=== fsqrt_wb_stage_flat ===
### Sizing map, fsqrt_wb_stage_flat

Scale: 1.5 px per um.
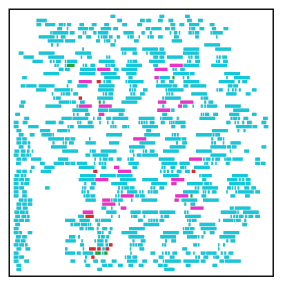
### Signal wires on met3, fsqrt_wb_stage_flat

Scale: 2 px per um. Cells faint in the background.
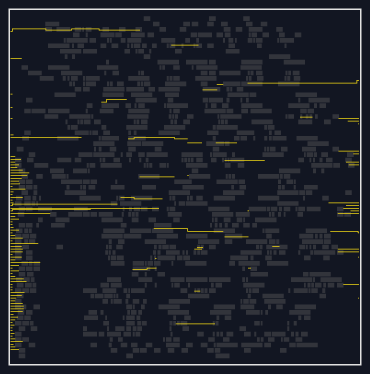
===== src/rtl/fsqrt_wb_stage_pkg.sv =====
// Shared FPU post-stage definitions: fsqrt operand classes, IEEE-754 single constants
// and the classifier used by the fsqrt writeback fix-up and sibling stages.
package fsqrt_wb_stage_pkg;

  typedef enum logic [1:0] {
    FSQRT_CLS_NORM = 2'd0,
    FSQRT_CLS_ZERO = 2'd1,
    FSQRT_CLS_QNAN = 2'd2,
    FSQRT_CLS_PINF = 2'd3
  } fsqrt_cls_e;

  localparam logic [31:0] FP_QNAN     = 32'h7FC0_0000;
  localparam logic [31:0] FP_PINF     = 32'h7F80_0000;
  localparam logic [7:0]  FP_EXP_ONES = 8'hFF;
  localparam logic [7:0]  FP_EXP_ZERO = 8'h00;

  // Denormals count as zero; any negative non-zero operand has no real root.
  function automatic fsqrt_cls_e fsqrt_classify(input logic [31:0] a);
    logic        s;
    logic [7:0]  e;
    logic [22:0] m;
    s = a[31];
    e = a[30:23];
    m = a[22:0];
    if (e == FP_EXP_ZERO)
      return FSQRT_CLS_ZERO;
    else if (s || (e == FP_EXP_ONES && m != '0))
      return FSQRT_CLS_QNAN;
    else if (e == FP_EXP_ONES)
      return FSQRT_CLS_PINF;
    else
      return FSQRT_CLS_NORM;
  endfunction

endpackage


===== src/rtl/fsqrt_wb_stage_if.sv =====
// Issue and writeback handshake bundle of the fsqrt writeback stage.
interface fsqrt_wb_stage_if #(
  parameter int TAG_W = 6
);
  logic             in_valid;
  logic             in_ready;
  logic [31:0]      in_a;
  logic [TAG_W-1:0] in_tag;
  logic             out_valid;
  logic             out_ready;
  logic [31:0]      out_data;
  logic [TAG_W-1:0] out_tag;

  modport master (
    output in_valid, in_a, in_tag, out_ready,
    input  in_ready, out_valid, out_data, out_tag
  );

  modport slave (
    input  in_valid, in_a, in_tag, out_ready,
    output in_ready, out_valid, out_data, out_tag
  );
endinterface


===== src/rtl/fsqrt_wb_fifo.sv =====
// Shift-style result FIFO whose head register drives the writeback outputs directly;
// the head holds its last value when the FIFO drains.
module fsqrt_wb_fifo #(
  parameter int DEPTH = 4,
  parameter int WIDTH = 38,
  parameter int CW    = $clog2(DEPTH + 1)
) (
  input  logic             clk,
  input  logic             rst,
  input  logic             clr_i,
  input  logic             push_i,
  input  logic [WIDTH-1:0] data_i,
  input  logic             pop_i,
  output logic             valid_o,
  output logic [WIDTH-1:0] data_o,
  output logic [CW-1:0]    count_o
);

  logic [WIDTH-1:0] mem_q [DEPTH];
  logic [WIDTH-1:0] mem_d [DEPTH];
  logic [CW-1:0]    cnt_q;
  logic [CW-1:0]    cnt_d;
  logic             pop_ok;
  logic             push_ok;
  logic [CW-1:0]    wr_idx;

  always_comb begin
    mem_d   = mem_q;
    pop_ok  = pop_i && (cnt_q != '0);
    push_ok = push_i && ((cnt_q != CW'(DEPTH)) || pop_ok);
    wr_idx  = cnt_q - CW'(pop_ok);
    // Popping the only entry leaves the head in place so the outputs hold.
    if (pop_ok && cnt_q > CW'(1)) begin
      for (int i = 0; i < DEPTH - 1; i++)
        mem_d[i] = mem_q[i+1];
    end
    if (push_ok) begin
      for (int i = 0; i < DEPTH; i++)
        if (wr_idx == CW'(i))
          mem_d[i] = data_i;
    end
    cnt_d = cnt_q + CW'(push_ok) - CW'(pop_ok);
    if (clr_i) begin
      mem_d = mem_q;
      cnt_d = '0;
    end
  end

  always_ff @(posedge clk) begin
    if (rst) begin
      cnt_q    <= '0;
      mem_q[0] <= '0;
    end else begin
      cnt_q <= cnt_d;
      mem_q <= mem_d;
    end
  end

  assign valid_o = (cnt_q != '0);
  assign data_o  = mem_q[0];
  assign count_o = cnt_q;

endmodule


===== src/rtl/fsqrt_wb_stage.sv =====
// fsqrt writeback stage: credit-limited issue into a non-stallable core, shadow pipe
// tracking valid/tag/class, IEEE special-case fix-up and a result FIFO.
module fsqrt_wb_stage
  import fsqrt_wb_stage_pkg::*;
#(
  parameter int CORE_LAT = 2,
  parameter int DEPTH    = 4,
  parameter int TAG_W    = 6
) (
  input  logic                 clk,
  input  logic                 rst,
  input  logic                 flush,
  fsqrt_wb_stage_if.slave      bus,
  output logic [31:0]          core_a,
  input  logic [31:0]          core_result
);

  localparam int CW = $clog2(DEPTH + 1);
  localparam int IW = $clog2(CORE_LAT + 1);
  localparam int SW = $clog2(DEPTH + CORE_LAT + 1);
  localparam int EW = 32 + TAG_W;

  logic             sh_vld_q [CORE_LAT];
  logic             sh_vld_d [CORE_LAT];
  logic [TAG_W-1:0] sh_tag_q [CORE_LAT];
  logic [TAG_W-1:0] sh_tag_d [CORE_LAT];
  fsqrt_cls_e       sh_cls_q [CORE_LAT];
  fsqrt_cls_e       sh_cls_d [CORE_LAT];
  logic             sh_sgn_q [CORE_LAT];
  logic             sh_sgn_d [CORE_LAT];

  logic [IW-1:0]    inflight;
  logic [SW-1:0]    used;
  logic             in_rdy;
  logic             accept;
  logic             cap_vld;
  logic [31:0]      cap_res;
  logic [CW-1:0]    fifo_cnt;
  logic             fifo_vld;
  logic [EW-1:0]    fifo_head;

  function automatic logic [31:0] fsqrt_fixup(input fsqrt_cls_e cls, input logic sgn,
                                              input logic [31:0] res);
    case (cls)
      FSQRT_CLS_ZERO: return {sgn, 31'b0};
      FSQRT_CLS_QNAN: return FP_QNAN;
      FSQRT_CLS_PINF: return FP_PINF;
      default:        return res;
    endcase
  endfunction

  // Credits cover both in-flight core ops and buffered results, so a capture always fits.
  always_comb begin
    inflight = '0;
    for (int i = 0; i < CORE_LAT; i++)
      inflight = inflight + IW'(sh_vld_q[i]);
  end

  assign used   = SW'(inflight) + SW'(fifo_cnt);
  assign in_rdy = ~rst & ~flush & (used < SW'(DEPTH));
  assign accept = bus.in_valid & in_rdy;
  assign core_a = bus.in_a;

  // Stage 1 of the shadow pipe is loaded at the accept edge, alongside the core's first stage.
  always_comb begin
    sh_vld_d[0] = accept;
    sh_tag_d[0] = bus.in_tag;
    sh_cls_d[0] = fsqrt_classify(bus.in_a);
    sh_sgn_d[0] = bus.in_a[31];
    for (int i = 1; i < CORE_LAT; i++) begin
      sh_vld_d[i] = sh_vld_q[i-1];
      sh_tag_d[i] = sh_tag_q[i-1];
      sh_cls_d[i] = sh_cls_q[i-1];
      sh_sgn_d[i] = sh_sgn_q[i-1];
    end
  end

  always_ff @(posedge clk) begin
    if (rst || flush) begin
      for (int i = 0; i < CORE_LAT; i++)
        sh_vld_q[i] <= 1'b0;
    end else begin
      sh_vld_q <= sh_vld_d;
    end
  end

  always_ff @(posedge clk) begin
    sh_tag_q <= sh_tag_d;
    sh_cls_q <= sh_cls_d;
    sh_sgn_q <= sh_sgn_d;
  end

  // Shadow tail lines up with core_result; flushed ops arrive here with valid cleared.
  assign cap_vld = sh_vld_q[CORE_LAT-1];
  assign cap_res = fsqrt_fixup(sh_cls_q[CORE_LAT-1], sh_sgn_q[CORE_LAT-1], core_result);

  fsqrt_wb_fifo #(
    .DEPTH (DEPTH),
    .WIDTH (EW),
    .CW    (CW)
  ) u_fifo (
    .clk     (clk),
    .rst     (rst),
    .clr_i   (rst | flush),
    .push_i  (cap_vld),
    .data_i  ({sh_tag_q[CORE_LAT-1], cap_res}),
    .pop_i   (bus.out_ready),
    .valid_o (fifo_vld),
    .data_o  (fifo_head),
    .count_o (fifo_cnt)
  );

  assign bus.in_ready  = in_rdy;
  assign bus.out_valid = fifo_vld;
  assign bus.out_data  = fifo_head[31:0];
  assign bus.out_tag   = fifo_head[32 +: TAG_W];

  a_no_overflow: assert property (@(posedge clk) disable iff (rst)
    !(cap_vld && fifo_cnt == CW'(DEPTH)));

endmodule


===== src/flat_wrapper.sv =====
// flat-port wrapper written by rule: the top's interface ports become plain ports
module fsqrt_wb_stage_flat import fsqrt_wb_stage_pkg::*;
#(
  parameter int CORE_LAT = 2,
  parameter int DEPTH    = 4,
  parameter int TAG_W    = 6
)
  (clk, rst, flush, core_a, core_result, bus_in_valid, bus_in_a, bus_in_tag, bus_out_ready, bus_in_ready, bus_out_valid, bus_out_data, bus_out_tag);
  fsqrt_wb_stage_if #(.TAG_W(TAG_W)) bus_i ();
  input  logic clk;
  input  logic rst;
  input  logic flush;
  output logic [31:0] core_a;
  input  logic [31:0] core_result;
  input wire logic [$bits(bus_i.in_valid)-1:0] bus_in_valid;
  input wire logic [$bits(bus_i.in_a)-1:0] bus_in_a;
  input wire logic [$bits(bus_i.in_tag)-1:0] bus_in_tag;
  input wire logic [$bits(bus_i.out_ready)-1:0] bus_out_ready;
  output wire logic [$bits(bus_i.in_ready)-1:0] bus_in_ready;
  output wire logic [$bits(bus_i.out_valid)-1:0] bus_out_valid;
  output wire logic [$bits(bus_i.out_data)-1:0] bus_out_data;
  output wire logic [$bits(bus_i.out_tag)-1:0] bus_out_tag;
  assign bus_i.in_valid = bus_in_valid;
  assign bus_i.in_a = bus_in_a;
  assign bus_i.in_tag = bus_in_tag;
  assign bus_i.out_ready = bus_out_ready;
  assign bus_in_ready = bus_i.in_ready;
  assign bus_out_valid = bus_i.out_valid;
  assign bus_out_data = bus_i.out_data;
  assign bus_out_tag = bus_i.out_tag;
  fsqrt_wb_stage #(.CORE_LAT(CORE_LAT), .DEPTH(DEPTH), .TAG_W(TAG_W)) u_core (.clk(clk), .rst(rst), .flush(flush), .bus(bus_i), .core_a(core_a), .core_result(core_result));
endmodule

===== config.mk =====
export PLATFORM = sky130hd
export DESIGN_NAME = fsqrt_wb_stage_flat
export DESIGN_NICKNAME = d
export VERILOG_FILES = /design/src/rtl/fsqrt_wb_stage_pkg.sv /design/src/rtl/fsqrt_wb_stage_if.sv /design/src/rtl/fsqrt_wb_fifo.sv /design/src/rtl/fsqrt_wb_stage.sv /design/src/flat_wrapper.sv
export SDC_FILE = /design/constraint.sdc
export NUM_CORES = 1
export LEC_CHECK = 0
export CAP_MARGIN = 20
export CORE_AREA = 2 2 173 175
export DETAILED_ROUTE_END_ITERATION = 12
export DIE_AREA = 0 0 175 177
export PLACE_DENSITY_LB_ADDON = 0.08
export RECOVER_POWER = 100
export SYNTH_ARGS = -nofsm -noshare
export SYNTH_HDL_FRONTEND = slang
export SYNTH_SLANG_ARGS = --single-unit

===== constraint.sdc =====
create_clock -name clk -period 7.4 [get_ports clk]
set_input_delay 1.48 -clock clk [delete_from_list [all_inputs] [get_ports clk]]
set_output_delay 1.48 -clock clk [all_outputs]
set_load 0.02 [all_outputs]

==> Changelog: implementation <==
### Physical design

- R2r setup slk: 3.05 ns
- Max-cap violations: 5
- Die width: 175 um
- Slew Viols, Final: 224
- CLK BUF: 17
- Crit-path cells: dlygate4sd3_1, and2_0, ha_1, ha_1, or4b_1, nand4_1, clkbuf_1, a21oi_1
- FP Rows: 63
- Worst skew pair latency: 0.44 ns
- Placed Area: 9910 um^2
- Flop+latch power: 0.00108 W
- Cell mode on critical path: ha_1
- Status: finished with violations
- Logic power comb: 0.000148 W
- Biggest Area Class: registers
- Failing checks: capacitance limit, slew limit
- Data buffer area share: 14.9%
- DRC Markers: 0
- PnR worst setup slack: 2.02 ns
## Picture notes: 'Sizing map' of fsqrt_wb_stage_flat
Key: cyan = _0 and _1 cells [cells 792, share 95%, most used a21oi_1]; red = _3 and _4 cells [cells 10, share 1.2%, most used buf_4]; magenta = _6 and larger [cells 27, share 3.2%, most used clkbuf_16]; green = _2 cells [cells 6, share 0.72%, most used clkinv_2]
fin area: 10300 um^2
Area Overhead vs Synth: 20.4%

## Picture notes: 'Signal wires on met3' of fsqrt_wb_stage_flat
The wires run mostly horizontal. The layer holds 4.6% of the routed length. The layer carries 964 um of wire.
met3 Track Usage GR: 3.57%
vias: 5709
Routed WL: 21100 um

## worst max-delay path, delay by kind of cell
family / cells / cell delay (ns)
AND-OR/OR-AND: 1 / 0.20
adder cells (fa/ha/maj): 2 / 0.34
buffers and inverters: 2 / 2.57
AND/OR/NAND/NOR: 3 / 0.81
## cell families after synthesis
family	count (synthesis)	share of synthesized area [%]
XOR/XNOR	3	0.306
flip-flops	175	54.2
buffers and inverters	163	10.6
adder cells (fa/ha/maj)	8	1.25
AND/OR/NAND/NOR	127	6.46
multiplexers	117	13.7
AND-OR/OR-AND	172	13.5

=== movi_seq_ctrl_flat ===
### Wire density map, movi_seq_ctrl_flat

Scale: 3 px per um. 22 x 16 tiles, from dark purple (low) to yellow (high), scaled to the fullest tile. Values are wire area over tile area, all layers added.
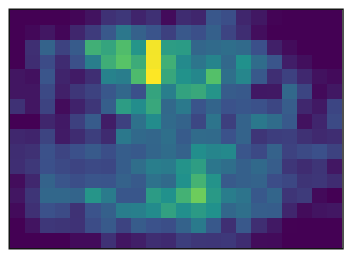
### Signal wires on met3, movi_seq_ctrl_flat

Scale: 3 px per um. Cells faint in the background.
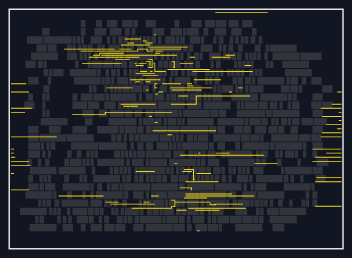
`config.mk`:
```
export PLATFORM = sky130hd
export DESIGN_NAME = movi_seq_ctrl_flat
export DESIGN_NICKNAME = d
export VERILOG_FILES = /design/src/rtl/movi_seq_ctrl_if.sv /design/src/rtl/movi_seq_ctrl.sv /design/src/flat_wrapper.sv
export SDC_FILE = /design/constraint.sdc
export NUM_CORES = 1
export LEC_CHECK = 0
export ABC_AREA = 1
export CAP_MARGIN = 10
export CORE_ASPECT_RATIO = 0.7
export CORE_MARGIN = 3
export CORE_UTILIZATION = 43
export CTS_CLUSTER_DIAMETER = 60
export DETAILED_ROUTE_END_ITERATION = 8
export GPL_ROUTABILITY_DRIVEN = 0
export GPL_TIMING_DRIVEN = 0
export PLACE_DENSITY = 0.79
export RECOVER_POWER = 25
export SKIP_LAST_GASP = 1
export SLEW_MARGIN = 15
export SYNTH_ARGS = -nofsm -noshare
export SYNTH_HDL_FRONTEND = slang
export SYNTH_SLANG_ARGS = --single-unit
```
`constraint.sdc`:
```
create_clock -name CLK -period 1.55 [get_ports CLK]
set_clock_uncertainty 0.05 [all_clocks]
set_input_delay 0.155 -clock CLK [delete_from_list [all_inputs] [get_ports CLK]]
set_output_delay 0.155 -clock CLK [all_outputs]
set_load 0.01 [all_outputs]
```
`src/rtl/movi_seq_ctrl_if.sv`:
```
// movi_seq_ctrl_if
//   Bus bundle between the sequence controller and its neighbours.
//   Fetch port  : IADDR/IREQ out, IACK/IDATA in (request/acknowledge,
//                 IDATA valid in the IACK cycle).
//   RF port     : RF_WE/RF_WADDR/RF_WDATA out (single-cycle write strobe).
//   Execute port: EX_VALID/EX_INSTR out, EX_READY in (valid/ready).
//   master = controller side, slave = memory / register file / execute side.
interface movi_seq_ctrl_if #(
  parameter int AW  = 16,
  parameter int RAW = 4
);
  logic [AW-1:0]  IADDR;
  logic           IREQ;
  logic           IACK;
  logic [15:0]    IDATA;
  logic           RF_WE;
  logic [RAW-1:0] RF_WADDR;
  logic [15:0]    RF_WDATA;
  logic           EX_VALID;
  logic [15:0]    EX_INSTR;
  logic           EX_READY;

  modport master (
    output IADDR, IREQ, RF_WE, RF_WADDR, RF_WDATA, EX_VALID, EX_INSTR,
    input  IACK, IDATA, EX_READY
  );

  modport slave (
    input  IADDR, IREQ, RF_WE, RF_WADDR, RF_WDATA, EX_VALID, EX_INSTR,
    output IACK, IDATA, EX_READY
  );
endinterface

```
`src/rtl/movi_seq_ctrl.sv`:
```
// movi_seq_ctrl
//   Fetch/decode/sequence controller for a 16-bit instruction stream.
//   Owns the PC. MOVI (opcode byte 0x02) is executed locally as a two-word
//   move-immediate into the register file; 0x0000 halts; every other word
//   is handed to the execute stage.
// Ports:
//   CLK, RST        clock, asynchronous active-high reset
//   START           one-cycle pulse, honoured only in IDLE/HALTED
//   START_ADDR      initial PC, sampled with START
//   bus (master)    fetch, register-file write and execute handoff signals
//   BUSY            high in every state except IDLE/HALTED
//   HALTED          high in HALTED
//   MOVI_CNT        completed MOVI count, wraps 0xFF->0x00
// All bus outputs are decoded from the state register alone, so a reset
// forces them low in the same cycle without waiting for a clock edge.
module movi_seq_ctrl #(
  parameter int AW  = 16,
  parameter int RAW = 4
) (
  input  logic                   CLK,
  input  logic                   RST,
  input  logic                   START,
  input  logic [AW-1:0]          START_ADDR,
  movi_seq_ctrl_if.master        bus,
  output logic                   BUSY,
  output logic                   HALTED,
  output logic [7:0]             MOVI_CNT
);

  typedef enum logic [2:0] {
    S_IDLE, S_FETCH, S_DECODE, S_IMM, S_WRITE, S_DISPATCH, S_HALTED
  } state_e;

  state_e         state_q, state_d;
  logic [AW-1:0]  pc_q, pc_d;
  logic [15:0]    ir_q, ir_d;
  logic [15:0]    immr_q, immr_d;
  logic [7:0]     cnt_q, cnt_d;

  logic           ireq;
  logic [AW-1:0]  iaddr;
  logic           rf_we;
  logic [RAW-1:0] rf_waddr;
  logic [15:0]    rf_wdata;
  logic           ex_valid;
  logic [15:0]    ex_instr;

  always_ff @(posedge CLK or posedge RST) begin
    if (RST) begin
      state_q <= S_IDLE;
      pc_q    <= '0;
      ir_q    <= '0;
      immr_q  <= '0;
      cnt_q   <= '0;
    end else begin
      state_q <= state_d;
      pc_q    <= pc_d;
      ir_q    <= ir_d;
      immr_q  <= immr_d;
      cnt_q   <= cnt_d;
    end
  end

  always_comb begin
    state_d  = state_q;
    pc_d     = pc_q;
    ir_d     = ir_q;
    immr_d   = immr_q;
    cnt_d    = cnt_q;
    ireq     = 1'b0;
    iaddr    = '0;
    rf_we    = 1'b0;
    rf_waddr = '0;
    rf_wdata = '0;
    ex_valid = 1'b0;
    ex_instr = '0;
    case (state_q)
      S_IDLE, S_HALTED: begin
        if (START) begin
          pc_d    = START_ADDR;
          state_d = S_FETCH;
        end
      end
      S_FETCH: begin
        ireq  = 1'b1;
        iaddr = pc_q;
        if (bus.IACK) begin
          ir_d    = bus.IDATA;
          pc_d    = pc_q + AW'(1);
          state_d = S_DECODE;
        end
      end
      S_DECODE: begin
        if (ir_q[7:0] == 8'h02)  state_d = S_IMM;
        else if (ir_q == 16'h0)  state_d = S_HALTED;
        else                     state_d = S_DISPATCH;
      end
      S_IMM: begin
        // Immediate word follows the opcode; PC wrap makes a top-of-memory
        // opcode pull its immediate from address 0.
        ireq  = 1'b1;
        iaddr = pc_q;
        if (bus.IACK) begin
          immr_d  = bus.IDATA;
          pc_d    = pc_q + AW'(1);
          state_d = S_WRITE;
        end
      end
      S_WRITE: begin
        rf_we    = 1'b1;
        rf_waddr = ir_q[8 +: RAW];
        rf_wdata = immr_q;
        cnt_d    = cnt_q + 8'd1;
        state_d  = S_FETCH;
      end
      S_DISPATCH: begin
        ex_valid = 1'b1;
        ex_instr = ir_q;
        if (bus.EX_READY) state_d = S_FETCH;
      end
      default: state_d = S_IDLE;
    endcase
  end

  assign bus.IREQ     = ireq;
  assign bus.IADDR    = iaddr;
  assign bus.RF_WE    = rf_we;
  assign bus.RF_WADDR = rf_waddr;
  assign bus.RF_WDATA = rf_wdata;
  assign bus.EX_VALID = ex_valid;
  assign bus.EX_INSTR = ex_instr;

  assign BUSY     = (state_q != S_IDLE) && (state_q != S_HALTED);
  assign HALTED   = (state_q == S_HALTED);
  assign MOVI_CNT = cnt_q;

endmodule

```
`src/flat_wrapper.sv`:
```
// flat-port wrapper written by rule: the top's interface ports become plain ports
module movi_seq_ctrl_flat 
#(
  parameter int AW  = 16,
  parameter int RAW = 4
)
  (CLK, RST, START, START_ADDR, BUSY, HALTED, MOVI_CNT, bus_IADDR, bus_IREQ, bus_RF_WE, bus_RF_WADDR, bus_RF_WDATA, bus_EX_VALID, bus_EX_INSTR, bus_IACK, bus_IDATA, bus_EX_READY);
  movi_seq_ctrl_if #(.AW(AW), .RAW(RAW)) bus_i ();
  input  logic CLK;
  input  logic RST;
  input  logic START;
  input  logic [AW-1:0] START_ADDR;
  output logic BUSY;
  output logic HALTED;
  output logic [7:0] MOVI_CNT;
  output wire logic [$bits(bus_i.IADDR)-1:0] bus_IADDR;
  output wire logic [$bits(bus_i.IREQ)-1:0] bus_IREQ;
  output wire logic [$bits(bus_i.RF_WE)-1:0] bus_RF_WE;
  output wire logic [$bits(bus_i.RF_WADDR)-1:0] bus_RF_WADDR;
  output wire logic [$bits(bus_i.RF_WDATA)-1:0] bus_RF_WDATA;
  output wire logic [$bits(bus_i.EX_VALID)-1:0] bus_EX_VALID;
  output wire logic [$bits(bus_i.EX_INSTR)-1:0] bus_EX_INSTR;
  input wire logic [$bits(bus_i.IACK)-1:0] bus_IACK;
  input wire logic [$bits(bus_i.IDATA)-1:0] bus_IDATA;
  input wire logic [$bits(bus_i.EX_READY)-1:0] bus_EX_READY;
  assign bus_IADDR = bus_i.IADDR;
  assign bus_IREQ = bus_i.IREQ;
  assign bus_RF_WE = bus_i.RF_WE;
  assign bus_RF_WADDR = bus_i.RF_WADDR;
  assign bus_RF_WDATA = bus_i.RF_WDATA;
  assign bus_EX_VALID = bus_i.EX_VALID;
  assign bus_EX_INSTR = bus_i.EX_INSTR;
  assign bus_i.IACK = bus_IACK;
  assign bus_i.IDATA = bus_IDATA;
  assign bus_i.EX_READY = bus_EX_READY;
  movi_seq_ctrl #(.AW(AW), .RAW(RAW)) u_core (.CLK(CLK), .RST(RST), .START(START), .START_ADDR(START_ADDR), .bus(bus_i), .BUSY(BUSY), .HALTED(HALTED), .MOVI_CNT(MOVI_CNT));
endmodule
```
==> Changelog: implementation <==
### Physical design

- Failing checks: setup timing
- Worst hold path depth: 3
- Fa+ha+maj area frac: 0.757%
- Cell count after synthesis: 491
- Basic Gates by Area: 32.9%
- Pre-antenna DRT Iters: 5
- Final min period: 1.75 ns
- Clock Power Share: 13.0%
- Crit share post-route: 113%
- Top-count cell post-synth: nand2_1
- First-pass GRT wire length: 16800 um
- Iter 0 DRT Violations: 361
- Post-synth top cells: 143 x nand2_1, 90 x nor2_1, 81 x inv_1
- Power Total: 0.00945 W
- Min-Delay Endpoint: u_core.ir_q[3]
- Top power group: combinational logic
- P_int: 0.00517 W
- Met3 wire len: 817 um
- DRC Markers: 0
- Vias in the first global route: 3434
- PnR worst setup slack: -0.199 ns
- CP max stage cell: dfrtp_2
- Crit-path cells: inv_4, nand3_4, clkbuf_16, buf_6, nor2_2, buf_2
- Combinational power share: 56.8%
- Layout cells sized above 1: 28.6%
- Status: finished with violations
- M1 WL: 4930 um
- Critical Path Sink: bus_RF_WADDR[0]
- Number of gates on the worst path with buffers counted: 6
- Crit path required time: 1.34 ns
- CP delay by family, top: buffers and inverters
- Synth Area per Inst: 6.73 um^2
- Final setup viols: 84
- Initial antenna violation count: 0
- FP Util: 44.7%
About 'Wire density map' of movi_seq_ctrl_flat:
The emptiest ninth of the die: upper right. The fullest tile reaches 0.86. The mean over all tiles is 0.21. The densest ninth of the die: top center.
DR WL/cell: 15.3 um
vias: 3817

About 'Signal wires on met3' of movi_seq_ctrl_flat:
The wires run mostly horizontal. The layer holds 7.2% of the routed length.

final cells by class:
type,count,share of cell area (%)
plain buffers,15,3.58
clock buffers,10,2.63
clock inverters,5,0.573
inverters,85,6.59
multi-input cells,331,32.0
flip-flops and latches,59,28.3
well taps,98,2.34
repair buffers,139,24.0
state kept, by name (all words and copies together) (netlist names):
name,flops
u_core.state_q,3
u_core.ir_q,16
u_core.immr_q,16
u_core.pc_q,16
u_core.MOVI_CNT,8
per-stage QoR:
step,std cells,instance area (um^2)
2_1_floorplan,491,3310
3_3_place_gp,690,4450
3_5_place_dp,691,4470
4_1_cts,727,4790
5_1_grt,742,5240
6_report,742,5240

=== layer_sequencer ===
### Cells colored by class, layer_sequencer

Scale: 4 px per um.
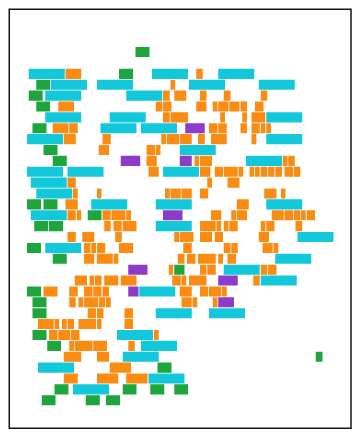
### Sizing map, layer_sequencer

Scale: 3 px per um.
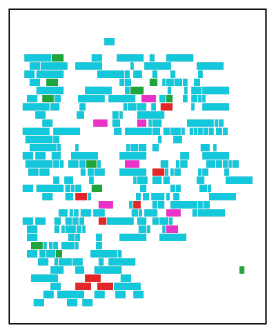
**config.mk**
```make
export PLATFORM = sky130hd
export DESIGN_NAME = layer_sequencer
export DESIGN_NICKNAME = d
export VERILOG_FILES = /design/src/rtl/cnn_ctrl_pkg.sv /design/src/rtl/layer_watchdog.sv /design/src/rtl/layer_sequencer.sv
export SDC_FILE = /design/constraint.sdc
export NUM_CORES = 1
export LEC_CHECK = 0
export CORE_ASPECT_RATIO = 1.25
export CORE_MARGIN = 4
export CORE_UTILIZATION = 30
export CTS_CLUSTER_SIZE = 25
export DETAILED_ROUTE_END_ITERATION = 16
export HOLD_SLACK_MARGIN = 0.02
export PLACE_DENSITY_LB_ADDON = 0.2
export SYNTH_ARGS = -nofsm -noshare
export SYNTH_HDL_FRONTEND = slang
export SYNTH_SLANG_ARGS = --single-unit
export TNS_END_PERCENT = 100
```
**constraint.sdc**
```tcl
create_clock -name clk -period 4.1 [get_ports clk]
set_input_delay 0.82 -clock clk [delete_from_list [all_inputs] [get_ports clk]]
set_output_delay 0.82 -clock clk [all_outputs]
set_load 0.01 [all_outputs]
```
**src/rtl/cnn_ctrl_pkg.sv**
```systemverilog
// Shared types and constants for the CNN layer sequencer.
package cnn_ctrl_pkg;

  // IDLE wait start | LOAD param fetch | RUN start pulse | WAIT layer busy | FINISH done pulse
  typedef enum logic [2:0] {
    ST_IDLE   = 3'd0,
    ST_LOAD   = 3'd1,
    ST_RUN    = 3'd2,
    ST_WAIT   = 3'd3,
    ST_FINISH = 3'd4
  } seq_state_e;

  localparam int unsigned L_CONV = 0;
  localparam int unsigned L_POOL = 1;
  localparam int unsigned L_BN   = 2;
  localparam int unsigned L_ACT  = 3;
  localparam int unsigned L_FC   = 4;
  localparam int unsigned L_SM   = 5;

  localparam logic [5:0] DEFAULT_LOAD_MASK = 6'b010100;

endpackage

```
**src/rtl/layer_watchdog.sv**
```systemverilog
// Per-layer watchdog: saturating up-counter with a limit compare; limit 0 disables it.
module layer_watchdog #(
  parameter int W = 20
) (
  input  logic         clk,
  input  logic         rst_n,
  input  logic         clr_i,
  input  logic         en_i,
  input  logic [W-1:0] limit_i,
  output logic         timeout_o
);

  logic [W-1:0] cnt_q, cnt_d;

  always_comb begin
    cnt_d = cnt_q;
    if (clr_i) begin
      cnt_d = '0;
    end else if (en_i && (cnt_q != '1)) begin
      cnt_d = cnt_q + W'(1);
    end
  end

  always_ff @(posedge clk or negedge rst_n) begin
    if (!rst_n) begin
      cnt_q <= '0;
    end else begin
      cnt_q <= cnt_d;
    end
  end

  // Fires on the cycle the count reaches the limit, so a limit of N allows N enabled cycles.
  assign timeout_o = en_i && (limit_i != '0) && (cnt_q >= (limit_i - W'(1)));

endmodule

```
**src/rtl/layer_sequencer.sv**
```systemverilog
// Sequences conv->pool->bn->act->fc->softmax with parameter loads and a per-layer watchdog.
// Optional per-layer cycle counters are enabled by defining LAYER_SEQUENCER_PERF_EN.
module layer_sequencer #(
  parameter int                    NUM_LAYERS = 6,
  parameter logic [NUM_LAYERS-1:0] LOAD_MASK  = cnn_ctrl_pkg::DEFAULT_LOAD_MASK,
  parameter int                    WDOG_W     = 20,
  parameter logic [WDOG_W-1:0]     WDOG_LIMIT = 20'hFFFFF,
  parameter int                    IDX_W      = 3
) (
  input  logic                  clk,
  input  logic                  rst_n,
  input  logic                  start,
  input  logic                  abort,
  output logic                  busy,
  output logic                  done,
  output logic                  err,
  output logic [IDX_W-1:0]      err_layer,
  output logic [NUM_LAYERS-1:0] layer_start,
  input  logic [NUM_LAYERS-1:0] layer_done,
  output logic                  load_req,
  output logic [IDX_W-1:0]      load_sel,
  input  logic                  load_ack,
  output logic [IDX_W-1:0]      cur_layer
`ifdef LAYER_SEQUENCER_PERF_EN
  ,
  input  logic [IDX_W-1:0]      perf_sel,
  output logic [31:0]           perf_cnt
`endif
);

  import cnn_ctrl_pkg::*;

  seq_state_e            state_q, state_d;
  logic [IDX_W-1:0]      cur_q, cur_d;
  logic                  err_q, err_d;
  logic [IDX_W-1:0]      err_layer_q, err_layer_d;
  logic                  busy_q, done_q, load_req_q;
  logic [IDX_W-1:0]      load_sel_q;
  logic [NUM_LAYERS-1:0] layer_start_q;
  logic                  wd_clr, wd_en, wd_timeout;

  layer_watchdog #(.W(WDOG_W)) u_wdog (
    .clk      (clk),
    .rst_n    (rst_n),
    .clr_i    (wd_clr),
    .en_i     (wd_en),
    .limit_i  (WDOG_LIMIT),
    .timeout_o(wd_timeout)
  );

  always_comb begin
    state_d     = state_q;
    cur_d       = cur_q;
    err_d       = err_q;
    err_layer_d = err_layer_q;
    wd_clr      = 1'b0;
    wd_en       = 1'b0;
    unique case (state_q)
      ST_IDLE: begin
        if (start) begin
          err_d   = 1'b0;
          cur_d   = '0;
          state_d = LOAD_MASK[0] ? ST_LOAD : ST_RUN;
        end
      end
      ST_LOAD: begin
        if (abort)         state_d = ST_IDLE;
        else if (load_ack) state_d = ST_RUN;
      end
      ST_RUN: begin
        wd_clr  = 1'b1;
        state_d = abort ? ST_IDLE : ST_WAIT;
      end
      ST_WAIT: begin
        wd_en = 1'b1;
        // Priority: abort, then layer completion, then timeout.
        if (abort) begin
          state_d = ST_IDLE;
        end else if (layer_done[cur_q]) begin
          if (cur_q == IDX_W'(NUM_LAYERS - 1)) begin
            state_d = ST_FINISH;
          end else begin
            cur_d   = cur_q + IDX_W'(1);
            state_d = LOAD_MASK[cur_d] ? ST_LOAD : ST_RUN;
          end
        end else if (wd_timeout) begin
          err_d       = 1'b1;
          err_layer_d = cur_q;
          state_d     = ST_IDLE;
        end
      end
      ST_FINISH: state_d = ST_IDLE;
      default:   state_d = ST_IDLE;
    endcase
  end

  // Outputs are registered from the next state so strobes never glitch.
  always_ff @(posedge clk or negedge rst_n) begin
    if (!rst_n) begin
      state_q       <= ST_IDLE;
      cur_q         <= '0;
      err_q         <= 1'b0;
      err_layer_q   <= '0;
      busy_q        <= 1'b0;
      done_q        <= 1'b0;
      load_req_q    <= 1'b0;
      load_sel_q    <= '0;
      layer_start_q <= '0;
    end else begin
      state_q       <= state_d;
      cur_q         <= cur_d;
      err_q         <= err_d;
      err_layer_q   <= err_layer_d;
      busy_q        <= (state_d == ST_LOAD) || (state_d == ST_RUN) || (state_d == ST_WAIT);
      done_q        <= (state_d == ST_FINISH);
      load_req_q    <= (state_d == ST_LOAD);
      if (state_d == ST_LOAD) load_sel_q <= cur_d;
      layer_start_q <= (state_d == ST_RUN) ? (NUM_LAYERS'(1) << cur_d) : '0;
    end
  end

  assign busy        = busy_q;
  assign done        = done_q;
  assign err         = err_q;
  assign err_layer   = err_layer_q;
  assign load_req    = load_req_q;
  assign load_sel    = load_sel_q;
  assign layer_start = layer_start_q;
  assign cur_layer   = cur_q;

`ifdef LAYER_SEQUENCER_PERF_EN
  logic [31:0] perf_q [NUM_LAYERS];

  always_ff @(posedge clk or negedge rst_n) begin
    if (!rst_n) begin
      for (int i = 0; i < NUM_LAYERS; i++) perf_q[i] <= '0;
    end else if ((state_q == ST_IDLE) && start) begin
      for (int i = 0; i < NUM_LAYERS; i++) perf_q[i] <= '0;
    end else if (((state_q == ST_LOAD) || (state_q == ST_WAIT)) && (perf_q[cur_q] != 32'hFFFF_FFFF)) begin
      perf_q[cur_q] <= perf_q[cur_q] + 32'd1;
    end
  end

  assign perf_cnt = (32'(perf_sel) < 32'(NUM_LAYERS)) ? perf_q[perf_sel] : 32'd0;
`endif

endmodule

```
==> Changelog: implementation <==
### Physical design

- Status: finished clean
- Iter 0 DRT Violations: 78
- Met2 Use GR: 19.6%
- Vias in the first global route: 1726
- Number of gates on the worst path with buffers counted: 6
- Post-synth mux share: 5.84%
- Final min period: 2.65 ns
- Worst Max-Slew Pin Slew: 1.01 ns
- Basic Gates by Area: 24.3%
- OpenROAD warning count: 29
- Crit-path cells: clkdlybuf4s50_1, nand4bb_1, a21oi_1, o21ai_0, o22ai_1, mux2_2
- Total CTS buffers: 5
- CTS Sinks: 42
- Postcts setup bufs: 0
- WHS: 0.518 ns
- Min-Delay Endpoint: err_layer[0]
- Via/cell ratio: 5.28
- Layout cells sized above 1: 10.2%
- Register share after synthesis: 47.2%
- Max-cap violations: 0
- P_leak: 1.11 nW
- Placement Setup Slack: 1.09 ns
- CTS tree: built
- XOR-XNOR Cells, Area Fraction: 1.97%
- Hold Buf Count CTS: 0
- Met3 wire len: 216 um
- Main logic family after synthesis: simple AND/OR/NAND/NOR gates
- Crit. End Element: flip-flop
- Flop+latch power: 0.000510 W
- Max stage delay on crit path: 0.49 ns
- Top FF cell, synth: dfrtp_1
- Final setup viols: 0
- Largest net degree at the start of global routing: 43
- Synthesized area: 2230 um^2
- Yosys stat area: 2230 um^2
- Post-synth top cells: 42 x dfrtp_1, 17 x nand2_1, 17 x nor2_1
- DR WL/cell: 14.9 um
- IO Count: 30
- FP Rows: 34
- Critical path type: in -> reg
- Worst skew pair latency: 0.30 ns
- Crit path from: abort
- Highest routed layer: met4
- Distinct lib cells: 47
- FF+latch area: 1050 um^2
- CP max FO: 6
- Grt met1 use: 15.6%
- RSZ-0062 raised after global routing: no
- Fmax: 377 MHz
- GRT Total Usage: 11.9%
- Critical Path Sink: load_sel[1]
- Post-DRT Antenna Nets: 0
- Slew Viols, Final: 0
- Sequential group share of total power: 46.2%
- Max reg flops: 20
- Hold WC Path Type: reg -> reg
- CTS Root Cell: clkbuf_8
- Slew headroom: 31.6%
- Post-CTS sizing: 0
- DRC Markers: 0
- NetSw: 0.000401 W
- Ys cells: 223
- Clock Path Buffers: 2
- FILL cells: 713
## Picture notes: 'Cells colored by class' of layer_sequencer
Key: purple = clock drivers and dummy loads [cells 8, share of their area 3.7%]; green = other buffers and delay cells [cells 30, share of their area 11%]; orange = combinational and other logic [cells 174, share of their area 44%]; cyan = flops [cells 42, share of their area 41%]
Seq area share: 39.0%
fin area: 2700 um^2

## Picture notes: 'Sizing map' of layer_sequencer
Key: magenta = _6 and larger [cells 7, share 2.8%, most used clkbuf_8]; cyan = _0 and _1 cells [cells 228, share 90%, most used dfrtp_1]; green = _2 cells [cells 11, share 4.3%, most used mux2_2]; red = _3 and _4 cells [cells 8, share 3.1%, most used mux2_4]
Non-clk bufs: 30
Area Overhead vs Synth: 21.0%
PnR worst setup slack: 1.45 ns

-- through the flow --
stage	total power, W	cell area (um^2)	utilization [%]	cells
floorplan	0.000697	2230	-	223
global placement	0.000830	2600	36.6	336
detailed placement	0.000826	2600	36.6	336
CTS	0.00113	2700	38.0	344
global route	0.00119	2700	38.0	344
finish	0.00111	2700	38.0	344
-- area by class of cell --
type                            instances  share of cell area, %
Sequential cell                        42                   39.0
Clock inverter                          3                   1.02
Clock buffer                            5                   2.55
Multi-Input combinational cell        164                   41.0
Inverter                               10                   1.39
Timing Repair Buffer                   30                   10.9
Tap cell                               90                   4.18

=== ra_writer_flat ===
**config.mk**
```make
export PLATFORM = sky130hd
export DESIGN_NAME = ra_writer_flat
export DESIGN_NICKNAME = d
export VERILOG_FILES = /design/src/rtl/ra_writer_if.sv /design/src/rtl/ra_writer.sv /design/src/flat_wrapper.sv
export SDC_FILE = /design/constraint.sdc
export NUM_CORES = 1
export LEC_CHECK = 0
export CORE_UTILIZATION = 52
export CTS_BUF_LIST = sky130_fd_sc_hd__clkbuf_16
export CTS_CLUSTER_SIZE = 40
export DETAILED_ROUTE_END_ITERATION = 12
export PLACE_DENSITY_LB_ADDON = 0.25
export SYNTH_ARGS = -nofsm -noshare
export SYNTH_HDL_FRONTEND = slang
export SYNTH_SLANG_ARGS = --single-unit
```
**constraint.sdc**
```tcl
create_clock -name clock -period 19.8 [get_ports clock]
set_input_delay 2.97 -clock clock [delete_from_list [all_inputs] [get_ports clock]]
set_output_delay 2.97 -clock clock [all_outputs]
set_load 0.01 [all_outputs]
```
**src/rtl/ra_writer_if.sv**
```systemverilog
`default_nettype none
// ============================================================================
// ra_writer_if : VRAM write port between the region-array writer and memory
// Revision     : 1.0
// ============================================================================
interface ra_writer_if;
    logic        ra_vram_wr;
    logic [23:0] ra_vram_addr;
    logic [31:0] ra_vram_dout;
    logic        ra_vram_wait;

    modport master (
        output ra_vram_wr,
        output ra_vram_addr,
        output ra_vram_dout,
        input  ra_vram_wait
    );

    modport slave (
        input  ra_vram_wr,
        input  ra_vram_addr,
        input  ra_vram_dout,
        output ra_vram_wait
    );
endinterface
`default_nettype wire

```
**src/rtl/ra_writer.sv**
```systemverilog
`default_nettype none
// ============================================================================
// ra_writer : builds the tile region array in VRAM (5 or 6 words per tile)
// Revision  : 1.0
// ============================================================================
module ra_writer #(
    parameter logic ZCLEAR = 1'b1
) (
    input  logic        clock,
    input  logic        reset_n,
    input  logic        ra_build_trig,
    input  logic [31:0] FPU_PARAM_CFG,
    input  logic [31:0] TA_ALLOC_CTRL,
    input  logic [31:0] TA_GLOB_TILE_CLIP,
    input  logic [31:0] REGION_BASE,
    input  logic [31:0] OL_BASE,
    output logic        ra_busy,
    output logic        ra_done,
    ra_writer_if.master vram
);
    typedef enum logic [3:0] {
        IDLE, SETUP, WR_CTRL, WR_O, WR_OM, WR_T, WR_TM, WR_PT, NEXT, DONE
    } state_t;

    state_t           state_q, state_d;
    logic             v2_q, v2_d;
    logic [4:0][1:0]  code_q, code_d;
    logic [5:0]       xmax_q, xmax_d, x_q, x_d;
    logic [3:0]       ymax_q, ymax_d, y_q, y_d;
    logic [22:0]      rbase_q, rbase_d;
    logic [23:0]      olbase_q, olbase_d;
    logic [23:0]      addr_q, addr_d;
    logic [4:0][23:0] ptr_q, ptr_d;

    function automatic logic [23:0] opb_bytes(input logic [1:0] code);
        return (code == 2'd0) ? 24'd0 : (24'd16 << code);
    endfunction

    logic        last_tile;
    logic [23:0] ntiles;
    logic [23:0] base_om, base_t, base_tm, base_pt;
    logic        wr;
    logic [31:0] dout;
    logic [2:0]  lidx;
    logic        ptr_word;
    state_t      after_wr;

    assign last_tile = (x_q == xmax_q) && (y_q == ymax_q);
    assign ntiles    = ({18'd0, xmax_q} + 24'd1) * ({20'd0, ymax_q} + 24'd1);
    // Lists are packed back to back, each sized for every tile.
    assign base_om   = olbase_q + ntiles * opb_bytes(code_q[0]);
    assign base_t    = base_om  + ntiles * opb_bytes(code_q[1]);
    assign base_tm   = base_t   + ntiles * opb_bytes(code_q[2]);
    assign base_pt   = base_tm  + ntiles * opb_bytes(code_q[3]);

    always_ff @(posedge clock or negedge reset_n) begin
        if (!reset_n) begin
            state_q  <= IDLE;
            v2_q     <= 1'b0;
            code_q   <= '0;
            xmax_q   <= '0;
            ymax_q   <= '0;
            x_q      <= '0;
            y_q      <= '0;
            rbase_q  <= '0;
            olbase_q <= '0;
            addr_q   <= '0;
            ptr_q    <= '0;
        end else begin
            state_q  <= state_d;
            v2_q     <= v2_d;
            code_q   <= code_d;
            xmax_q   <= xmax_d;
            ymax_q   <= ymax_d;
            x_q      <= x_d;
            y_q      <= y_d;
            rbase_q  <= rbase_d;
            olbase_q <= olbase_d;
            addr_q   <= addr_d;
            ptr_q    <= ptr_d;
        end
    end

    always_comb begin
        state_d  = state_q;
        v2_d     = v2_q;
        code_d   = code_q;
        xmax_d   = xmax_q;
        ymax_d   = ymax_q;
        x_d      = x_q;
        y_d      = y_q;
        rbase_d  = rbase_q;
        olbase_d = olbase_q;
        addr_d   = addr_q;
        ptr_d    = ptr_q;
        wr       = 1'b0;
        dout     = '0;
        lidx     = 3'd0;
        ptr_word = 1'b0;
        after_wr = state_q;

        case (state_q)
            IDLE: begin
                if (ra_build_trig) begin
                    v2_d     = FPU_PARAM_CFG[21];
                    code_d   = {TA_ALLOC_CTRL[17:16], TA_ALLOC_CTRL[13:12], TA_ALLOC_CTRL[9:8],
                                TA_ALLOC_CTRL[5:4], TA_ALLOC_CTRL[1:0]};
                    xmax_d   = TA_GLOB_TILE_CLIP[5:0];
                    ymax_d   = TA_GLOB_TILE_CLIP[19:16];
                    rbase_d  = REGION_BASE[22:0];
                    olbase_d = OL_BASE[23:0];
                    state_d  = SETUP;
                end
            end
            SETUP: begin
                ptr_d   = {base_pt, base_tm, base_t, base_om, olbase_q};
                x_d     = '0;
                y_d     = '0;
                addr_d  = {1'b0, rbase_q};
                state_d = WR_CTRL;
            end
            WR_CTRL: begin
                wr       = 1'b1;
                dout     = {last_tile, ZCLEAR, 16'd0, 2'd0, y_q, x_q, 2'd0};
                after_wr = WR_O;
            end
            WR_O:  begin ptr_word = 1'b1; lidx = 3'd0; after_wr = WR_OM; end
            WR_OM: begin ptr_word = 1'b1; lidx = 3'd1; after_wr = WR_T;  end
            WR_T:  begin ptr_word = 1'b1; lidx = 3'd2; after_wr = WR_TM; end
            WR_TM: begin ptr_word = 1'b1; lidx = 3'd3; after_wr = v2_q ? WR_PT : NEXT; end
            WR_PT: begin ptr_word = 1'b1; lidx = 3'd4; after_wr = NEXT;  end
            NEXT: begin
                for (int i = 0; i < 5; i++) begin
                    ptr_d[i] = ptr_q[i] + opb_bytes(code_q[i]);
                end
                if (last_tile) begin
                    state_d = DONE;
                end else begin
                    if (x_q == xmax_q) begin
                        x_d = '0;
                        y_d = y_q + 4'd1;
                    end else begin
                        x_d = x_q + 6'd1;
                    end
                    state_d = WR_CTRL;
                end
            end
            DONE:    state_d = IDLE;
            default: state_d = IDLE;
        endcase

        // Unallocated lists get the empty-pointer marker instead of an address.
        if (ptr_word) begin
            wr   = 1'b1;
            dout = (code_q[lidx] == 2'd0) ? 32'h8000_0000 : {8'h00, ptr_q[lidx]};
        end

        if (wr && !vram.ra_vram_wait) begin
            addr_d  = addr_q + 24'd4;
            state_d = after_wr;
        end
    end

    assign vram.ra_vram_wr   = wr;
    assign vram.ra_vram_addr = addr_q;
    assign vram.ra_vram_dout = dout;
    assign ra_busy           = (state_q != IDLE) && (state_q != DONE);
    assign ra_done           = (state_q == DONE);

    logic unused_cfg;
    assign unused_cfg = ^{FPU_PARAM_CFG[31:22], FPU_PARAM_CFG[20:0],
                          TA_ALLOC_CTRL[31:18], TA_ALLOC_CTRL[15:14], TA_ALLOC_CTRL[11:10],
                          TA_ALLOC_CTRL[7:6], TA_ALLOC_CTRL[3:2],
                          TA_GLOB_TILE_CLIP[31:20], TA_GLOB_TILE_CLIP[15:6],
                          REGION_BASE[31:23], OL_BASE[31:24]};
endmodule
`default_nettype wire

```
**src/flat_wrapper.sv**
```systemverilog
// flat-port wrapper written by rule: the top's interface ports become plain ports
module ra_writer_flat 
#(
    parameter logic ZCLEAR = 1'b1
)
  (clock, reset_n, ra_build_trig, FPU_PARAM_CFG, TA_ALLOC_CTRL, TA_GLOB_TILE_CLIP, REGION_BASE, OL_BASE, ra_busy, ra_done, vram_ra_vram_wr, vram_ra_vram_addr, vram_ra_vram_dout, vram_ra_vram_wait);
  ra_writer_if vram_i ();
  input  logic clock;
  input  logic reset_n;
  input  logic ra_build_trig;
  input  logic [31:0] FPU_PARAM_CFG;
  input  logic [31:0] TA_ALLOC_CTRL;
  input  logic [31:0] TA_GLOB_TILE_CLIP;
  input  logic [31:0] REGION_BASE;
  input  logic [31:0] OL_BASE;
  output logic ra_busy;
  output logic ra_done;
  output wire logic [$bits(vram_i.ra_vram_wr)-1:0] vram_ra_vram_wr;
  output wire logic [$bits(vram_i.ra_vram_addr)-1:0] vram_ra_vram_addr;
  output wire logic [$bits(vram_i.ra_vram_dout)-1:0] vram_ra_vram_dout;
  input wire logic [$bits(vram_i.ra_vram_wait)-1:0] vram_ra_vram_wait;
  assign vram_ra_vram_wr = vram_i.ra_vram_wr;
  assign vram_ra_vram_addr = vram_i.ra_vram_addr;
  assign vram_ra_vram_dout = vram_i.ra_vram_dout;
  assign vram_i.ra_vram_wait = vram_ra_vram_wait;
  ra_writer #(.ZCLEAR(ZCLEAR)) u_core (.clock(clock), .reset_n(reset_n), .ra_build_trig(ra_build_trig), .FPU_PARAM_CFG(FPU_PARAM_CFG), .TA_ALLOC_CTRL(TA_ALLOC_CTRL), .TA_GLOB_TILE_CLIP(TA_GLOB_TILE_CLIP), .REGION_BASE(REGION_BASE), .OL_BASE(OL_BASE), .ra_busy(ra_busy), .ra_done(ra_done), .vram(vram_i));
endmodule
```
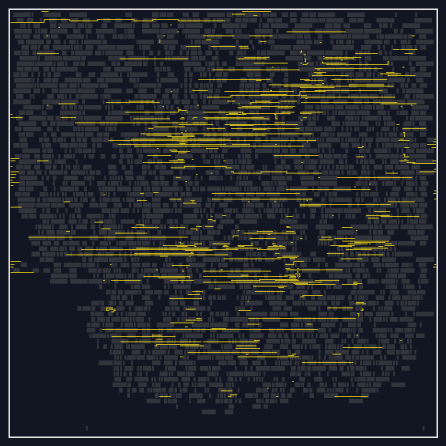
*Signal wires on met3, ra_writer_flat*
Scale: 2 px per um. Cells faint in the background.
The longest straight run is 108 um. The wires run mostly horizontal. The layer holds 6.7% of the routed length. 240 nets have wire on it. The layer carries 4430 um of wire.

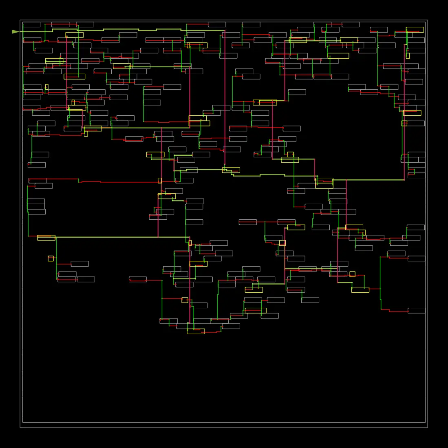
*Clock nets, ra_writer_flat*
CTS Sinks: 206

==> Changelog: implementation <==
### Physical design

- Status: finished clean
- Height of the die: 213 um
- Hold WC Path Type: reg -> reg
- Post-CTS sizing: 0
- Biggest Area Class: combinational gates
- Die width: 213 um
- Commonest Layout Cell: inv_1
- Fraction of area in multi-input gates: 62.3%
- CLK BUF: 25
- Placed Area: 25000 um^2
- Postcts setup bufs: 0
- Min-Delay Endpoint: u_core.ptr_q[96]
- Met3 Track Usage GR: 4.85%
- Non-clk bufs: 147
- Dpl hpwl: 50400 um
- Distinct lib cells: 71
- Largest net degree at the start of global routing: 130
- Worst hold start: u_core.olbase_q[0]
- DR WL/cell: 19.6 um
- Hold Buf Count CTS: 0
- Wire length on met2: 30800 um
- CTS tree: built
- Via/cell ratio: 5.88
- Seq cells: 206
- Synth Warn #: 0
- Max stage delay on crit path: 0.56 ns
- Vias in the first global route: 19300
-- metrics by stage --
stage | cells | utilization (%) | hold WS (ns) | setup WS, ns
2_1_floorplan | 2683 | - | 0.433 | 5.34
3_3_place_gp | 3314 | 56.7 | 0.441 | 3.39
3_5_place_dp | 3314 | 56.7 | 0.453 | 3.11
4_1_cts | 3358 | 58.6 | 0.466 | 2.99
5_1_grt | 3359 | 58.6 | 0.488 | 2.12
6_report | 3359 | 58.6 | 0.458 | 2.99

=== ram8_stack_ctrl ===
### Signal wires on met3, ram8_stack_ctrl

Scale: 4 px per um. Cells faint in the background.
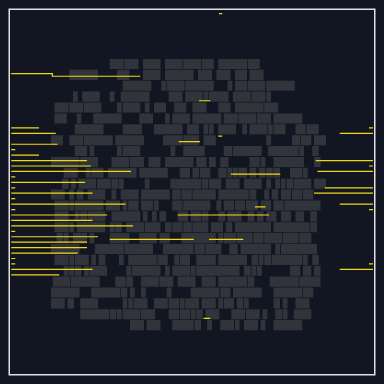
### Sizing map, ram8_stack_ctrl

Scale: 3 px per um.
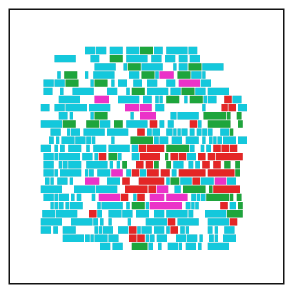
### config.mk
export PLATFORM = sky130hd
export DESIGN_NAME = ram8_stack_ctrl
export DESIGN_NICKNAME = d
export VERILOG_FILES = /design/src/rtl/stack_pkg.sv /design/src/rtl/ram8_stack_ctrl.sv
export SDC_FILE = /design/constraint.sdc
export NUM_CORES = 1
export LEC_CHECK = 0
export CAP_MARGIN = 10
export CORE_MARGIN = 10
export CORE_UTILIZATION = 38
export CTS_CLUSTER_DIAMETER = 50
export DETAILED_ROUTE_END_ITERATION = 8
export PLACE_DENSITY = 0.73
export SYNTH_ARGS = -nofsm -noshare
export SYNTH_HDL_FRONTEND = slang
export SYNTH_SLANG_ARGS = --single-unit
export TNS_END_PERCENT = 10
### constraint.sdc
create_clock -name clk -period 1.35 [get_ports clk]
set_input_delay 0.135 -clock clk [delete_from_list [all_inputs] [get_ports clk]]
set_output_delay 0.135 -clock clk [all_outputs]
set_load 0.01 [all_outputs]
### src/rtl/stack_pkg.sv
// Shared types and sizing for the RAM8-backed LIFO controller.
// Holds the request opcodes, the FSM state encoding and the default data/address widths.
package stack_pkg;

    localparam int DATA_W = 16;
    localparam int ADDR_W = 3;
    localparam int DEPTH  = 8;

    typedef enum logic [1:0] {
        OP_PUSH = 2'b00,
        OP_POP  = 2'b01,
        OP_PEEK = 2'b10,
        OP_CLR  = 2'b11
    } stack_op_e;

    typedef enum logic [1:0] {
        IDLE,
        WR,
        RD,
        RSP
    } stack_state_e;

endpackage

### src/rtl/ram8_stack_ctrl.sv
// LIFO controller driving RAM8: push/pop/peek/clear requests become RAM write/read cycles.
// Latency: push 2 cycles to ready; pop/peek response at N+2 (underflow at N+1). Optional hwm via STACK_WATERMARK_EN.
// Backpressure: req_ready is high only in IDLE, so exactly one request is in flight at a time.
module ram8_stack_ctrl #(
    parameter int DATA_W = stack_pkg::DATA_W,
    parameter int ADDR_W = stack_pkg::ADDR_W
) (
    input  logic              clk,
    input  logic              rst,
    input  logic              req_valid,
    input  logic [1:0]        req_op,
    input  logic [DATA_W-1:0] req_data,
    output logic              req_ready,
    output logic              rsp_valid,
    output logic [DATA_W-1:0] rsp_data,
    output logic              rsp_err,
    output logic [ADDR_W-1:0] ram_addr,
    output logic              ram_ld,
    output logic [DATA_W-1:0] ram_in,
    input  logic [DATA_W-1:0] ram_out,
    output logic [ADDR_W:0]   count,
    output logic              full,
    output logic              empty,
    output logic              ovf,
    output logic              udf
`ifdef STACK_WATERMARK_EN
    ,
    output logic [ADDR_W:0]   hwm
`endif
);

    import stack_pkg::*;

    localparam logic [ADDR_W:0] FULL_CNT = (ADDR_W+1)'(1 << ADDR_W);

    stack_state_e      state_q, state_d;
    stack_op_e         op_q, op_in;
    logic [DATA_W-1:0] data_q;
    logic              err_q;
    logic              accept;

    assign op_in  = stack_op_e'(req_op);
    assign accept = req_valid && req_ready;
    assign full   = (count == FULL_CNT);
    assign empty  = (count == '0);

    always_ff @(posedge clk) begin
        if (rst) state_q <= IDLE;
        else     state_q <= state_d;
    end

    always_comb begin
        state_d = state_q;
        case (state_q)
            IDLE: begin
                if (accept) begin
                    case (op_in)
                        OP_PUSH:         state_d = full  ? IDLE : WR;
                        OP_POP, OP_PEEK: state_d = empty ? RSP  : RD;
                        default:         state_d = IDLE;
                    endcase
                end
            end
            WR:      state_d = IDLE;
            RD:      state_d = RSP;
            RSP:     state_d = IDLE;
            default: state_d = IDLE;
        endcase
    end

    // Outside a write the address parks on the top entry, (count-1) mod 8.
    always_comb begin
        req_ready = (state_q == IDLE);
        ram_ld    = (state_q == WR) && !rst;
        ram_in    = data_q;
        ram_addr  = (state_q == WR) ? count[ADDR_W-1:0]
                                    : count[ADDR_W-1:0] - ADDR_W'(1);
        rsp_valid = (state_q == RSP);
        rsp_err   = (state_q == RSP) && err_q;
    end

    always_ff @(posedge clk) begin
        if (rst) begin
            op_q     <= OP_PUSH;
            data_q   <= '0;
            err_q    <= 1'b0;
            count    <= '0;
            ovf      <= 1'b0;
            udf      <= 1'b0;
            rsp_data <= '0;
`ifdef STACK_WATERMARK_EN
            hwm      <= '0;
`endif
        end else begin
            if (accept) begin
                op_q   <= op_in;
                data_q <= req_data;
                case (op_in)
                    OP_PUSH: begin
                        if (full) ovf <= 1'b1;
                    end
                    OP_POP, OP_PEEK: begin
                        err_q <= empty;
                        if (empty) begin
                            udf      <= 1'b1;
                            rsp_data <= '0;
                        end
                    end
                    default: begin
                        count <= '0;
                        ovf   <= 1'b0;
                        udf   <= 1'b0;
`ifdef STACK_WATERMARK_EN
                        hwm   <= '0;
`endif
                    end
                endcase
            end
            case (state_q)
                WR: begin
                    count <= count + 1'b1;
`ifdef STACK_WATERMARK_EN
                    if ((count + 1'b1) > hwm) hwm <= count + 1'b1;
`endif
                end
                RD: begin
                    rsp_data <= ram_out;
                    if (op_q == OP_POP) count <= count - 1'b1;
                end
                default: ;
            endcase
        end
    end

endmodule

==> Changelog: implementation <==
### Physical design

- Non-CTS inverters: 11
- Commonest Layout Cell: clkdlybuf4s50_1
- Vias in the first global route: 1976
- CTS Root Cell: clkbuf_8
- Register share after synthesis: 44.9%
- Placed Area: 3090 um^2
- Routed WL: 6330 um
- Final setup viols: 27
- Combinational gate area: 1100 um^2
- CLK BUF: 6
- NetSw: 0.00135 W
- Cell count after synthesis: 221
- Crit-path cells: inv_2, ha_4, buf_4, inv_4, nor2_2, xnor2_1, buf_2
- Slew headroom: 80.5%
- Placement Setup Slack: -0.317 ns
- Worst skew pair latency: 0.29 ns
- WHS: 0.387 ns
- ClkCell Share: 3.08%
- Yosys top cell by area: dfxtp_1
- Main logic family after synthesis: AND-OR/OR-AND gates
- Post-CTS sizing: 74
- Clock Power Share: 22.7%
- Dpl hpwl: 4640 um
- Crit path from: count[0]
- Port buffer count: 83
- Grt met1 use: 17.0%
- Combinational gate count: 155
- Chip Area: 8290 um^2
- Largest net degree at the start of global routing: 37
- Via/cell ratio: 4.82
- OpenROAD warning count: 35
- DRC Markers: 0
- Tap cells: 67
- Iter 0 DRT Violations: 78
- Reg2reg end: rsp_data[13]
- CTS Sinks: 43
- PnR worst setup slack: -0.162 ns
- Routability cong.: 0.854
- Status: finished with violations
- Max stage delay on crit path: 0.34 ns
- Switching Share: 31.9%
- Clock transition at path regs: 0.08 ns
- CTS tree: built
- Wire length on met2: 3100 um
- DR WL/cell: 15.6 um
- Basic Gates by Area: 21.0%
- IO Count: 84
- Highest routed layer: met4
- Failing checks: setup timing
- CP Launch Type: flip-flop
About 'Signal wires on met3' of ram8_stack_ctrl:
The wires run mostly horizontal. The layer carries 545 um of wire. The longest straight run is 30.1 um. The layer holds 8.6% of the routed length.

About 'Sizing map' of ram8_stack_ctrl:
Key: green = _2 cells [cells 43, share 13%, most used a22oi_2]; magenta = _6 and larger [cells 14, share 4.1%, most used clkbuf_8]; cyan = _0 and _1 cells [cells 238, share 70%, most used clkdlybuf4s50_1]; red = _3 and _4 cells [cells 43, share 13%, most used buf_4]
Non-clk bufs: 122
fin area: 3330 um^2
PnR worst setup slack: -0.162 ns
Area Overhead vs Synth: 73.9%

==> critical path: cells and delay by family (launching register included) <==
kind,cells,cell delay [ns]
xor+xnor,1,0.14
flops,1,0.34
simple gates,1,0.03
buf+inv,4,0.40
fa+ha+maj,1,0.17
==> power groups by stage <==
stage | logic [W] | registers (W) | clock network (W)
after floorplan | 0.000725 | 0.00158 | 0
after global placement | 0.00162 | 0.00151 | 0
after detailed placement | 0.00165 | 0.00152 | 0
after CTS | 0.00182 | 0.00150 | 0.000994
after global routing | 0.00193 | 0.00152 | 0.00104
final | 0.00177 | 0.00150 | 0.000961

=== instruction_fetch ===
[src/rtl/instruction_fetch.sv]
// instruction_fetch
//   Instruction fetch stage. Owns the program counter, issues word reads to
//   instruction memory over a req/ack handshake, buffers returned words in a
//   prefetch FIFO and hands {pc, instruction} to the decode stage over a
//   valid/ready handshake. A redirect flushes the FIFO and restarts fetch.
//
//   Optional feature macro: IF_ALIGN_TRAP_EN
//     defined   : a misaligned redirect target traps into a sticky FAULT state
//     undefined : redirect_pc[1:0] is forced to zero, fault is tied low
//
// Ports
//   clk, rst          clock, synchronous active-high reset
//   imem_req/addr     read request and byte address (held until imem_ack)
//   imem_ack/rdata    read completion and returned word
//   redirect/_pc      one-cycle flush and new fetch target
//   instructionOut    FIFO head instruction (0 when instrValid is low)
//   pcOut             PC of the FIFO head (0 when instrValid is low)
//   instrValid        FIFO head valid
//   instrReady        decode accepts the head this cycle
//   fault             sticky misaligned-redirect trap

module instruction_fetch #(
    parameter logic [31:0] RESET_PC   = 32'h0000_0000,
    parameter int          FIFO_DEPTH = 4
) (
    input  logic        clk,
    input  logic        rst,
    output logic        imem_req,
    output logic [31:0] imem_addr,
    input  logic        imem_ack,
    input  logic [31:0] imem_rdata,
    input  logic        redirect,
    input  logic [31:0] redirect_pc,
    output logic [31:0] instructionOut,
    output logic [31:0] pcOut,
    output logic        instrValid,
    input  logic        instrReady,
    output logic        fault
);

    // state | meaning
    // IDLE  | no request outstanding (FIFO full or just out of reset)
    // REQ   | request for fetchPc outstanding; ack pushes into the FIFO
    // DROP  | squashed request still outstanding; its data is discarded
    // FAULT | misaligned redirect trapped; no new requests (macro build only)

`ifdef IF_ALIGN_TRAP_EN
    typedef enum logic [1:0] {IDLE, REQ, DROP, FAULT} fetchStateT;
`else
    typedef enum logic [1:0] {IDLE, REQ, DROP} fetchStateT;
`endif

    localparam int PTR_W = $clog2(FIFO_DEPTH);
    localparam int CNT_W = PTR_W + 1;
    localparam logic [CNT_W-1:0] FULL = CNT_W'(FIFO_DEPTH);

    fetchStateT       state;
    logic [31:0]      fetchPc;
    logic [PTR_W-1:0] rdPtr;
    logic [PTR_W-1:0] wrPtr;
    logic [CNT_W-1:0] count;
    logic [31:0]      pcMem    [FIFO_DEPTH];
    logic [31:0]      instrMem [FIFO_DEPTH];

    logic             redirectTaken;
    logic             push;
    logic             pop;
    logic [31:0]      targetPc;
    logic [CNT_W-1:0] countNext;
`ifdef IF_ALIGN_TRAP_EN
    logic             misaligned;
`endif

    always_comb begin
        targetPc = redirect_pc & 32'hFFFF_FFFC;
`ifdef IF_ALIGN_TRAP_EN
        misaligned    = redirect_pc[1:0] != 2'b00;
        redirectTaken = redirect && (state != FAULT);
`else
        redirectTaken = redirect;
`endif
        pop       = instrValid && instrReady;
        // An ack in the same cycle as a redirect belongs to the old stream.
        push      = (state == REQ) && imem_ack && !redirectTaken;
        countNext = count + CNT_W'(push) - CNT_W'(pop);
    end

    always_ff @(posedge clk) begin
        if (rst) begin
            state     <= IDLE;
            fetchPc   <= RESET_PC;
            imem_req  <= 1'b0;
            imem_addr <= RESET_PC;
            count     <= '0;
            rdPtr     <= '0;
            wrPtr     <= '0;
`ifdef IF_ALIGN_TRAP_EN
            fault     <= 1'b0;
`endif
        end else begin
            count <= countNext;
            if (push) begin
                wrPtr   <= wrPtr + PTR_W'(1);
                fetchPc <= fetchPc + 32'd4;
            end
            if (pop) begin
                rdPtr <= rdPtr + PTR_W'(1);
            end

            if (redirectTaken) begin
                // Flush wins over a same-cycle pop: the popped head is
                // consumed by decode, everything behind it is dropped.
                count   <= '0;
                rdPtr   <= '0;
                wrPtr   <= '0;
                fetchPc <= targetPc;
`ifdef IF_ALIGN_TRAP_EN
                if (misaligned) begin
                    state <= FAULT;
                    fault <= 1'b1;
                    // An in-flight request stays up until its ack arrives.
                    if (imem_ack) begin
                        imem_req <= 1'b0;
                    end
                end else
`endif
                if (state == REQ && !imem_ack) begin
                    // Memory still owns the old request: hold req/addr.
                    state <= DROP;
                end else if (state == DROP) begin
                    if (imem_ack) begin
                        state     <= REQ;
                        imem_addr <= targetPc;
                    end
                end else begin
                    state     <= REQ;
                    imem_req  <= 1'b1;
                    imem_addr <= targetPc;
                end
            end else begin
                case (state)
                    IDLE: begin
                        if (count < FULL) begin
                            state     <= REQ;
                            imem_req  <= 1'b1;
                            imem_addr <= fetchPc;
                        end
                    end
                    REQ: begin
                        if (imem_ack) begin
                            imem_addr <= fetchPc + 32'd4;
                            // The slot for the next word is reserved now,
                            // so a later push can never overflow.
                            if (countNext >= FULL) begin
                                state    <= IDLE;
                                imem_req <= 1'b0;
                            end
                        end
                    end
                    DROP: begin
                        if (imem_ack) begin
                            state     <= REQ;
                            imem_addr <= fetchPc;
                        end
                    end
`ifdef IF_ALIGN_TRAP_EN
                    FAULT: begin
                        if (imem_ack) begin
                            imem_req <= 1'b0;
                        end
                    end
`endif
                    default: state <= IDLE;
                endcase
            end
        end
    end

    always_ff @(posedge clk) begin
        if (push) begin
            pcMem[wrPtr]    <= fetchPc;
            instrMem[wrPtr] <= imem_rdata;
        end
    end

    assign instrValid     = count != '0;
    assign instructionOut = instrValid ? instrMem[rdPtr] : 32'h0;
    assign pcOut          = instrValid ? pcMem[rdPtr]    : 32'h0;

`ifndef IF_ALIGN_TRAP_EN
    assign fault = 1'b0;
`endif

endmodule

[config.mk]
export PLATFORM = sky130hd
export DESIGN_NAME = instruction_fetch
export DESIGN_NICKNAME = d
export VERILOG_FILES = /design/src/rtl/instruction_fetch.sv
export SDC_FILE = /design/constraint.sdc
export NUM_CORES = 1
export LEC_CHECK = 0
export CAP_MARGIN = 30
export CELL_PAD_IN_SITES_DETAIL_PLACEMENT = 1
export CELL_PAD_IN_SITES_GLOBAL_PLACEMENT = 1
export CORE_MARGIN = 1
export CORE_UTILIZATION = 50
export DETAILED_ROUTE_END_ITERATION = 8
export PLACE_DENSITY = 0.91
export SLEW_MARGIN = 10
export SYNTH_ARGS = -nofsm -noshare
export SYNTH_HDL_FRONTEND = slang
export SYNTH_SLANG_ARGS = --single-unit
[constraint.sdc]
create_clock -name clk -period 8.05 [get_ports clk]
set_clock_uncertainty 0.05 [all_clocks]
set_input_delay 2.415 -clock clk [delete_from_list [all_inputs] [get_ports clk]]
set_output_delay 2.415 -clock clk [all_outputs]
set_load 0.01 [all_outputs]
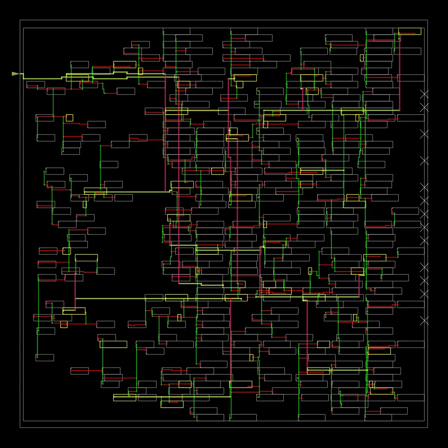
*Clock nets, instruction_fetch*
CTS Sinks: 320
Clock net power: 0.00143 W

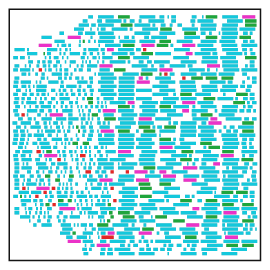
*Sizing map, instruction_fetch*
Scale: 1.5 px per um.
Key: red = _3 and _4 cells [cells 19, share 1.7%, most used buf_4]; magenta = _6 and larger [cells 43, share 4.0%, most used clkbuf_16]; cyan = _0 and _1 cells [cells 940, share 86%, most used edfxtp_1]; green = _2 cells [cells 86, share 7.9%, most used mux4_2]
Non-clk bufs: 174
Area Overhead vs Synth: 21.2%
PnR worst setup slack: 2.22 ns

==> Changelog: implementation <==
### Physical design

- Antenna diode count: 0
- FFs w/ async S/R, synth: 0%
- EDFF count, synth: 248
- Sequential group share of total power: 52.1%
- Clock Path Buffers: 3
- Worst VDD drop: 0.162 mV
- Status: finished with violations
- IO Count: 168
- Fmax: 172 MHz
- Final setup viols: 0
- CP max FO: 32
- Dpl hpwl: 21900 um
- WHS: 0.412 ns
- NetSw: 0.000800 W
- Max-cap violations: 0
- CTS Root Cell: clkbuf_16
- Post-Layout Cell Count: 1423
- Ys cells: 926
- P_int: 0.00280 W
- Fa+ha+maj area frac: 0.796%
- FILL cells: 2439
- Placement Setup Slack: 2.54 ns
- Via/cell ratio: 5.92
- Post-DRT Antenna Nets: 0
- Max reg flops: 128
- Failing checks: DRC
- Most frequent cells in the layout: 248 x edfxtp_1, 159 x clkdlybuf4s50_1, 70 x dfxtp_1
- DRC Markers: 13
- Critical Path Sink: pcOut[23]
- Routed WL: 33300 um
- Vias: 8422
- XOR-XNOR Cells, Area Fraction: 2.59%
- P_leak: 5.29 nW
- GRT Total Usage: 24.5%
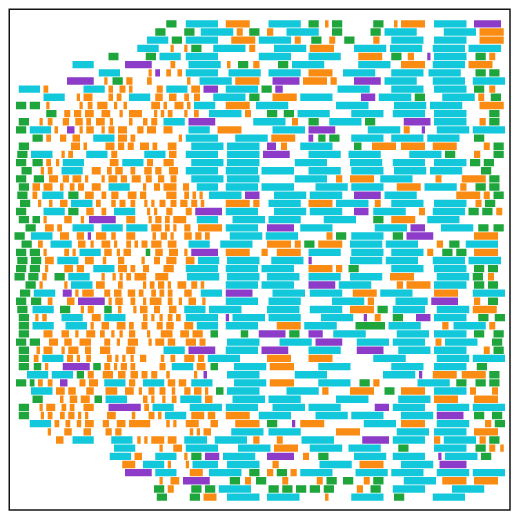
*Cells colored by class, instruction_fetch*
Scale: 3 px per um.
Key: cyan = flops [cells 320, share of their area 56%]; orange = combinational and other logic [cells 536, share of their area 27%]; purple = clock drivers and dummy loads [cells 58, share of their area 6.4%]; green = other buffers and delay cells [cells 174, share of their area 11%]

layer usage:
| metal | track usage (%) | up-vias | routed length (um) |
|---|---|---|---|
| met4 | 7.21 | 0 | 787 |
| met3 | 3.42 | 57 | 1950 |
| met2 | 41.8 | 291 | 16400 |
| li1 | - | 3799 | - |
| met1 | 32.8 | 4275 | 14200 |
| met5 | 0 | - | 0 |
final cells by class:
class	count	area (um^2)	area share (%)
clock buffer	49	933	5.69
clock inverter	9	83.8	0.511
inverter	12	45.0	0.275
multi-input combinational	524	4300	26.2
sequential	320	8890	54.2
tap	335	419	2.56
timing repair buffer	174	1720	10.5

=== bz_packet_deserializer ===
[src/rtl/bz_packet_deserializer.sv]
// ============================================================================
// bz_packet_deserializer
//   Packs 1..MAX_FLITS flits from a show-ahead FIFO into one NOUT-bit word
//   and hands it off over a four-phase valid/ack channel.
//   Revision: 1.0
// ============================================================================
`default_nettype none

module bz_packet_deserializer #(
    parameter  int NCODE     = 8,
    parameter  int NDATA     = 24,
    parameter  int W_FLIT    = 10,
    parameter  int MAX_FLITS = 4,
    parameter  int ERR_W     = 8,
    localparam int NOUT      = NCODE + NDATA,
    localparam int CNT_W     = $clog2(MAX_FLITS + 1)
) (
    input  logic              clk,
    input  logic              reset,
    input  logic [W_FLIT:0]   data_in,
    input  logic              isempty,
    output logic              rdreq,
    output logic              out_v,
    input  logic              out_a,
    output logic [NOUT-1:0]   out_d,
    output logic [CNT_W-1:0]  out_nflits,
    output logic [ERR_W-1:0]  err_count
);

    // Only the low NOUT-W_FLIT bits of earlier flits can ever reach out_d, so the
    // accumulator keeps just those; anything above NOUT is discarded on entry.
    localparam int               c_KEEP    = NOUT - W_FLIT;
    localparam logic [CNT_W-1:0] c_MAX_CNT = CNT_W'(MAX_FLITS);

    typedef enum logic [1:0] {
        S_ACCUM   = 2'd0,
        S_DROP    = 2'd1,
        S_SEND    = 2'd2,
        S_WAITLOW = 2'd3
    } state_t;

    state_t             r_state;
    logic [c_KEEP-1:0]  r_acc;
    logic [CNT_W-1:0]   r_cnt;

    logic               w_tail;
    logic [W_FLIT-1:0]  w_payload;
    logic [NOUT-1:0]    w_cat;
    logic [CNT_W-1:0]   w_cnt_inc;
    logic               w_pop;
    logic               w_err_sat;

    assign w_tail    = data_in[W_FLIT];
    assign w_payload = data_in[W_FLIT-1:0];
    assign w_cat     = {r_acc, w_payload};
    assign w_cnt_inc = r_cnt + CNT_W'(1);
    assign w_err_sat = &err_count;
    assign w_pop     = reset & ~isempty & ((r_state == S_ACCUM) | (r_state == S_DROP));
    assign rdreq     = w_pop;

    always_ff @(posedge clk or negedge reset) begin
        if (!reset) begin
            r_state    <= S_ACCUM;
            r_acc      <= '0;
            r_cnt      <= '0;
            out_v      <= 1'b0;
            out_d      <= '0;
            out_nflits <= '0;
            err_count  <= '0;
        end else begin
            case (r_state)
                S_ACCUM: begin
                    if (w_pop) begin
                        if (w_tail) begin
                            out_d      <= w_cat;
                            out_nflits <= w_cnt_inc;
                            out_v      <= 1'b1;
                            r_acc      <= '0;
                            r_cnt      <= '0;
                            r_state    <= S_SEND;
                        end else if (w_cnt_inc == c_MAX_CNT) begin
                            r_acc   <= '0;
                            r_cnt   <= '0;
                            if (!w_err_sat) begin
                                err_count <= err_count + ERR_W'(1);
                            end
                            r_state <= S_DROP;
                        end else begin
                            r_acc <= w_cat[c_KEEP-1:0];
                            r_cnt <= w_cnt_inc;
                        end
                    end
                end
                S_DROP: begin
                    if (w_pop && w_tail) begin
                        r_state <= S_ACCUM;
                    end
                end
                S_SEND: begin
                    if (out_a) begin
                        out_v   <= 1'b0;
                        r_state <= S_WAITLOW;
                    end
                end
                S_WAITLOW: begin
                    // Return-to-zero phase: the next word may not be offered yet.
                    if (!out_a) begin
                        r_state <= S_ACCUM;
                    end
                end
                default: begin
                    r_state <= S_ACCUM;
                end
            endcase
        end
    end

endmodule

`default_nettype wire

[config.mk]
export PLATFORM = sky130hd
export DESIGN_NAME = bz_packet_deserializer
export DESIGN_NICKNAME = d
export VERILOG_FILES = /design/src/rtl/bz_packet_deserializer.sv
export SDC_FILE = /design/constraint.sdc
export NUM_CORES = 1
export LEC_CHECK = 0
export ABC_CLOCK_PERIOD_IN_PS = 2480
export CORE_MARGIN = 1.5
export CORE_UTILIZATION = 40
export CTS_CLUSTER_DIAMETER = 200
export CTS_CLUSTER_SIZE = 20
export DETAILED_ROUTE_END_ITERATION = 8
export GPL_ROUTABILITY_DRIVEN = 0
export GPL_TIMING_DRIVEN = 0
export PLACE_DENSITY_LB_ADDON = 0.08
export SYNTH_ARGS = -nofsm -noshare
export SYNTH_HDL_FRONTEND = slang
export SYNTH_SLANG_ARGS = --single-unit
export TNS_END_PERCENT = 1
[constraint.sdc]
create_clock -name clk -period 2.48 [get_ports clk]
set_input_delay 0.496 -clock clk [delete_from_list [all_inputs] [get_ports clk]]
set_output_delay 0.496 -clock clk [all_outputs]
set_load 0.03 [all_outputs]
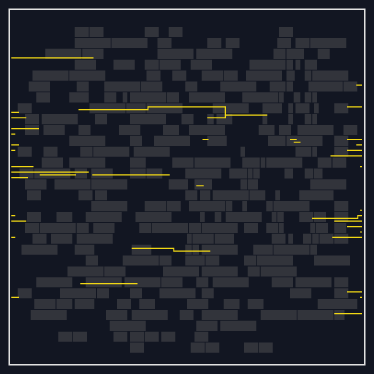
*Signal wires on met3, bz_packet_deserializer*
Scale: 4 px per um. Cells faint in the background.
The layer holds 4.6% of the routed length. The longest straight run is 20.2 um. The wires run mostly horizontal.

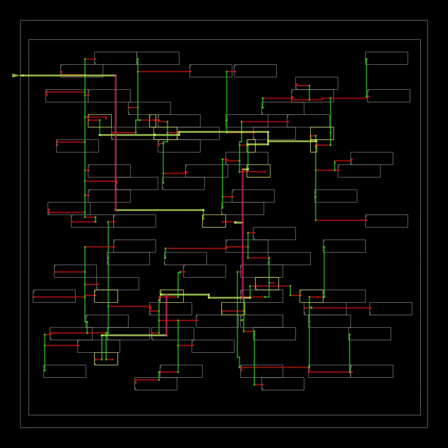
*Clock nets, bz_packet_deserializer*
Clock net power: 0.000794 W
Seq cells: 71

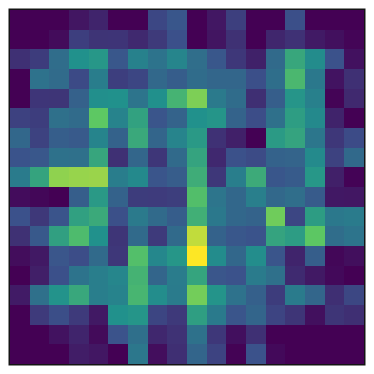
*Wire density map, bz_packet_deserializer*
Scale: 4 px per um. 18 x 18 tiles, from dark purple (low) to yellow (high), scaled to the fullest tile. Values are wire area over tile area, all layers added.
The mean over all tiles is 0.11. 14% of the tiles are nearly empty. 15% of the tiles are over half the peak.
GRT Total Usage: 15.8%
DR WL/cell: 15.3 um
vias: 1778
Routed WL: 5560 um

==> Changelog: implementation <==
### Physical design

- Status: finished clean
- Register share after synthesis: 60.8%
- Port buffer count: 59
- Ys cells: 193
- PwrDens: 1200 nW/um^2
- Core Area: 6940 um^2
- Reg2reg end: err_count[6]
- Fa+ha+maj area frac: 1.71%
- Worst Max-Slew Pin Slew: 0.515 ns
- Die width: 88.5 um
- Crit-path cells: clkdlybuf4s50_1, nor2b_2, and2b_2, dlygate4sd2_1
- Top FF cell, synth: dfrtp_1
- Vias in the first global route: 1817
- #FFs+latches synth: 71
- CTS Root Cell: clkbuf_8
- DP Cell Count: 349
- Layout cells sized above 1: 24.0%
- Height of the die: 88.5 um
- CLK BUF: 13
- Met3 wire len: 253 um
- Power Total: 0.00457 W
- Basic Gates by Area: 7.11%
- TNS Setup: 0 ns
- IO Count: 60
- H-tree depth: 3
- Met2 Use GR: 24.1%
- Final Hold Fails: 0
- Clock transition at path regs: 0.07 ns
- Nets: 283
- Tap cells: 96
- NetSw: 0.00159 W
- CP max FO: 5
- Antenna diode count: 0
- WHS: 0.0586 ns
- Post-DRT Antenna Nets: 0
- M1 WL: 2700 um
- Critical path type: in -> out
- Critical Path Sink: rdreq
- Dpl hpwl: 3770 um
- Most Used Layer, Global Route: met2
- FP Util: 42.1%
- Skew final: 0.00647 ns
- Seq area share: 46.5%
- Commonest Layout Cell: dfrtp_1
- First-pass GRT wire length: 9100 um
- AO/OA Area Share: 9.63%
- Area Overhead vs Synth: 30.8%
- CTS Sinks: 71
- Distinct lib cells: 29
- Final min period: 2.23 ns
- Initial antenna violation count: 0
- Non-clk bufs: 67
- CTS tree: built
- Top-area cell share: 60.8%
- Biggest register: out_d
- Grt met1 use: 21.2%
- Synth Area per Inst: 15.1 um^2
- RSZ-0062 raised after global routing: no
- Combinational power share: 40.4%
- Flop+latch power: 0.00193 W
-- synthesized netlist by cell type (all sizes together) (2+ instances only) --
master  instances
dfrtp          71
ha              4
a22o           24
nor2b           2
xor2            4
a21o            2
a31oi           3
clkbuf          2
mux2           35
nor2            5
nand2           9
nor3            6
nand3           2
inv             5
nor4b           2
o21ai           6
buf             5
-- what timing repair did --
action	in CTS	in global routing
endpoints found under the setup margin	1	0
endpoints found under the hold margin	0	0
gates resized	2	0
hold buffers	0	0
buffers inserted	0	0
-- critical path: cells and delay by family --
kind                   cells  cell delay (ns)
buffers and inverters      2             0.85
AND/OR/NAND/NOR            2             0.38

=== fifo_wr_arbiter ===
### Signal wires on met3, fifo_wr_arbiter

Scale: 4 px per um. Cells faint in the background.
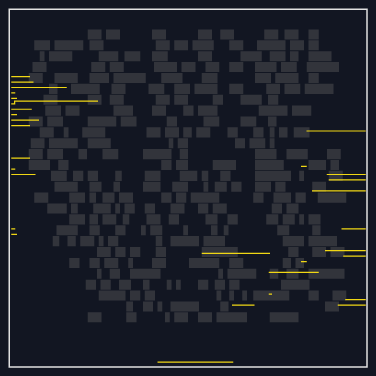
### Wire density map, fifo_wr_arbiter

Scale: 4 px per um. 18 x 18 tiles, from dark purple (low) to yellow (high), scaled to the fullest tile. Values are wire area over tile area, all layers added.
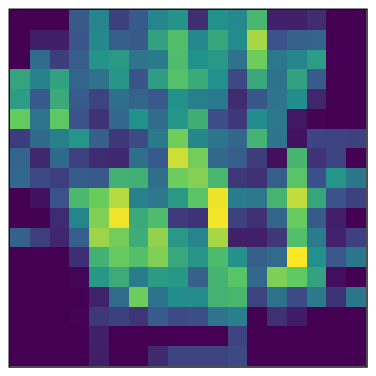
$ cat config.mk
export PLATFORM = sky130hd
export DESIGN_NAME = fifo_wr_arbiter
export DESIGN_NICKNAME = d
export VERILOG_FILES = /design/src/rtl/fifo_wr_arbiter.sv
export SDC_FILE = /design/constraint.sdc
export NUM_CORES = 1
export LEC_CHECK = 0
export CAP_MARGIN = 10
export CELL_PAD_IN_SITES_DETAIL_PLACEMENT = 1
export CELL_PAD_IN_SITES_GLOBAL_PLACEMENT = 2
export CORE_MARGIN = 4
export CORE_UTILIZATION = 17
export CTS_BUF_LIST = sky130_fd_sc_hd__clkbuf_16
export DETAILED_ROUTE_END_ITERATION = 10
export PLACE_DENSITY_LB_ADDON = 0.1
export SLEW_MARGIN = 20
export SYNTH_ARGS = -nofsm -noshare
export SYNTH_HDL_FRONTEND = slang
export SYNTH_SLANG_ARGS = --single-unit
$ cat constraint.sdc
create_clock -name clk -period 2.91 [get_ports clk]
set_input_delay 0.7275 -clock clk [delete_from_list [all_inputs] [get_ports clk]]
set_output_delay 0.7275 -clock clk [all_outputs]
set_load 0.05 [all_outputs]
$ cat src/rtl/fifo_wr_arbiter.sv
// Round-robin packet arbiter feeding a downstream fifo: once a requester wins it keeps
// the grant until its last beat, and the block tracks fifo occupancy from write/read strobes.
module fifo_wr_arbiter #(
    parameter int WIDTH = 8,
    parameter int NREQ  = 4,
    parameter int DEPTH = 4,
    localparam int IDW  = $clog2(NREQ),
    localparam int LW   = $clog2(DEPTH) + 1
) (
    input  logic                  clk,
    input  logic                  rst_n,
    input  logic [NREQ-1:0]       req_valid,
    input  logic [NREQ*WIDTH-1:0] req_data,
    input  logic [NREQ-1:0]       req_last,
    output logic [NREQ-1:0]       req_ready,
    output logic                  fifo_wen,
    output logic [IDW+WIDTH-1:0]  fifo_din,
    input  logic                  fifo_full,
    input  logic                  fifo_rd_en,
    input  logic                  fifo_empty,
    output logic [LW-1:0]         level,
    output logic                  almost_full,
    output logic                  busy
);

    localparam logic [0:0] ST_IDLE = 1'b0;
    localparam logic [0:0] ST_LOCK = 1'b1;

    logic [0:0]       state_r;
    logic [IDW-1:0]   last_grant_r;
    logic [IDW-1:0]   lock_id_r;
    logic [LW-1:0]    level_r;

    logic [IDW-1:0]   rr_grant_s;
    logic             rr_any_s;
    logic [IDW-1:0]   sel_s;
    logic             have_s;
    logic             sel_valid_s;
    logic             sel_last_s;
    logic [WIDTH-1:0] sel_data_s;
    logic [NREQ-1:0]  ready_s;
    logic             wen_s;
    logic             rd_ok_s;

    // Round-robin search starting just after last_grant; scanning backwards lets the nearest win.
    always_comb begin
        logic [IDW-1:0] idx_v;
        rr_grant_s = '0;
        rr_any_s   = 1'b0;
        idx_v      = '0;
        for (int k = NREQ; k >= 1; k--) begin
            idx_v      = IDW'((int'(last_grant_r) + k) % NREQ);
            rr_grant_s = req_valid[idx_v] ? idx_v : rr_grant_s;
            rr_any_s   = rr_any_s | req_valid[idx_v];
        end
    end

    // Pick the active requester and route its handshake and payload.
    always_comb begin
        sel_s       = (state_r == ST_LOCK) ? lock_id_r : rr_grant_s;
        have_s      = (state_r == ST_LOCK) | rr_any_s;
        sel_valid_s = 1'b0;
        sel_last_s  = 1'b0;
        sel_data_s  = '0;
        ready_s     = '0;
        for (int i = 0; i < NREQ; i++) begin
            sel_valid_s = (sel_s == IDW'(i)) ? req_valid[i] : sel_valid_s;
            sel_last_s  = (sel_s == IDW'(i)) ? req_last[i] : sel_last_s;
            sel_data_s  = (sel_s == IDW'(i)) ? req_data[i*WIDTH +: WIDTH] : sel_data_s;
            ready_s[i]  = have_s & ~fifo_full & (sel_s == IDW'(i));
        end
        wen_s   = sel_valid_s & have_s & ~fifo_full;
        rd_ok_s = fifo_rd_en & ~fifo_empty;
    end

    // Packet-lock state machine and round-robin pointer.
    always_ff @(posedge clk) begin
        if (!rst_n) begin
            state_r      <= ST_IDLE;
            last_grant_r <= IDW'(NREQ - 1);
            lock_id_r    <= '0;
        end else if (wen_s) begin
            case (state_r)
                ST_IDLE: begin
                    last_grant_r <= sel_s;
                    if (!sel_last_s) begin
                        lock_id_r <= sel_s;
                        state_r   <= ST_LOCK;
                    end
                end
                ST_LOCK: begin
                    if (sel_last_s) begin
                        state_r      <= ST_IDLE;
                        last_grant_r <= lock_id_r;
                    end
                end
                default: state_r <= ST_IDLE;
            endcase
        end
    end

    // Occupancy tracker, saturating at both ends.
    always_ff @(posedge clk) begin
        if (!rst_n) begin
            level_r <= '0;
        end else begin
            case ({wen_s, rd_ok_s})
                2'b10: begin
                    if (level_r < LW'(DEPTH)) begin
                        level_r <= level_r + LW'(1);
                    end
                end
                2'b01: begin
                    if (level_r != LW'(0)) begin
                        level_r <= level_r - LW'(1);
                    end
                end
                default: level_r <= level_r;
            endcase
        end
    end

    assign req_ready   = ready_s;
    assign fifo_wen    = wen_s;
    assign fifo_din    = {sel_s, sel_data_s};
    assign level       = level_r;
    assign almost_full = (level_r >= LW'(DEPTH - 1));
    assign busy        = (state_r == ST_LOCK);

endmodule
==> Changelog: implementation <==
### Physical design

- DP Cell Count: 311
- Non-clk bufs: 112
- Crit path required time: 2.18 ns
- Height of the die: 89.1 um
- Crit. End Element: output pin
- Biggest Area Class: combinational gates
- Fin area: 2710 um^2
- Placement Setup Slack: -0.715 ns
- Final core utilization: 42.7%
- FILL cells: 701
- CTS Root Cell: clkbuf_16
- Vias: 1487
- GRT Total Usage: 12.6%
- AO/OA Area Share: 25.0%
- Status: finished with violations
- RSZ-0062 raised after global routing: yes
- Top-count cell post-synth: nor2_1
- Pre-antenna DRT Iters: 4
- Non-CTS inverters: 9
- Dpl hpwl: 3970 um
- CTS Sinks: 8
- Post-Layout Cell Count: 329
- Crit share post-route: 103%
- Most frequent cells in the layout: 45 x clkdlybuf4s50_1, 39 x buf_4, 13 x buf_6
- Layout cells sized above 1: 52.8%
- ClkCell Share: 2.77%
- First-pass GRT wire length: 7820 um
- Most Used Layer, Global Route: met2
- Global route overflow: 0
- Antenna diode count: 0
- TNS Setup: -0.571 ns
- XOR-XNOR Cells, Area Fraction: 3.14%
- P_leak: 1.11 nW
- Sequential group share of total power: 9.2%
- DR WL/cell: 15.0 um
- FFs w/ async S/R, synth: 0%
- FF+latch area: 163 um^2
- WHS: 0.540 ns
- Grt met1 use: 14.8%
- Final setup viols: 10
- Failing checks: setup timing
- PnR worst setup slack: -0.0799 ns
- Slew Viols, Final: 0
- Max-cap violations: 0
- Logic power comb: 0.00222 W
- Skew final: 0.00149 ns
- Area Overhead vs Synth: 142%
- Fmax: 334 MHz
- Main logic family after synthesis: simple AND/OR/NAND/NOR gates
- Postcts setup bufs: 11
- Total CTS buffers: 3
- Placed Area: 2320 um^2
- Worst VDD drop: 0.513 mV
- Met2 Use GR: 23.7%
- Vias in the first global route: 1662
About 'Signal wires on met3' of fifo_wr_arbiter:
The layer carries 211 um of wire. The layer holds 4.3% of the routed length. 27 nets have wire on it.

About 'Wire density map' of fifo_wr_arbiter:
The densest ninth of the die: center. The mean over all tiles is 0.096. The fullest tile reaches 0.30. The emptiest ninth of the die: lower left. 22% of the tiles are nearly empty.

registers in the layout, summed over array words and instances (netlist names):
register,count
level,3
lock_id_r,2
last_grant_r,2
busy,1
worst paths after layout:
| kind | startpoint | end | depth (start not counted) | slack (ns) |
|---|---|---|---|---|
| worst max-delay path | req_valid[3] | fifo_din[0] | 9 | -0.08 |
| worst min-delay path | lock_id_r[0] | lock_id_r[0] | 2 | 0.54 |
| worst max register to register | last_grant_r[1] | level[2] | 15 | 0.07 |
| worst min register to register | lock_id_r[0] | lock_id_r[0] | 2 | 0.54 |

=== beep_sequencer ===
### Sizing map, beep_sequencer

Scale: 6 px per um.
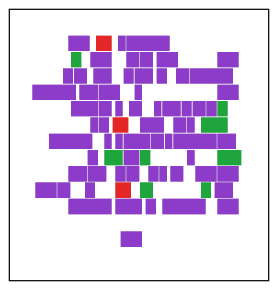
### Clock nets, beep_sequencer

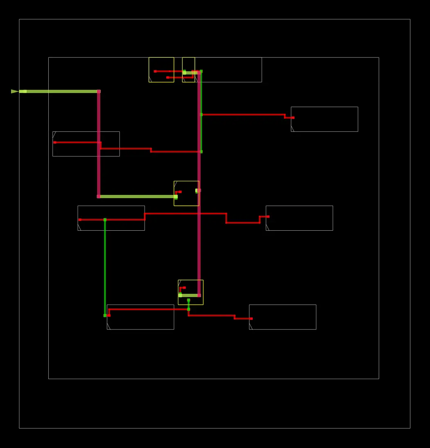
### Wire density map, beep_sequencer

Scale: 8 px per um. 9 x 9 tiles, from dark purple (low) to yellow (high), scaled to the fullest tile. Values are wire area over tile area, all layers added.
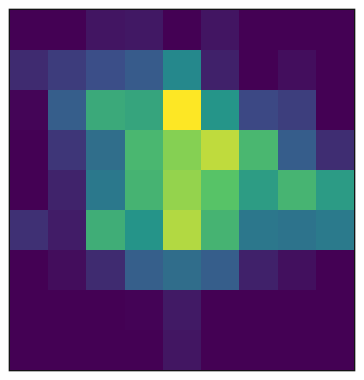
### config.mk
export PLATFORM = sky130hd
export DESIGN_NAME = beep_sequencer
export DESIGN_NICKNAME = d
export VERILOG_FILES = /design/src/rtl/beep_sequencer.sv
export SDC_FILE = /design/constraint.sdc
export NUM_CORES = 1
export LEC_CHECK = 0
export CORE_AREA = 3 3 40 42
export DETAILED_ROUTE_END_ITERATION = 8
export DIE_AREA = 0 0 43 45
export GPL_TIMING_DRIVEN = 0
export PLACE_DENSITY = 0.73
export SLEW_MARGIN = 20
export SYNTH_ARGS = -nofsm -noshare
export SYNTH_HDL_FRONTEND = slang
export SYNTH_SLANG_ARGS = --single-unit
### constraint.sdc
create_clock -name clk -period 2.1 [get_ports clk]
set_input_delay 0.42 -clock clk [delete_from_list [all_inputs] [get_ports clk]]
set_output_delay 0.42 -clock clk [all_outputs]
set_load 0.02 [all_outputs]
### src/rtl/beep_sequencer.sv
// rtl/beep_sequencer.sv - beep pattern controller driving the tone timer (3 ticks on, 2 ticks off)
module beep_sequencer #(
  parameter int N_W = 4
) (
  input  logic           clk,
  input  logic           rst,
  input  logic           start,
  input  logic           stop,
  input  logic [N_W-1:0] beep_num,
  input  logic           done,
  output logic           tload,
  output logic           tsel,
  output logic           buzz,
  output logic           busy,
  output logic           fin
);

  typedef enum logic [1:0] {
    ST_IDLE = 2'd0,
    ST_ON   = 2'd1,
    ST_OFF  = 2'd2
  } state_t;

  state_t         state_q, state_d;
  logic [N_W-1:0] rem_q, rem_d;
  logic           fin_q, fin_d;
  logic           tload_c, tsel_c;

  always_comb begin
    state_d = state_q;
    rem_d   = rem_q;
    fin_d   = 1'b0;
    tload_c = 1'b0;
    tsel_c  = 1'b0;
    case (state_q)
      ST_IDLE: begin
        if (start && !stop) begin
          tload_c = 1'b1;
          tsel_c  = 1'b1;
          rem_d   = beep_num;
          state_d = ST_ON;
        end
      end
      ST_ON: begin
        if (stop) begin
          state_d = ST_IDLE;
        end else if (done) begin
          if (rem_q == N_W'(1)) begin
            state_d = ST_IDLE;
            fin_d   = 1'b1;
          end else begin
            tload_c = 1'b1;
            state_d = ST_OFF;
            // rem == 0 means continuous mode: never decrement or wrap
            if (rem_q != '0) begin
              rem_d = rem_q - N_W'(1);
            end
          end
        end
      end
      ST_OFF: begin
        if (stop) begin
          state_d = ST_IDLE;
        end else if (done) begin
          tload_c = 1'b1;
          tsel_c  = 1'b1;
          state_d = ST_ON;
        end
      end
      default: state_d = ST_IDLE;
    endcase
  end

  always_ff @(posedge clk) begin
    if (rst) begin
      state_q <= ST_IDLE;
      rem_q   <= '0;
      fin_q   <= 1'b0;
    end else begin
      state_q <= state_d;
      rem_q   <= rem_d;
      fin_q   <= fin_d;
    end
  end

  // Timer load is combinational so Timer1 reloads on the same tick; rst masks it
  assign tload = tload_c & ~rst;
  assign tsel  = tsel_c & ~rst;
  assign buzz  = (state_q == ST_ON);
  assign busy  = (state_q != ST_IDLE);
  assign fin   = fin_q;

endmodule

==> Changelog: implementation <==
### Physical design

- CTS Root Cell: clkbuf_4
- Status: finished clean
- Postcts setup bufs: 0
- RSZ-0062 raised after global routing: no
- Non-CTS inverters: 3
- WHS: 0.477 ns
- Chip Area: 1940 um^2
- Seq area share: 21.6%
- Yosys top cell by area: dfxtp_1
- FP Rows: 13
- Clock Power Share: 37.1%
- Nets: 89
- DP Cell Count: 87
- DRC Markers: 0
- Crit. End Element: output pin
- EDFF count, synth: 0
- Sequential group share of total power: 39.2%
- Core Area: 1280 um^2
- Flop+latch power: 0.000144 W
- #FFs+latches synth: 7
- Final Hold Fails: 0
- Final core utilization: 50.4%
About 'Sizing map' of beep_sequencer:
Key: green = _2 cells [cells 8, share 11%, most used buf_2]; purple = _0 and _1 cells [cells 65, share 86%, most used clkdlybuf4s50_1]; red = _3 and _4 cells [cells 3, share 3.9%, most used clkbuf_4]
Area Overhead vs Synth: 37.8%
PnR worst setup slack: 0.104 ns

About 'Clock nets' of beep_sequencer:
total CTS buffers: 3
skew final: 0.00419 ns
CTS Sinks: 7
CLK BUF: 4

About 'Wire density map' of beep_sequencer:
The densest ninth of the die: center. The emptiest ninth of the die: lower right. The fullest tile reaches 0.44. 22% of the tiles are over half the peak. The mean over all tiles is 0.10. 37% of the tiles are nearly empty.
Routed WL: 1200 um
DR WL/cell: 13.2 um

[worst max-delay path by stage]
stage	startpoint	to
after floorplan	state_q[0]	tload
after global placement	done	tload
after detailed placement	done	tload
after CTS	rst	tsel
after global routing	start	tload
final	state_q[0]	busy
[critical path, cell delays in order, from the launching register on]
cell and delay [ns]:
dfxtp_1 0.29, buf_2 0.16, or2_2 0.31, clkdlybuf4s50_1 0.54
[registers in the layout, summed over array words and instances (netlist names)]
name / count
rem_q: 4
state_q: 2
fin: 1
[cell families after synthesis]
kind of cell / count (synthesis)
fa+ha+maj: 3
buf+inv: 6
compound gates: 16
simple gates: 25
flops: 7
mux: 2

=== inexrecur_seq_ctrl_flat ===
### Cells colored by class, inexrecur_seq_ctrl_flat

Scale: 6 px per um.
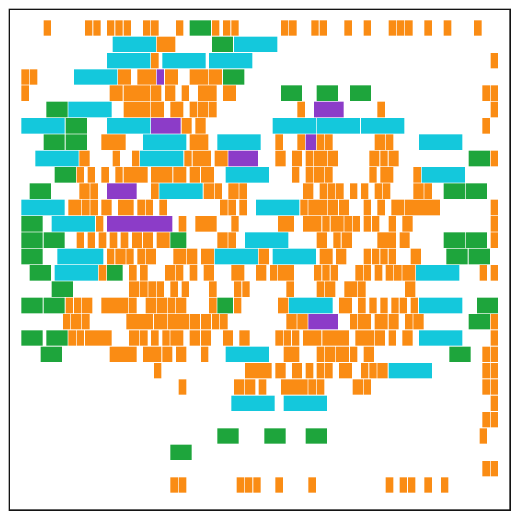
**config.mk**
```make
export PLATFORM = sky130hd
export DESIGN_NAME = inexrecur_seq_ctrl_flat
export DESIGN_NICKNAME = d
export VERILOG_FILES = /design/src/rtl/inexrecur_seq_ctrl_if.sv /design/src/rtl/inexrecur_seq_ctrl.sv /design/src/flat_wrapper.sv
export SDC_FILE = /design/constraint.sdc
export NUM_CORES = 1
export LEC_CHECK = 0
export ABC_AREA = 1
export CORE_MARGIN = 1.5
export CORE_UTILIZATION = 40
export DETAILED_ROUTE_END_ITERATION = 10
export PLACE_DENSITY = 0.75
export SYNTH_ARGS = -nofsm -noshare
export SYNTH_HDL_FRONTEND = slang
export SYNTH_SLANG_ARGS = --single-unit
```
**constraint.sdc**
```tcl
create_clock -name clk -period 2.71 [get_ports clk]
set_input_delay 0.4065 -clock clk [delete_from_list [all_inputs] [get_ports clk]]
set_output_delay 0.4065 -clock clk [all_outputs]
set_load 0.05 [all_outputs]
```
**src/rtl/inexrecur_seq_ctrl_if.sv**
```systemverilog
// Stage handshake bundle between the sequencer (master) and the four
// inexact-recursion stage modules (slave).
interface inexrecur_seq_ctrl_if;
  logic [3:0] stage_go;
  logic [3:0] stage_done;
  logic       is_find;
  logic       is_finish;

  modport master (output stage_go, input stage_done, is_find, is_finish);
  modport slave  (input stage_go, output stage_done, is_find, is_finish);
endinterface

```
**src/rtl/inexrecur_seq_ctrl.sv**
```systemverilog
// Inexact-recursion stage sequencer: go/done handshake, per-stage watchdog,
// iteration limit, abort. Define INEXRECUR_PERF_CNT_EN to build the busy/stall counters.
//
// state | meaning
// IDLE  | waiting for start
// PARAM | get-param stage running
// DATA  | get-data stage running
// EX    | ex stage running
// WB    | write-back stage running
// DONE  | one-cycle normal completion
// ERR   | one-cycle error completion
module inexrecur_seq_ctrl #(
  parameter int ITER_W   = 16,
  parameter int MAX_ITER = 4095,
  parameter int TO_W     = 8,
  parameter int STAGE_TO = 200,
  parameter int CNT_W    = 32
) (
  input  logic                 clk,
  input  logic                 rst,
  input  logic                 start,
  input  logic                 abort,
  inexrecur_seq_ctrl_if.master stg,
  output logic [2:0]           state,
  output logic                 busy,
  output logic                 done,
  output logic                 err,
  output logic [1:0]           err_code,
  output logic [ITER_W-1:0]    iter_cnt,
  output logic [CNT_W-1:0]     cyc_cnt,
  output logic [CNT_W-1:0]     stall_cnt
);

  typedef enum logic [2:0] {
    S_IDLE  = 3'd0,
    S_PARAM = 3'd1,
    S_DATA  = 3'd2,
    S_EX    = 3'd3,
    S_WB    = 3'd4,
    S_DONE  = 3'd5,
    S_ERR   = 3'd6
  } state_t;

  // Timeout fires on the cycle whose edge would take the counter to STAGE_TO-1.
  localparam logic [TO_W-1:0]   TO_LAST   = TO_W'(STAGE_TO - 2);
  localparam logic [ITER_W-1:0] ITER_LAST = ITER_W'(MAX_ITER);

  state_t            state_q, state_d;
  logic [TO_W-1:0]   to_cnt;
  logic [1:0]        code_d;
  logic [1:0]        stage_idx;
  logic [3:0]        go_d, go_q;
  logic [ITER_W-1:0] iter_nxt;
  logic              stage_act, stage_hit, timeout, iter_inc, start_acc;

  assign stage_act = state_q inside {S_PARAM, S_DATA, S_EX, S_WB};
  assign stage_idx = state_q[1:0] - 2'd1;
  assign stage_hit = stage_act && stg.stage_done[stage_idx];
  assign timeout   = stage_act && (to_cnt == TO_LAST);
  assign start_acc = (state_q == S_IDLE) && start;
  assign iter_nxt  = iter_cnt + 1'b1;

  assign state        = state_q;
  assign stg.stage_go = go_q;

  always_ff @(posedge clk) begin
    if (rst) begin
      state_q  <= S_IDLE;
      to_cnt   <= '0;
      go_q     <= '0;
      busy     <= 1'b0;
      done     <= 1'b0;
      err      <= 1'b0;
      err_code <= 2'd0;
      iter_cnt <= '0;
    end else begin
      state_q <= state_d;
      to_cnt  <= (state_d != state_q || !stage_act) ? '0 : to_cnt + 1'b1;
      go_q    <= go_d;
      busy    <= (state_d != S_IDLE);
      done    <= (state_d == S_DONE) || (state_d == S_ERR);
      if (start_acc) begin
        err      <= 1'b0;
        err_code <= 2'd0;
        iter_cnt <= '0;
      end else begin
        if (state_d == S_ERR) begin
          err      <= 1'b1;
          err_code <= code_d;
        end
        if (iter_inc) iter_cnt <= iter_nxt;
      end
    end
  end

  // Priority: abort, then the current stage's done, then the watchdog.
  always_comb begin
    state_d = state_q;
    code_d  = 2'd0;
    case (state_q)
      S_IDLE: if (start) state_d = S_PARAM;
      S_PARAM, S_DATA, S_EX, S_WB: begin
        if (abort) begin
          state_d = S_ERR;
          code_d  = 2'd3;
        end else if (stage_hit) begin
          case (state_q)
            S_PARAM: state_d = stg.is_find ? S_DATA : S_DONE;
            S_DATA:  state_d = S_EX;
            S_EX:    state_d = stg.is_finish ? S_DONE : S_WB;
            default: begin
              if (iter_nxt == ITER_LAST) begin
                state_d = S_ERR;
                code_d  = 2'd2;
              end else begin
                state_d = S_PARAM;
              end
            end
          endcase
        end else if (timeout) begin
          state_d = S_ERR;
          code_d  = 2'd1;
        end
      end
      default: state_d = S_IDLE;
    endcase
  end

  always_comb begin
    go_d = 4'b0000;
    if (state_d != state_q) begin
      case (state_d)
        S_PARAM: go_d = 4'b0001;
        S_DATA:  go_d = 4'b0010;
        S_EX:    go_d = 4'b0100;
        S_WB:    go_d = 4'b1000;
        default: go_d = 4'b0000;
      endcase
    end
    iter_inc = (state_q == S_WB) && stage_hit && !abort;
  end

`ifdef INEXRECUR_PERF_CNT_EN
  always_ff @(posedge clk) begin
    if (rst || start_acc) begin
      cyc_cnt   <= '0;
      stall_cnt <= '0;
    end else begin
      if (state_q != S_IDLE && cyc_cnt != '1) cyc_cnt <= cyc_cnt + 1'b1;
      if (state_q == S_DATA && !stg.stage_done[1] && stall_cnt != '1)
        stall_cnt <= stall_cnt + 1'b1;
    end
  end
`else
  assign cyc_cnt   = '0;
  assign stall_cnt = '0;
`endif

endmodule

```
**src/flat_wrapper.sv**
```systemverilog
// flat-port wrapper written by rule: the top's interface ports become plain ports
module inexrecur_seq_ctrl_flat 
#(
  parameter int ITER_W   = 16,
  parameter int MAX_ITER = 4095,
  parameter int TO_W     = 8,
  parameter int STAGE_TO = 200,
  parameter int CNT_W    = 32
)
  (clk, rst, start, abort, state, busy, done, err, err_code, iter_cnt, cyc_cnt, stall_cnt, stg_stage_go, stg_stage_done, stg_is_find, stg_is_finish);
  inexrecur_seq_ctrl_if stg_i ();
  input  logic clk;
  input  logic rst;
  input  logic start;
  input  logic abort;
  output logic [2:0] state;
  output logic busy;
  output logic done;
  output logic err;
  output logic [1:0] err_code;
  output logic [ITER_W-1:0] iter_cnt;
  output logic [CNT_W-1:0] cyc_cnt;
  output logic [CNT_W-1:0] stall_cnt;
  output wire logic [$bits(stg_i.stage_go)-1:0] stg_stage_go;
  input wire logic [$bits(stg_i.stage_done)-1:0] stg_stage_done;
  input wire logic [$bits(stg_i.is_find)-1:0] stg_is_find;
  input wire logic [$bits(stg_i.is_finish)-1:0] stg_is_finish;
  assign stg_stage_go = stg_i.stage_go;
  assign stg_i.stage_done = stg_stage_done;
  assign stg_i.is_find = stg_is_find;
  assign stg_i.is_finish = stg_is_finish;
  inexrecur_seq_ctrl #(.ITER_W(ITER_W), .MAX_ITER(MAX_ITER), .TO_W(TO_W), .STAGE_TO(STAGE_TO), .CNT_W(CNT_W)) u_core (.clk(clk), .rst(rst), .start(start), .abort(abort), .stg(stg_i), .state(state), .busy(busy), .done(done), .err(err), .err_code(err_code), .iter_cnt(iter_cnt), .cyc_cnt(cyc_cnt), .stall_cnt(stall_cnt));
endmodule
```
==> Changelog: implementation <==
### Physical design

- Crit share post-route: 88.7%
- Clock Path Buffers: 2
- DRC Markers: 0
- Post-synth top cells: 64 x buf_4, 64 x nand2_1, 38 x inv_1
- Worst VDD drop: 0.842 mV
- Min-Delay Endpoint: u_core.err
- Non-CTS inverters: 40
- Post-CTS sizing: 0
- Clock transition at path regs: 0.07 ns
- Routability cong.: 0.911
- #FFs+latches synth: 36
- Core Area: 6280 um^2
- R2r setup slk: 0.31 ns
- PnR worst setup slack: 0.306 ns
- Worst hold path depth: 2
- Worst Max-Slew Pin Slew: 0.506 ns
- PwrDens: 904 nW/um^2
- AO/OA Area Share: 9.62%
- Basic Gates by Area: 28.6%
- Seq cells: 36
- ClkCell Share: 3.68%
- CP Launch Type: flip-flop
- GRT Total Usage: 14.5%
- Combinational gate count: 291
- Tap cells: 77
- Height of the die: 83.2 um
- Post-synth mux share: 0%
- Final Hold Fails: 0
- Biggest Area Class: combinational gates
- CTS Sinks: 36
- EDFF count, synth: 0
- XOR-XNOR Cells, Area Fraction: 4.37%
- Worst skew pair latency: 0.29 ns
- Postcts setup bufs: 0
- Routed WL: 5080 um
- Non-clk bufs: 40
- FILL cells: 651
- Combinational gate area: 1450 um^2
- Reg2reg end: u_core.to_cnt[0]
- CP max FO: 8
- Chip Area: 6930 um^2
- Antenna diode count: 0
- Nets: 433
- Fraction of area in multi-input gates: 49.7%
- Total CTS buffers: 5
- Worst hold start: u_core.err
- Register share after synthesis: 28.0%
- Critical path type: reg -> reg
- Status: finished clean
- RSZ-0062 raised after global routing: no
- Top cells by area, synth: dfxtp_1 28%, buf_4 19%, nand2_1 9.3%
- Crit path from: u_core.state[0]
- Most frequent cells in the layout: 64 x nand2_1, 64 x conb_1, 38 x inv_1
- Crit path required time: 2.89 ns
- Distinct lib cells: 27
- CTS tree: built
- WHS: 0.462 ns
- Synth Area per Inst: 6.94 um^2
- Fa+ha+maj area frac: 4.37%
About 'Cells colored by class' of inexrecur_seq_ctrl_flat:
Key: green = other buffers and delay cells [cells 40, share of their area 14%]; purple = clock drivers and dummy loads [cells 8, share of their area 3.8%]; orange = combinational and other logic [cells 331, share of their area 57%]; cyan = flops [cells 36, share of their area 26%]

## report_power, final
part	leakage, nW	total (W)	internal, W	switching (W)
combinational	0.923	0.00149	0.000394	0.00109
sequential	0.292	0.000684	0.000609	0.0000746
clock	0.0552	0.000470	0.000273	0.000197
## state kept, by name, summed over array words and instances (netlist names)
name and cells:
u_core.iter_cnt 16, u_core.to_cnt 8, u_core.stg.stage_go 4, u_core.state 3, u_core.err_code 2, u_core.busy 1
u_core.done 1, u_core.err 1
## layer usage
metal	share of wire (%)	global-route usage (%)
met3	6.6	3.78
met2	48	24.2
met4	1.3	5.15
met1	44	17.9
met5	0	0

=== fsm_seq_ctrl ===
### Cells colored by class, fsm_seq_ctrl

Scale: 6 px per um.
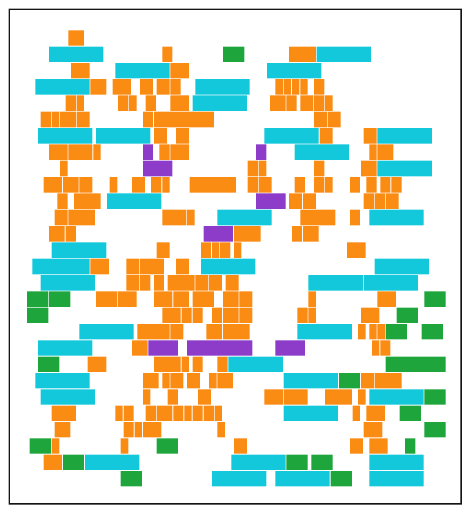
### Clock nets, fsm_seq_ctrl

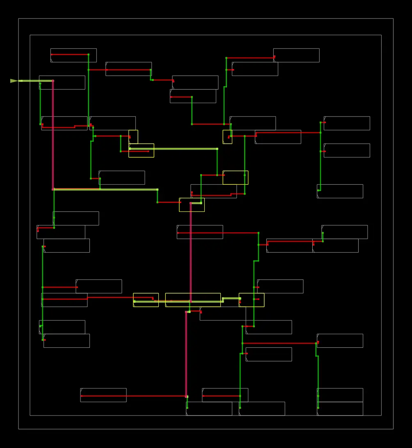
**src/rtl/fsm_seq_ctrl.sv**
```systemverilog
// fsm_seq_ctrl: initiator-side sequencer for the start/step2/step3 handshake FSM.
// Latency: registered outputs, reacts to sampled status one cycle after it is seen.
// Backpressure: paced by the controlled FSM's status; a watchdog bounds every wait.
//
// Ports:
//   clk, clr_n            rising-edge clock, asynchronous active-low reset
//   go, skip              run request (IDLE only) and step2-decline flag latched with it
//   status[2:0]           controlled FSM code: 001 idle, 010 started, 100 decision, 111 wait
//   start, step2, step3   drives into the controlled FSM
//   busy, done, aborted   run in progress, completed-run pulse, skipped-run pulse
//   err, run_cnt          sticky error flag, wrapping count of completed runs
module fsm_seq_ctrl #(
  parameter int unsigned DWELL   = 4,
  parameter int unsigned TIMEOUT = 16,
  parameter int unsigned CNT_W   = 8
) (
  input  logic             clk,
  input  logic             clr_n,
  input  logic             go,
  input  logic             skip,
  input  logic [2:0]       status,
  output logic             start,
  output logic             step2,
  output logic             step3,
  output logic             busy,
  output logic             done,
  output logic             aborted,
  output logic             err,
  output logic [CNT_W-1:0] run_cnt
);

  localparam logic [2:0] ST_IDLE    = 3'b001;
  localparam logic [2:0] ST_STARTED = 3'b010;
  localparam logic [2:0] ST_DECIDE  = 3'b100;
  localparam logic [2:0] ST_WAIT    = 3'b111;

  typedef enum logic [2:0] {
    S_IDLE,
    S_ISSUE,
    S_DECIDE,
    S_DWELL,
    S_RETURN
  } state_e;

  state_e           state_q;
  logic             start_q, step2_q, step3_q, busy_q;
  logic             done_q, aborted_q, err_q, skip_q;
  logic [CNT_W-1:0] run_cnt_q;
  logic [7:0]       wd_q;
  logic [7:0]       dwell_q;
  logic [2:0]       status_prev_q;

  logic       legal_d;
  logic       status_chg_d;
  logic       fail_d;
  logic       wd_tick_d;
  logic       timeout_d;
  logic [8:0] wd_inc_d;
  logic [8:0] dwell_inc_d;

  assign start   = start_q;
  assign step2   = step2_q;
  assign step3   = step3_q;
  assign busy    = busy_q;
  assign done    = done_q;
  assign aborted = aborted_q;
  assign err     = err_q;
  assign run_cnt = run_cnt_q;

  // Classify the sampled status against what the current state expects.
  // fail_d covers both unknown codes and legal codes arriving out of order;
  // wd_tick_d marks the cycles in which the watchdog is counting.
  always_comb begin
    legal_d      = (status == ST_IDLE) || (status == ST_STARTED) ||
                   (status == ST_DECIDE) || (status == ST_WAIT);
    status_chg_d = (status != status_prev_q);
    wd_inc_d     = {1'b0, wd_q} + 9'd1;
    dwell_inc_d  = {1'b0, dwell_q} + 9'd1;
    fail_d       = 1'b0;
    wd_tick_d    = 1'b0;
    case (state_q)
      S_ISSUE: begin
        if (!legal_d || status == ST_DECIDE || status == ST_WAIT) fail_d = 1'b1;
        else if (status == ST_IDLE)                              wd_tick_d = 1'b1;
      end
      S_DECIDE: begin
        // Falling back to idle is only legitimate when step2 was declined.
        if (!legal_d || (status == ST_IDLE && !skip_q))           fail_d = 1'b1;
        else if (status == ST_STARTED || status == ST_DECIDE)     wd_tick_d = 1'b1;
      end
      S_DWELL: begin
        if (status != ST_WAIT) fail_d = 1'b1;
      end
      S_RETURN: begin
        if (status != ST_IDLE && status != ST_WAIT) fail_d = 1'b1;
        else if (status == ST_WAIT)                 wd_tick_d = 1'b1;
      end
      default: ;
    endcase
    // A status change restarts the count instead of advancing it.
    timeout_d = wd_tick_d && !status_chg_d && (wd_inc_d >= 9'(TIMEOUT));
  end

  always_ff @(posedge clk or negedge clr_n) begin
    if (!clr_n) begin
      state_q       <= S_IDLE;
      start_q       <= 1'b0;
      step2_q       <= 1'b0;
      step3_q       <= 1'b0;
      busy_q        <= 1'b0;
      done_q        <= 1'b0;
      aborted_q     <= 1'b0;
      err_q         <= 1'b0;
      skip_q        <= 1'b0;
      run_cnt_q     <= '0;
      wd_q          <= 8'd0;
      dwell_q       <= 8'd0;
      status_prev_q <= ST_IDLE;
    end else begin
      done_q        <= 1'b0;
      aborted_q     <= 1'b0;
      status_prev_q <= status;

      if (fail_d || timeout_d) begin
        // Error exit: release every drive and leave the FSM to its own clear.
        err_q   <= 1'b1;
        start_q <= 1'b0;
        step2_q <= 1'b0;
        step3_q <= 1'b0;
        busy_q  <= 1'b0;
        wd_q    <= 8'd0;
        state_q <= S_IDLE;
      end else begin
        if (wd_tick_d) wd_q <= status_chg_d ? 8'd0 : wd_inc_d[7:0];

        case (state_q)
          S_IDLE: begin
            if (go && status == ST_IDLE) begin
              skip_q  <= skip;
              start_q <= 1'b1;
              busy_q  <= 1'b1;
              step2_q <= ~skip;
              wd_q    <= 8'd0;
              state_q <= S_ISSUE;
            end
          end

          S_ISSUE: begin
            if (status == ST_STARTED) begin
              start_q <= 1'b0;
              wd_q    <= 8'd0;
              state_q <= S_DECIDE;
            end
          end

          S_DECIDE: begin
            if (status == ST_WAIT) begin
              wd_q    <= 8'd0;
              dwell_q <= 8'd0;
              if (DWELL == 0) begin
                step3_q <= 1'b1;
                state_q <= S_RETURN;
              end else begin
                state_q <= S_DWELL;
              end
            end else if (status == ST_IDLE) begin
              // Only reachable with skip latched; the other case is fail_d.
              aborted_q <= 1'b1;
              step2_q   <= 1'b0;
              busy_q    <= 1'b0;
              wd_q      <= 8'd0;
              state_q   <= S_IDLE;
            end
          end

          S_DWELL: begin
            if (dwell_inc_d == 9'(DWELL)) begin
              step3_q <= 1'b1;
              wd_q    <= 8'd0;
              state_q <= S_RETURN;
            end else begin
              dwell_q <= dwell_inc_d[7:0];
            end
          end

          S_RETURN: begin
            if (status == ST_IDLE) begin
              step3_q   <= 1'b0;
              step2_q   <= 1'b0;
              busy_q    <= 1'b0;
              done_q    <= 1'b1;
              run_cnt_q <= run_cnt_q + CNT_W'(1);
              wd_q      <= 8'd0;
              state_q   <= S_IDLE;
            end
          end

          default: state_q <= S_IDLE;
        endcase
      end
    end
  end

endmodule
```
**config.mk**
```make
export PLATFORM = sky130hd
export DESIGN_NAME = fsm_seq_ctrl
export DESIGN_NICKNAME = d
export VERILOG_FILES = /design/src/rtl/fsm_seq_ctrl.sv
export SDC_FILE = /design/constraint.sdc
export NUM_CORES = 1
export LEC_CHECK = 0
export CELL_PAD_IN_SITES_DETAIL_PLACEMENT = 0
export CELL_PAD_IN_SITES_GLOBAL_PLACEMENT = 2
export CORE_ASPECT_RATIO = 1.1
export CORE_MARGIN = 2
export CORE_UTILIZATION = 39
export DETAILED_ROUTE_END_ITERATION = 12
export GPL_TIMING_DRIVEN = 0
export PLACE_DENSITY_LB_ADDON = 0.1
export REMOVE_ABC_BUFFERS = 1
export SLEW_MARGIN = 20
export SYNTH_ARGS = -nofsm -noshare
export SYNTH_HDL_FRONTEND = slang
export SYNTH_SLANG_ARGS = --single-unit
```
**constraint.sdc**
```tcl
create_clock -name clk -period 3.5 [get_ports clk]
set_input_delay 1.05 -clock clk [delete_from_list [all_inputs] [get_ports clk]]
set_output_delay 1.05 -clock clk [all_outputs]
set_load 0.01 [all_outputs]
```
==> Changelog: implementation <==
### Physical design

- Post-synth mux share: 1.04%
- Crit-path cells: clkdlybuf4s50_1, nor3b_2, a32o_1, o21bai_2, o211ai_4, a21oi_2, a22o_1
- Critical path type: in -> reg
- Top FF cell, synth: dfrtp_1
- Post-CTS sizing: 0
- Crit path from: status[0]
- Height of the die: 82.2 um
- Logic power comb: 0.000335 W
- FP Util: 40.4%
- Routability cong.: 0.807
- Combinational gate count: 168
- Top power group: sequential cells
- WP data arrival: 3.35 ns
- Reg2reg end: dwell_q[4]
- Hold WC Path Type: reg -> reg
- Ys cells: 220
- RSZ-0062 raised after global routing: no
- Iter 0 DRT Violations: 82
- Flop+latch power: 0.000536 W
- Distinct lib cells: 53
- Top-count cell post-synth: dfrtp_1
- Via/cell ratio: 5.39
- NetSw: 0.000415 W
- Vias in the first global route: 1644
- FILL cells: 520
- Nets: 252
- Reg2reg start: state_q[0]
- Status: finished clean
- Dpl hpwl: 3350 um
- Register share after synthesis: 43.9%
- Seq cells: 38
- Max stage delay on crit path: 0.75 ns
- Most frequent cells in the layout: 37 x dfrtp_1, 22 x nor2_1, 21 x o21ai_0
- XOR-XNOR Cells, Area Fraction: 4.45%
- Top-area cell share: 42.7%
- Final setup viols: 0
- Routed WL: 4540 um
- Synthesized area: 2170 um^2
- OpenROAD warning count: 27
- CTS tree: built
- Crit share post-route: 90.7%
- Seq area share: 37.4%
- Slew Viols, Final: 0
- Combinational power share: 26.9%
- FFs w/ async S/R, synth: 100%
- Crit path required time: 3.68 ns
- EDFF count, synth: 0
- Number of gates on the worst path with buffers counted: 7
- Fraction of area in multi-input gates: 44.6%
- Final Hold Fails: 0
- Worst Max-Slew Pin Slew: 0.672 ns
- FF+latch area: 952 um^2
- Final min period: 3.17 ns
- Cell count after synthesis: 220
- Yosys stat area: 2170 um^2
Notes on 'Cells colored by class' of fsm_seq_ctrl above:
Key: purple = clock drivers and dummy loads [cells 8, share of their area 4.4%]; orange = combinational and other logic [cells 174, share of their area 47%]; cyan = flops [cells 38, share of their area 39%]; green = other buffers and delay cells [cells 22, share of their area 9.5%]

Notes on 'Clock nets' of fsm_seq_ctrl above:
total CTS buffers: 5
CTS Sinks: 38
CLK BUF: 5

-- stage by stage --
stage	worst slack, ns	hold slack, ns	total power, W	std cells	area, um^2
detailed placement	0.00768	0.458	0.000887	309	2440
finish	0.325	0.469	0.00125	317	2550
floorplan	1.12	0.446	0.000761	212	2110
global placement	-0.0260	0.449	0.000875	308	2410
global route	0.120	0.505	0.00133	317	2550
CTS	0.321	0.477	0.00127	317	2550
-- per-layer routing --
metal / GRT usage [%] / wire [um] / vias up
li1: - / - / 833
met1: 22.3 / 2090 / 831
met2: 26.7 / 2230 / 38
met3: 3.40 / 162 / 6
met4: 5.71 / 58 / 0
met5: 0 / 0 / -


==> notes/layouts.md <==
Pictures saved along the way, in no particular order.

Signal wires on met3.
(a)
Scale: 4 px per um. Cells faint in the background.
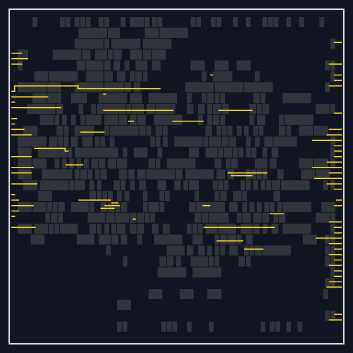
(b)
Scale: 4 px per um. Cells faint in the background.
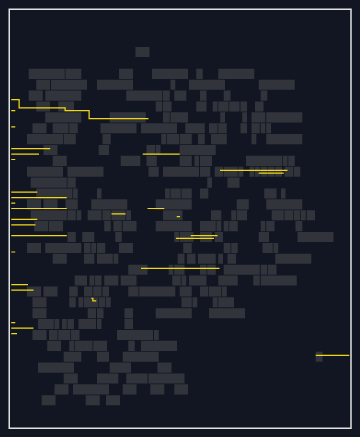
(c)
Scale: 8 px per um. Cells faint in the background.
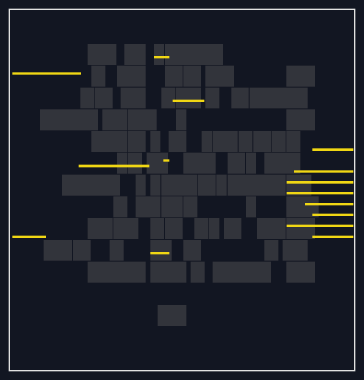
(d)
Scale: 4 px per um. Cells faint in the background.
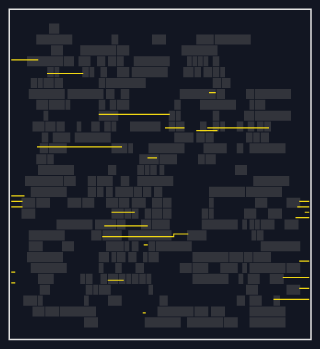
(e)
Scale: 2 px per um. Cells faint in the background.
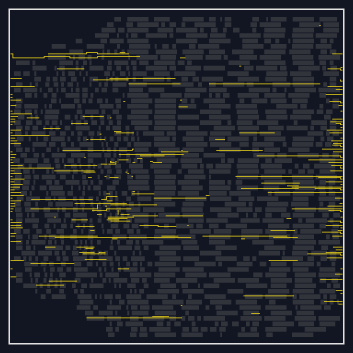
- smallest die: (c)
- largest die: (e)
(b) comes from layer_sequencer.
(a) comes from inexrecur_seq_ctrl_flat.
(d) comes from fsm_seq_ctrl.
(e) comes from instruction_fetch.
(c) comes from beep_sequencer.


==> notes/layouts.md <==
Pictures saved along the way, in no particular order.

Clock nets.
image #1
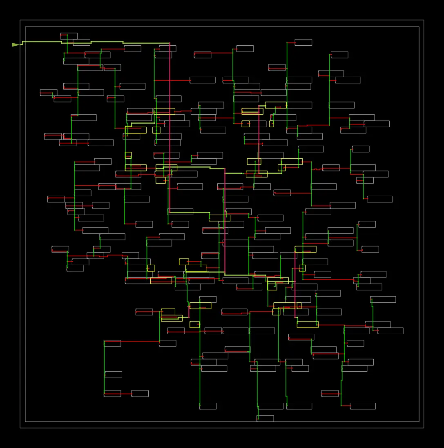
image #2
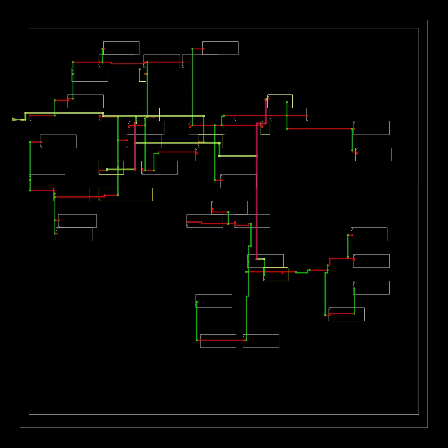
image #3
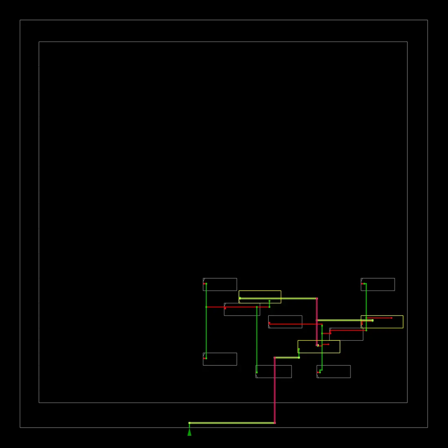
image #4
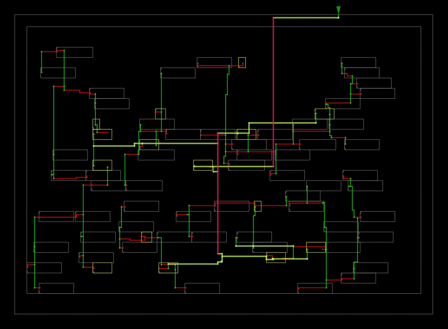
image #5
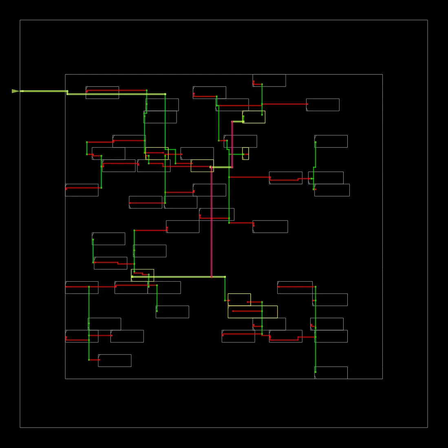
image #6
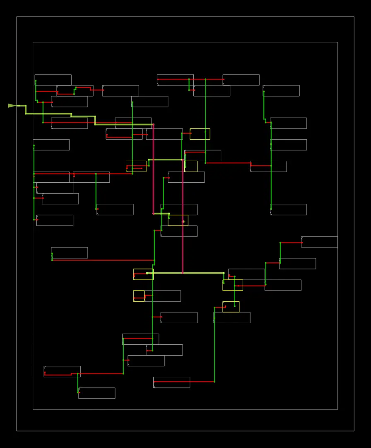
| picture | from |
|---|---|
| image #1 | fsqrt_wb_stage_flat |
| image #3 | fifo_wr_arbiter |
| image #5 | ram8_stack_ctrl |
| image #6 | layer_sequencer |
| image #4 | movi_seq_ctrl_flat |
| image #2 | inexrecur_seq_ctrl_flat |
Of these, fewest sequential cells: image #3
Of these, most clock buffers: image #1

Power and IR drop assume default switching activity.
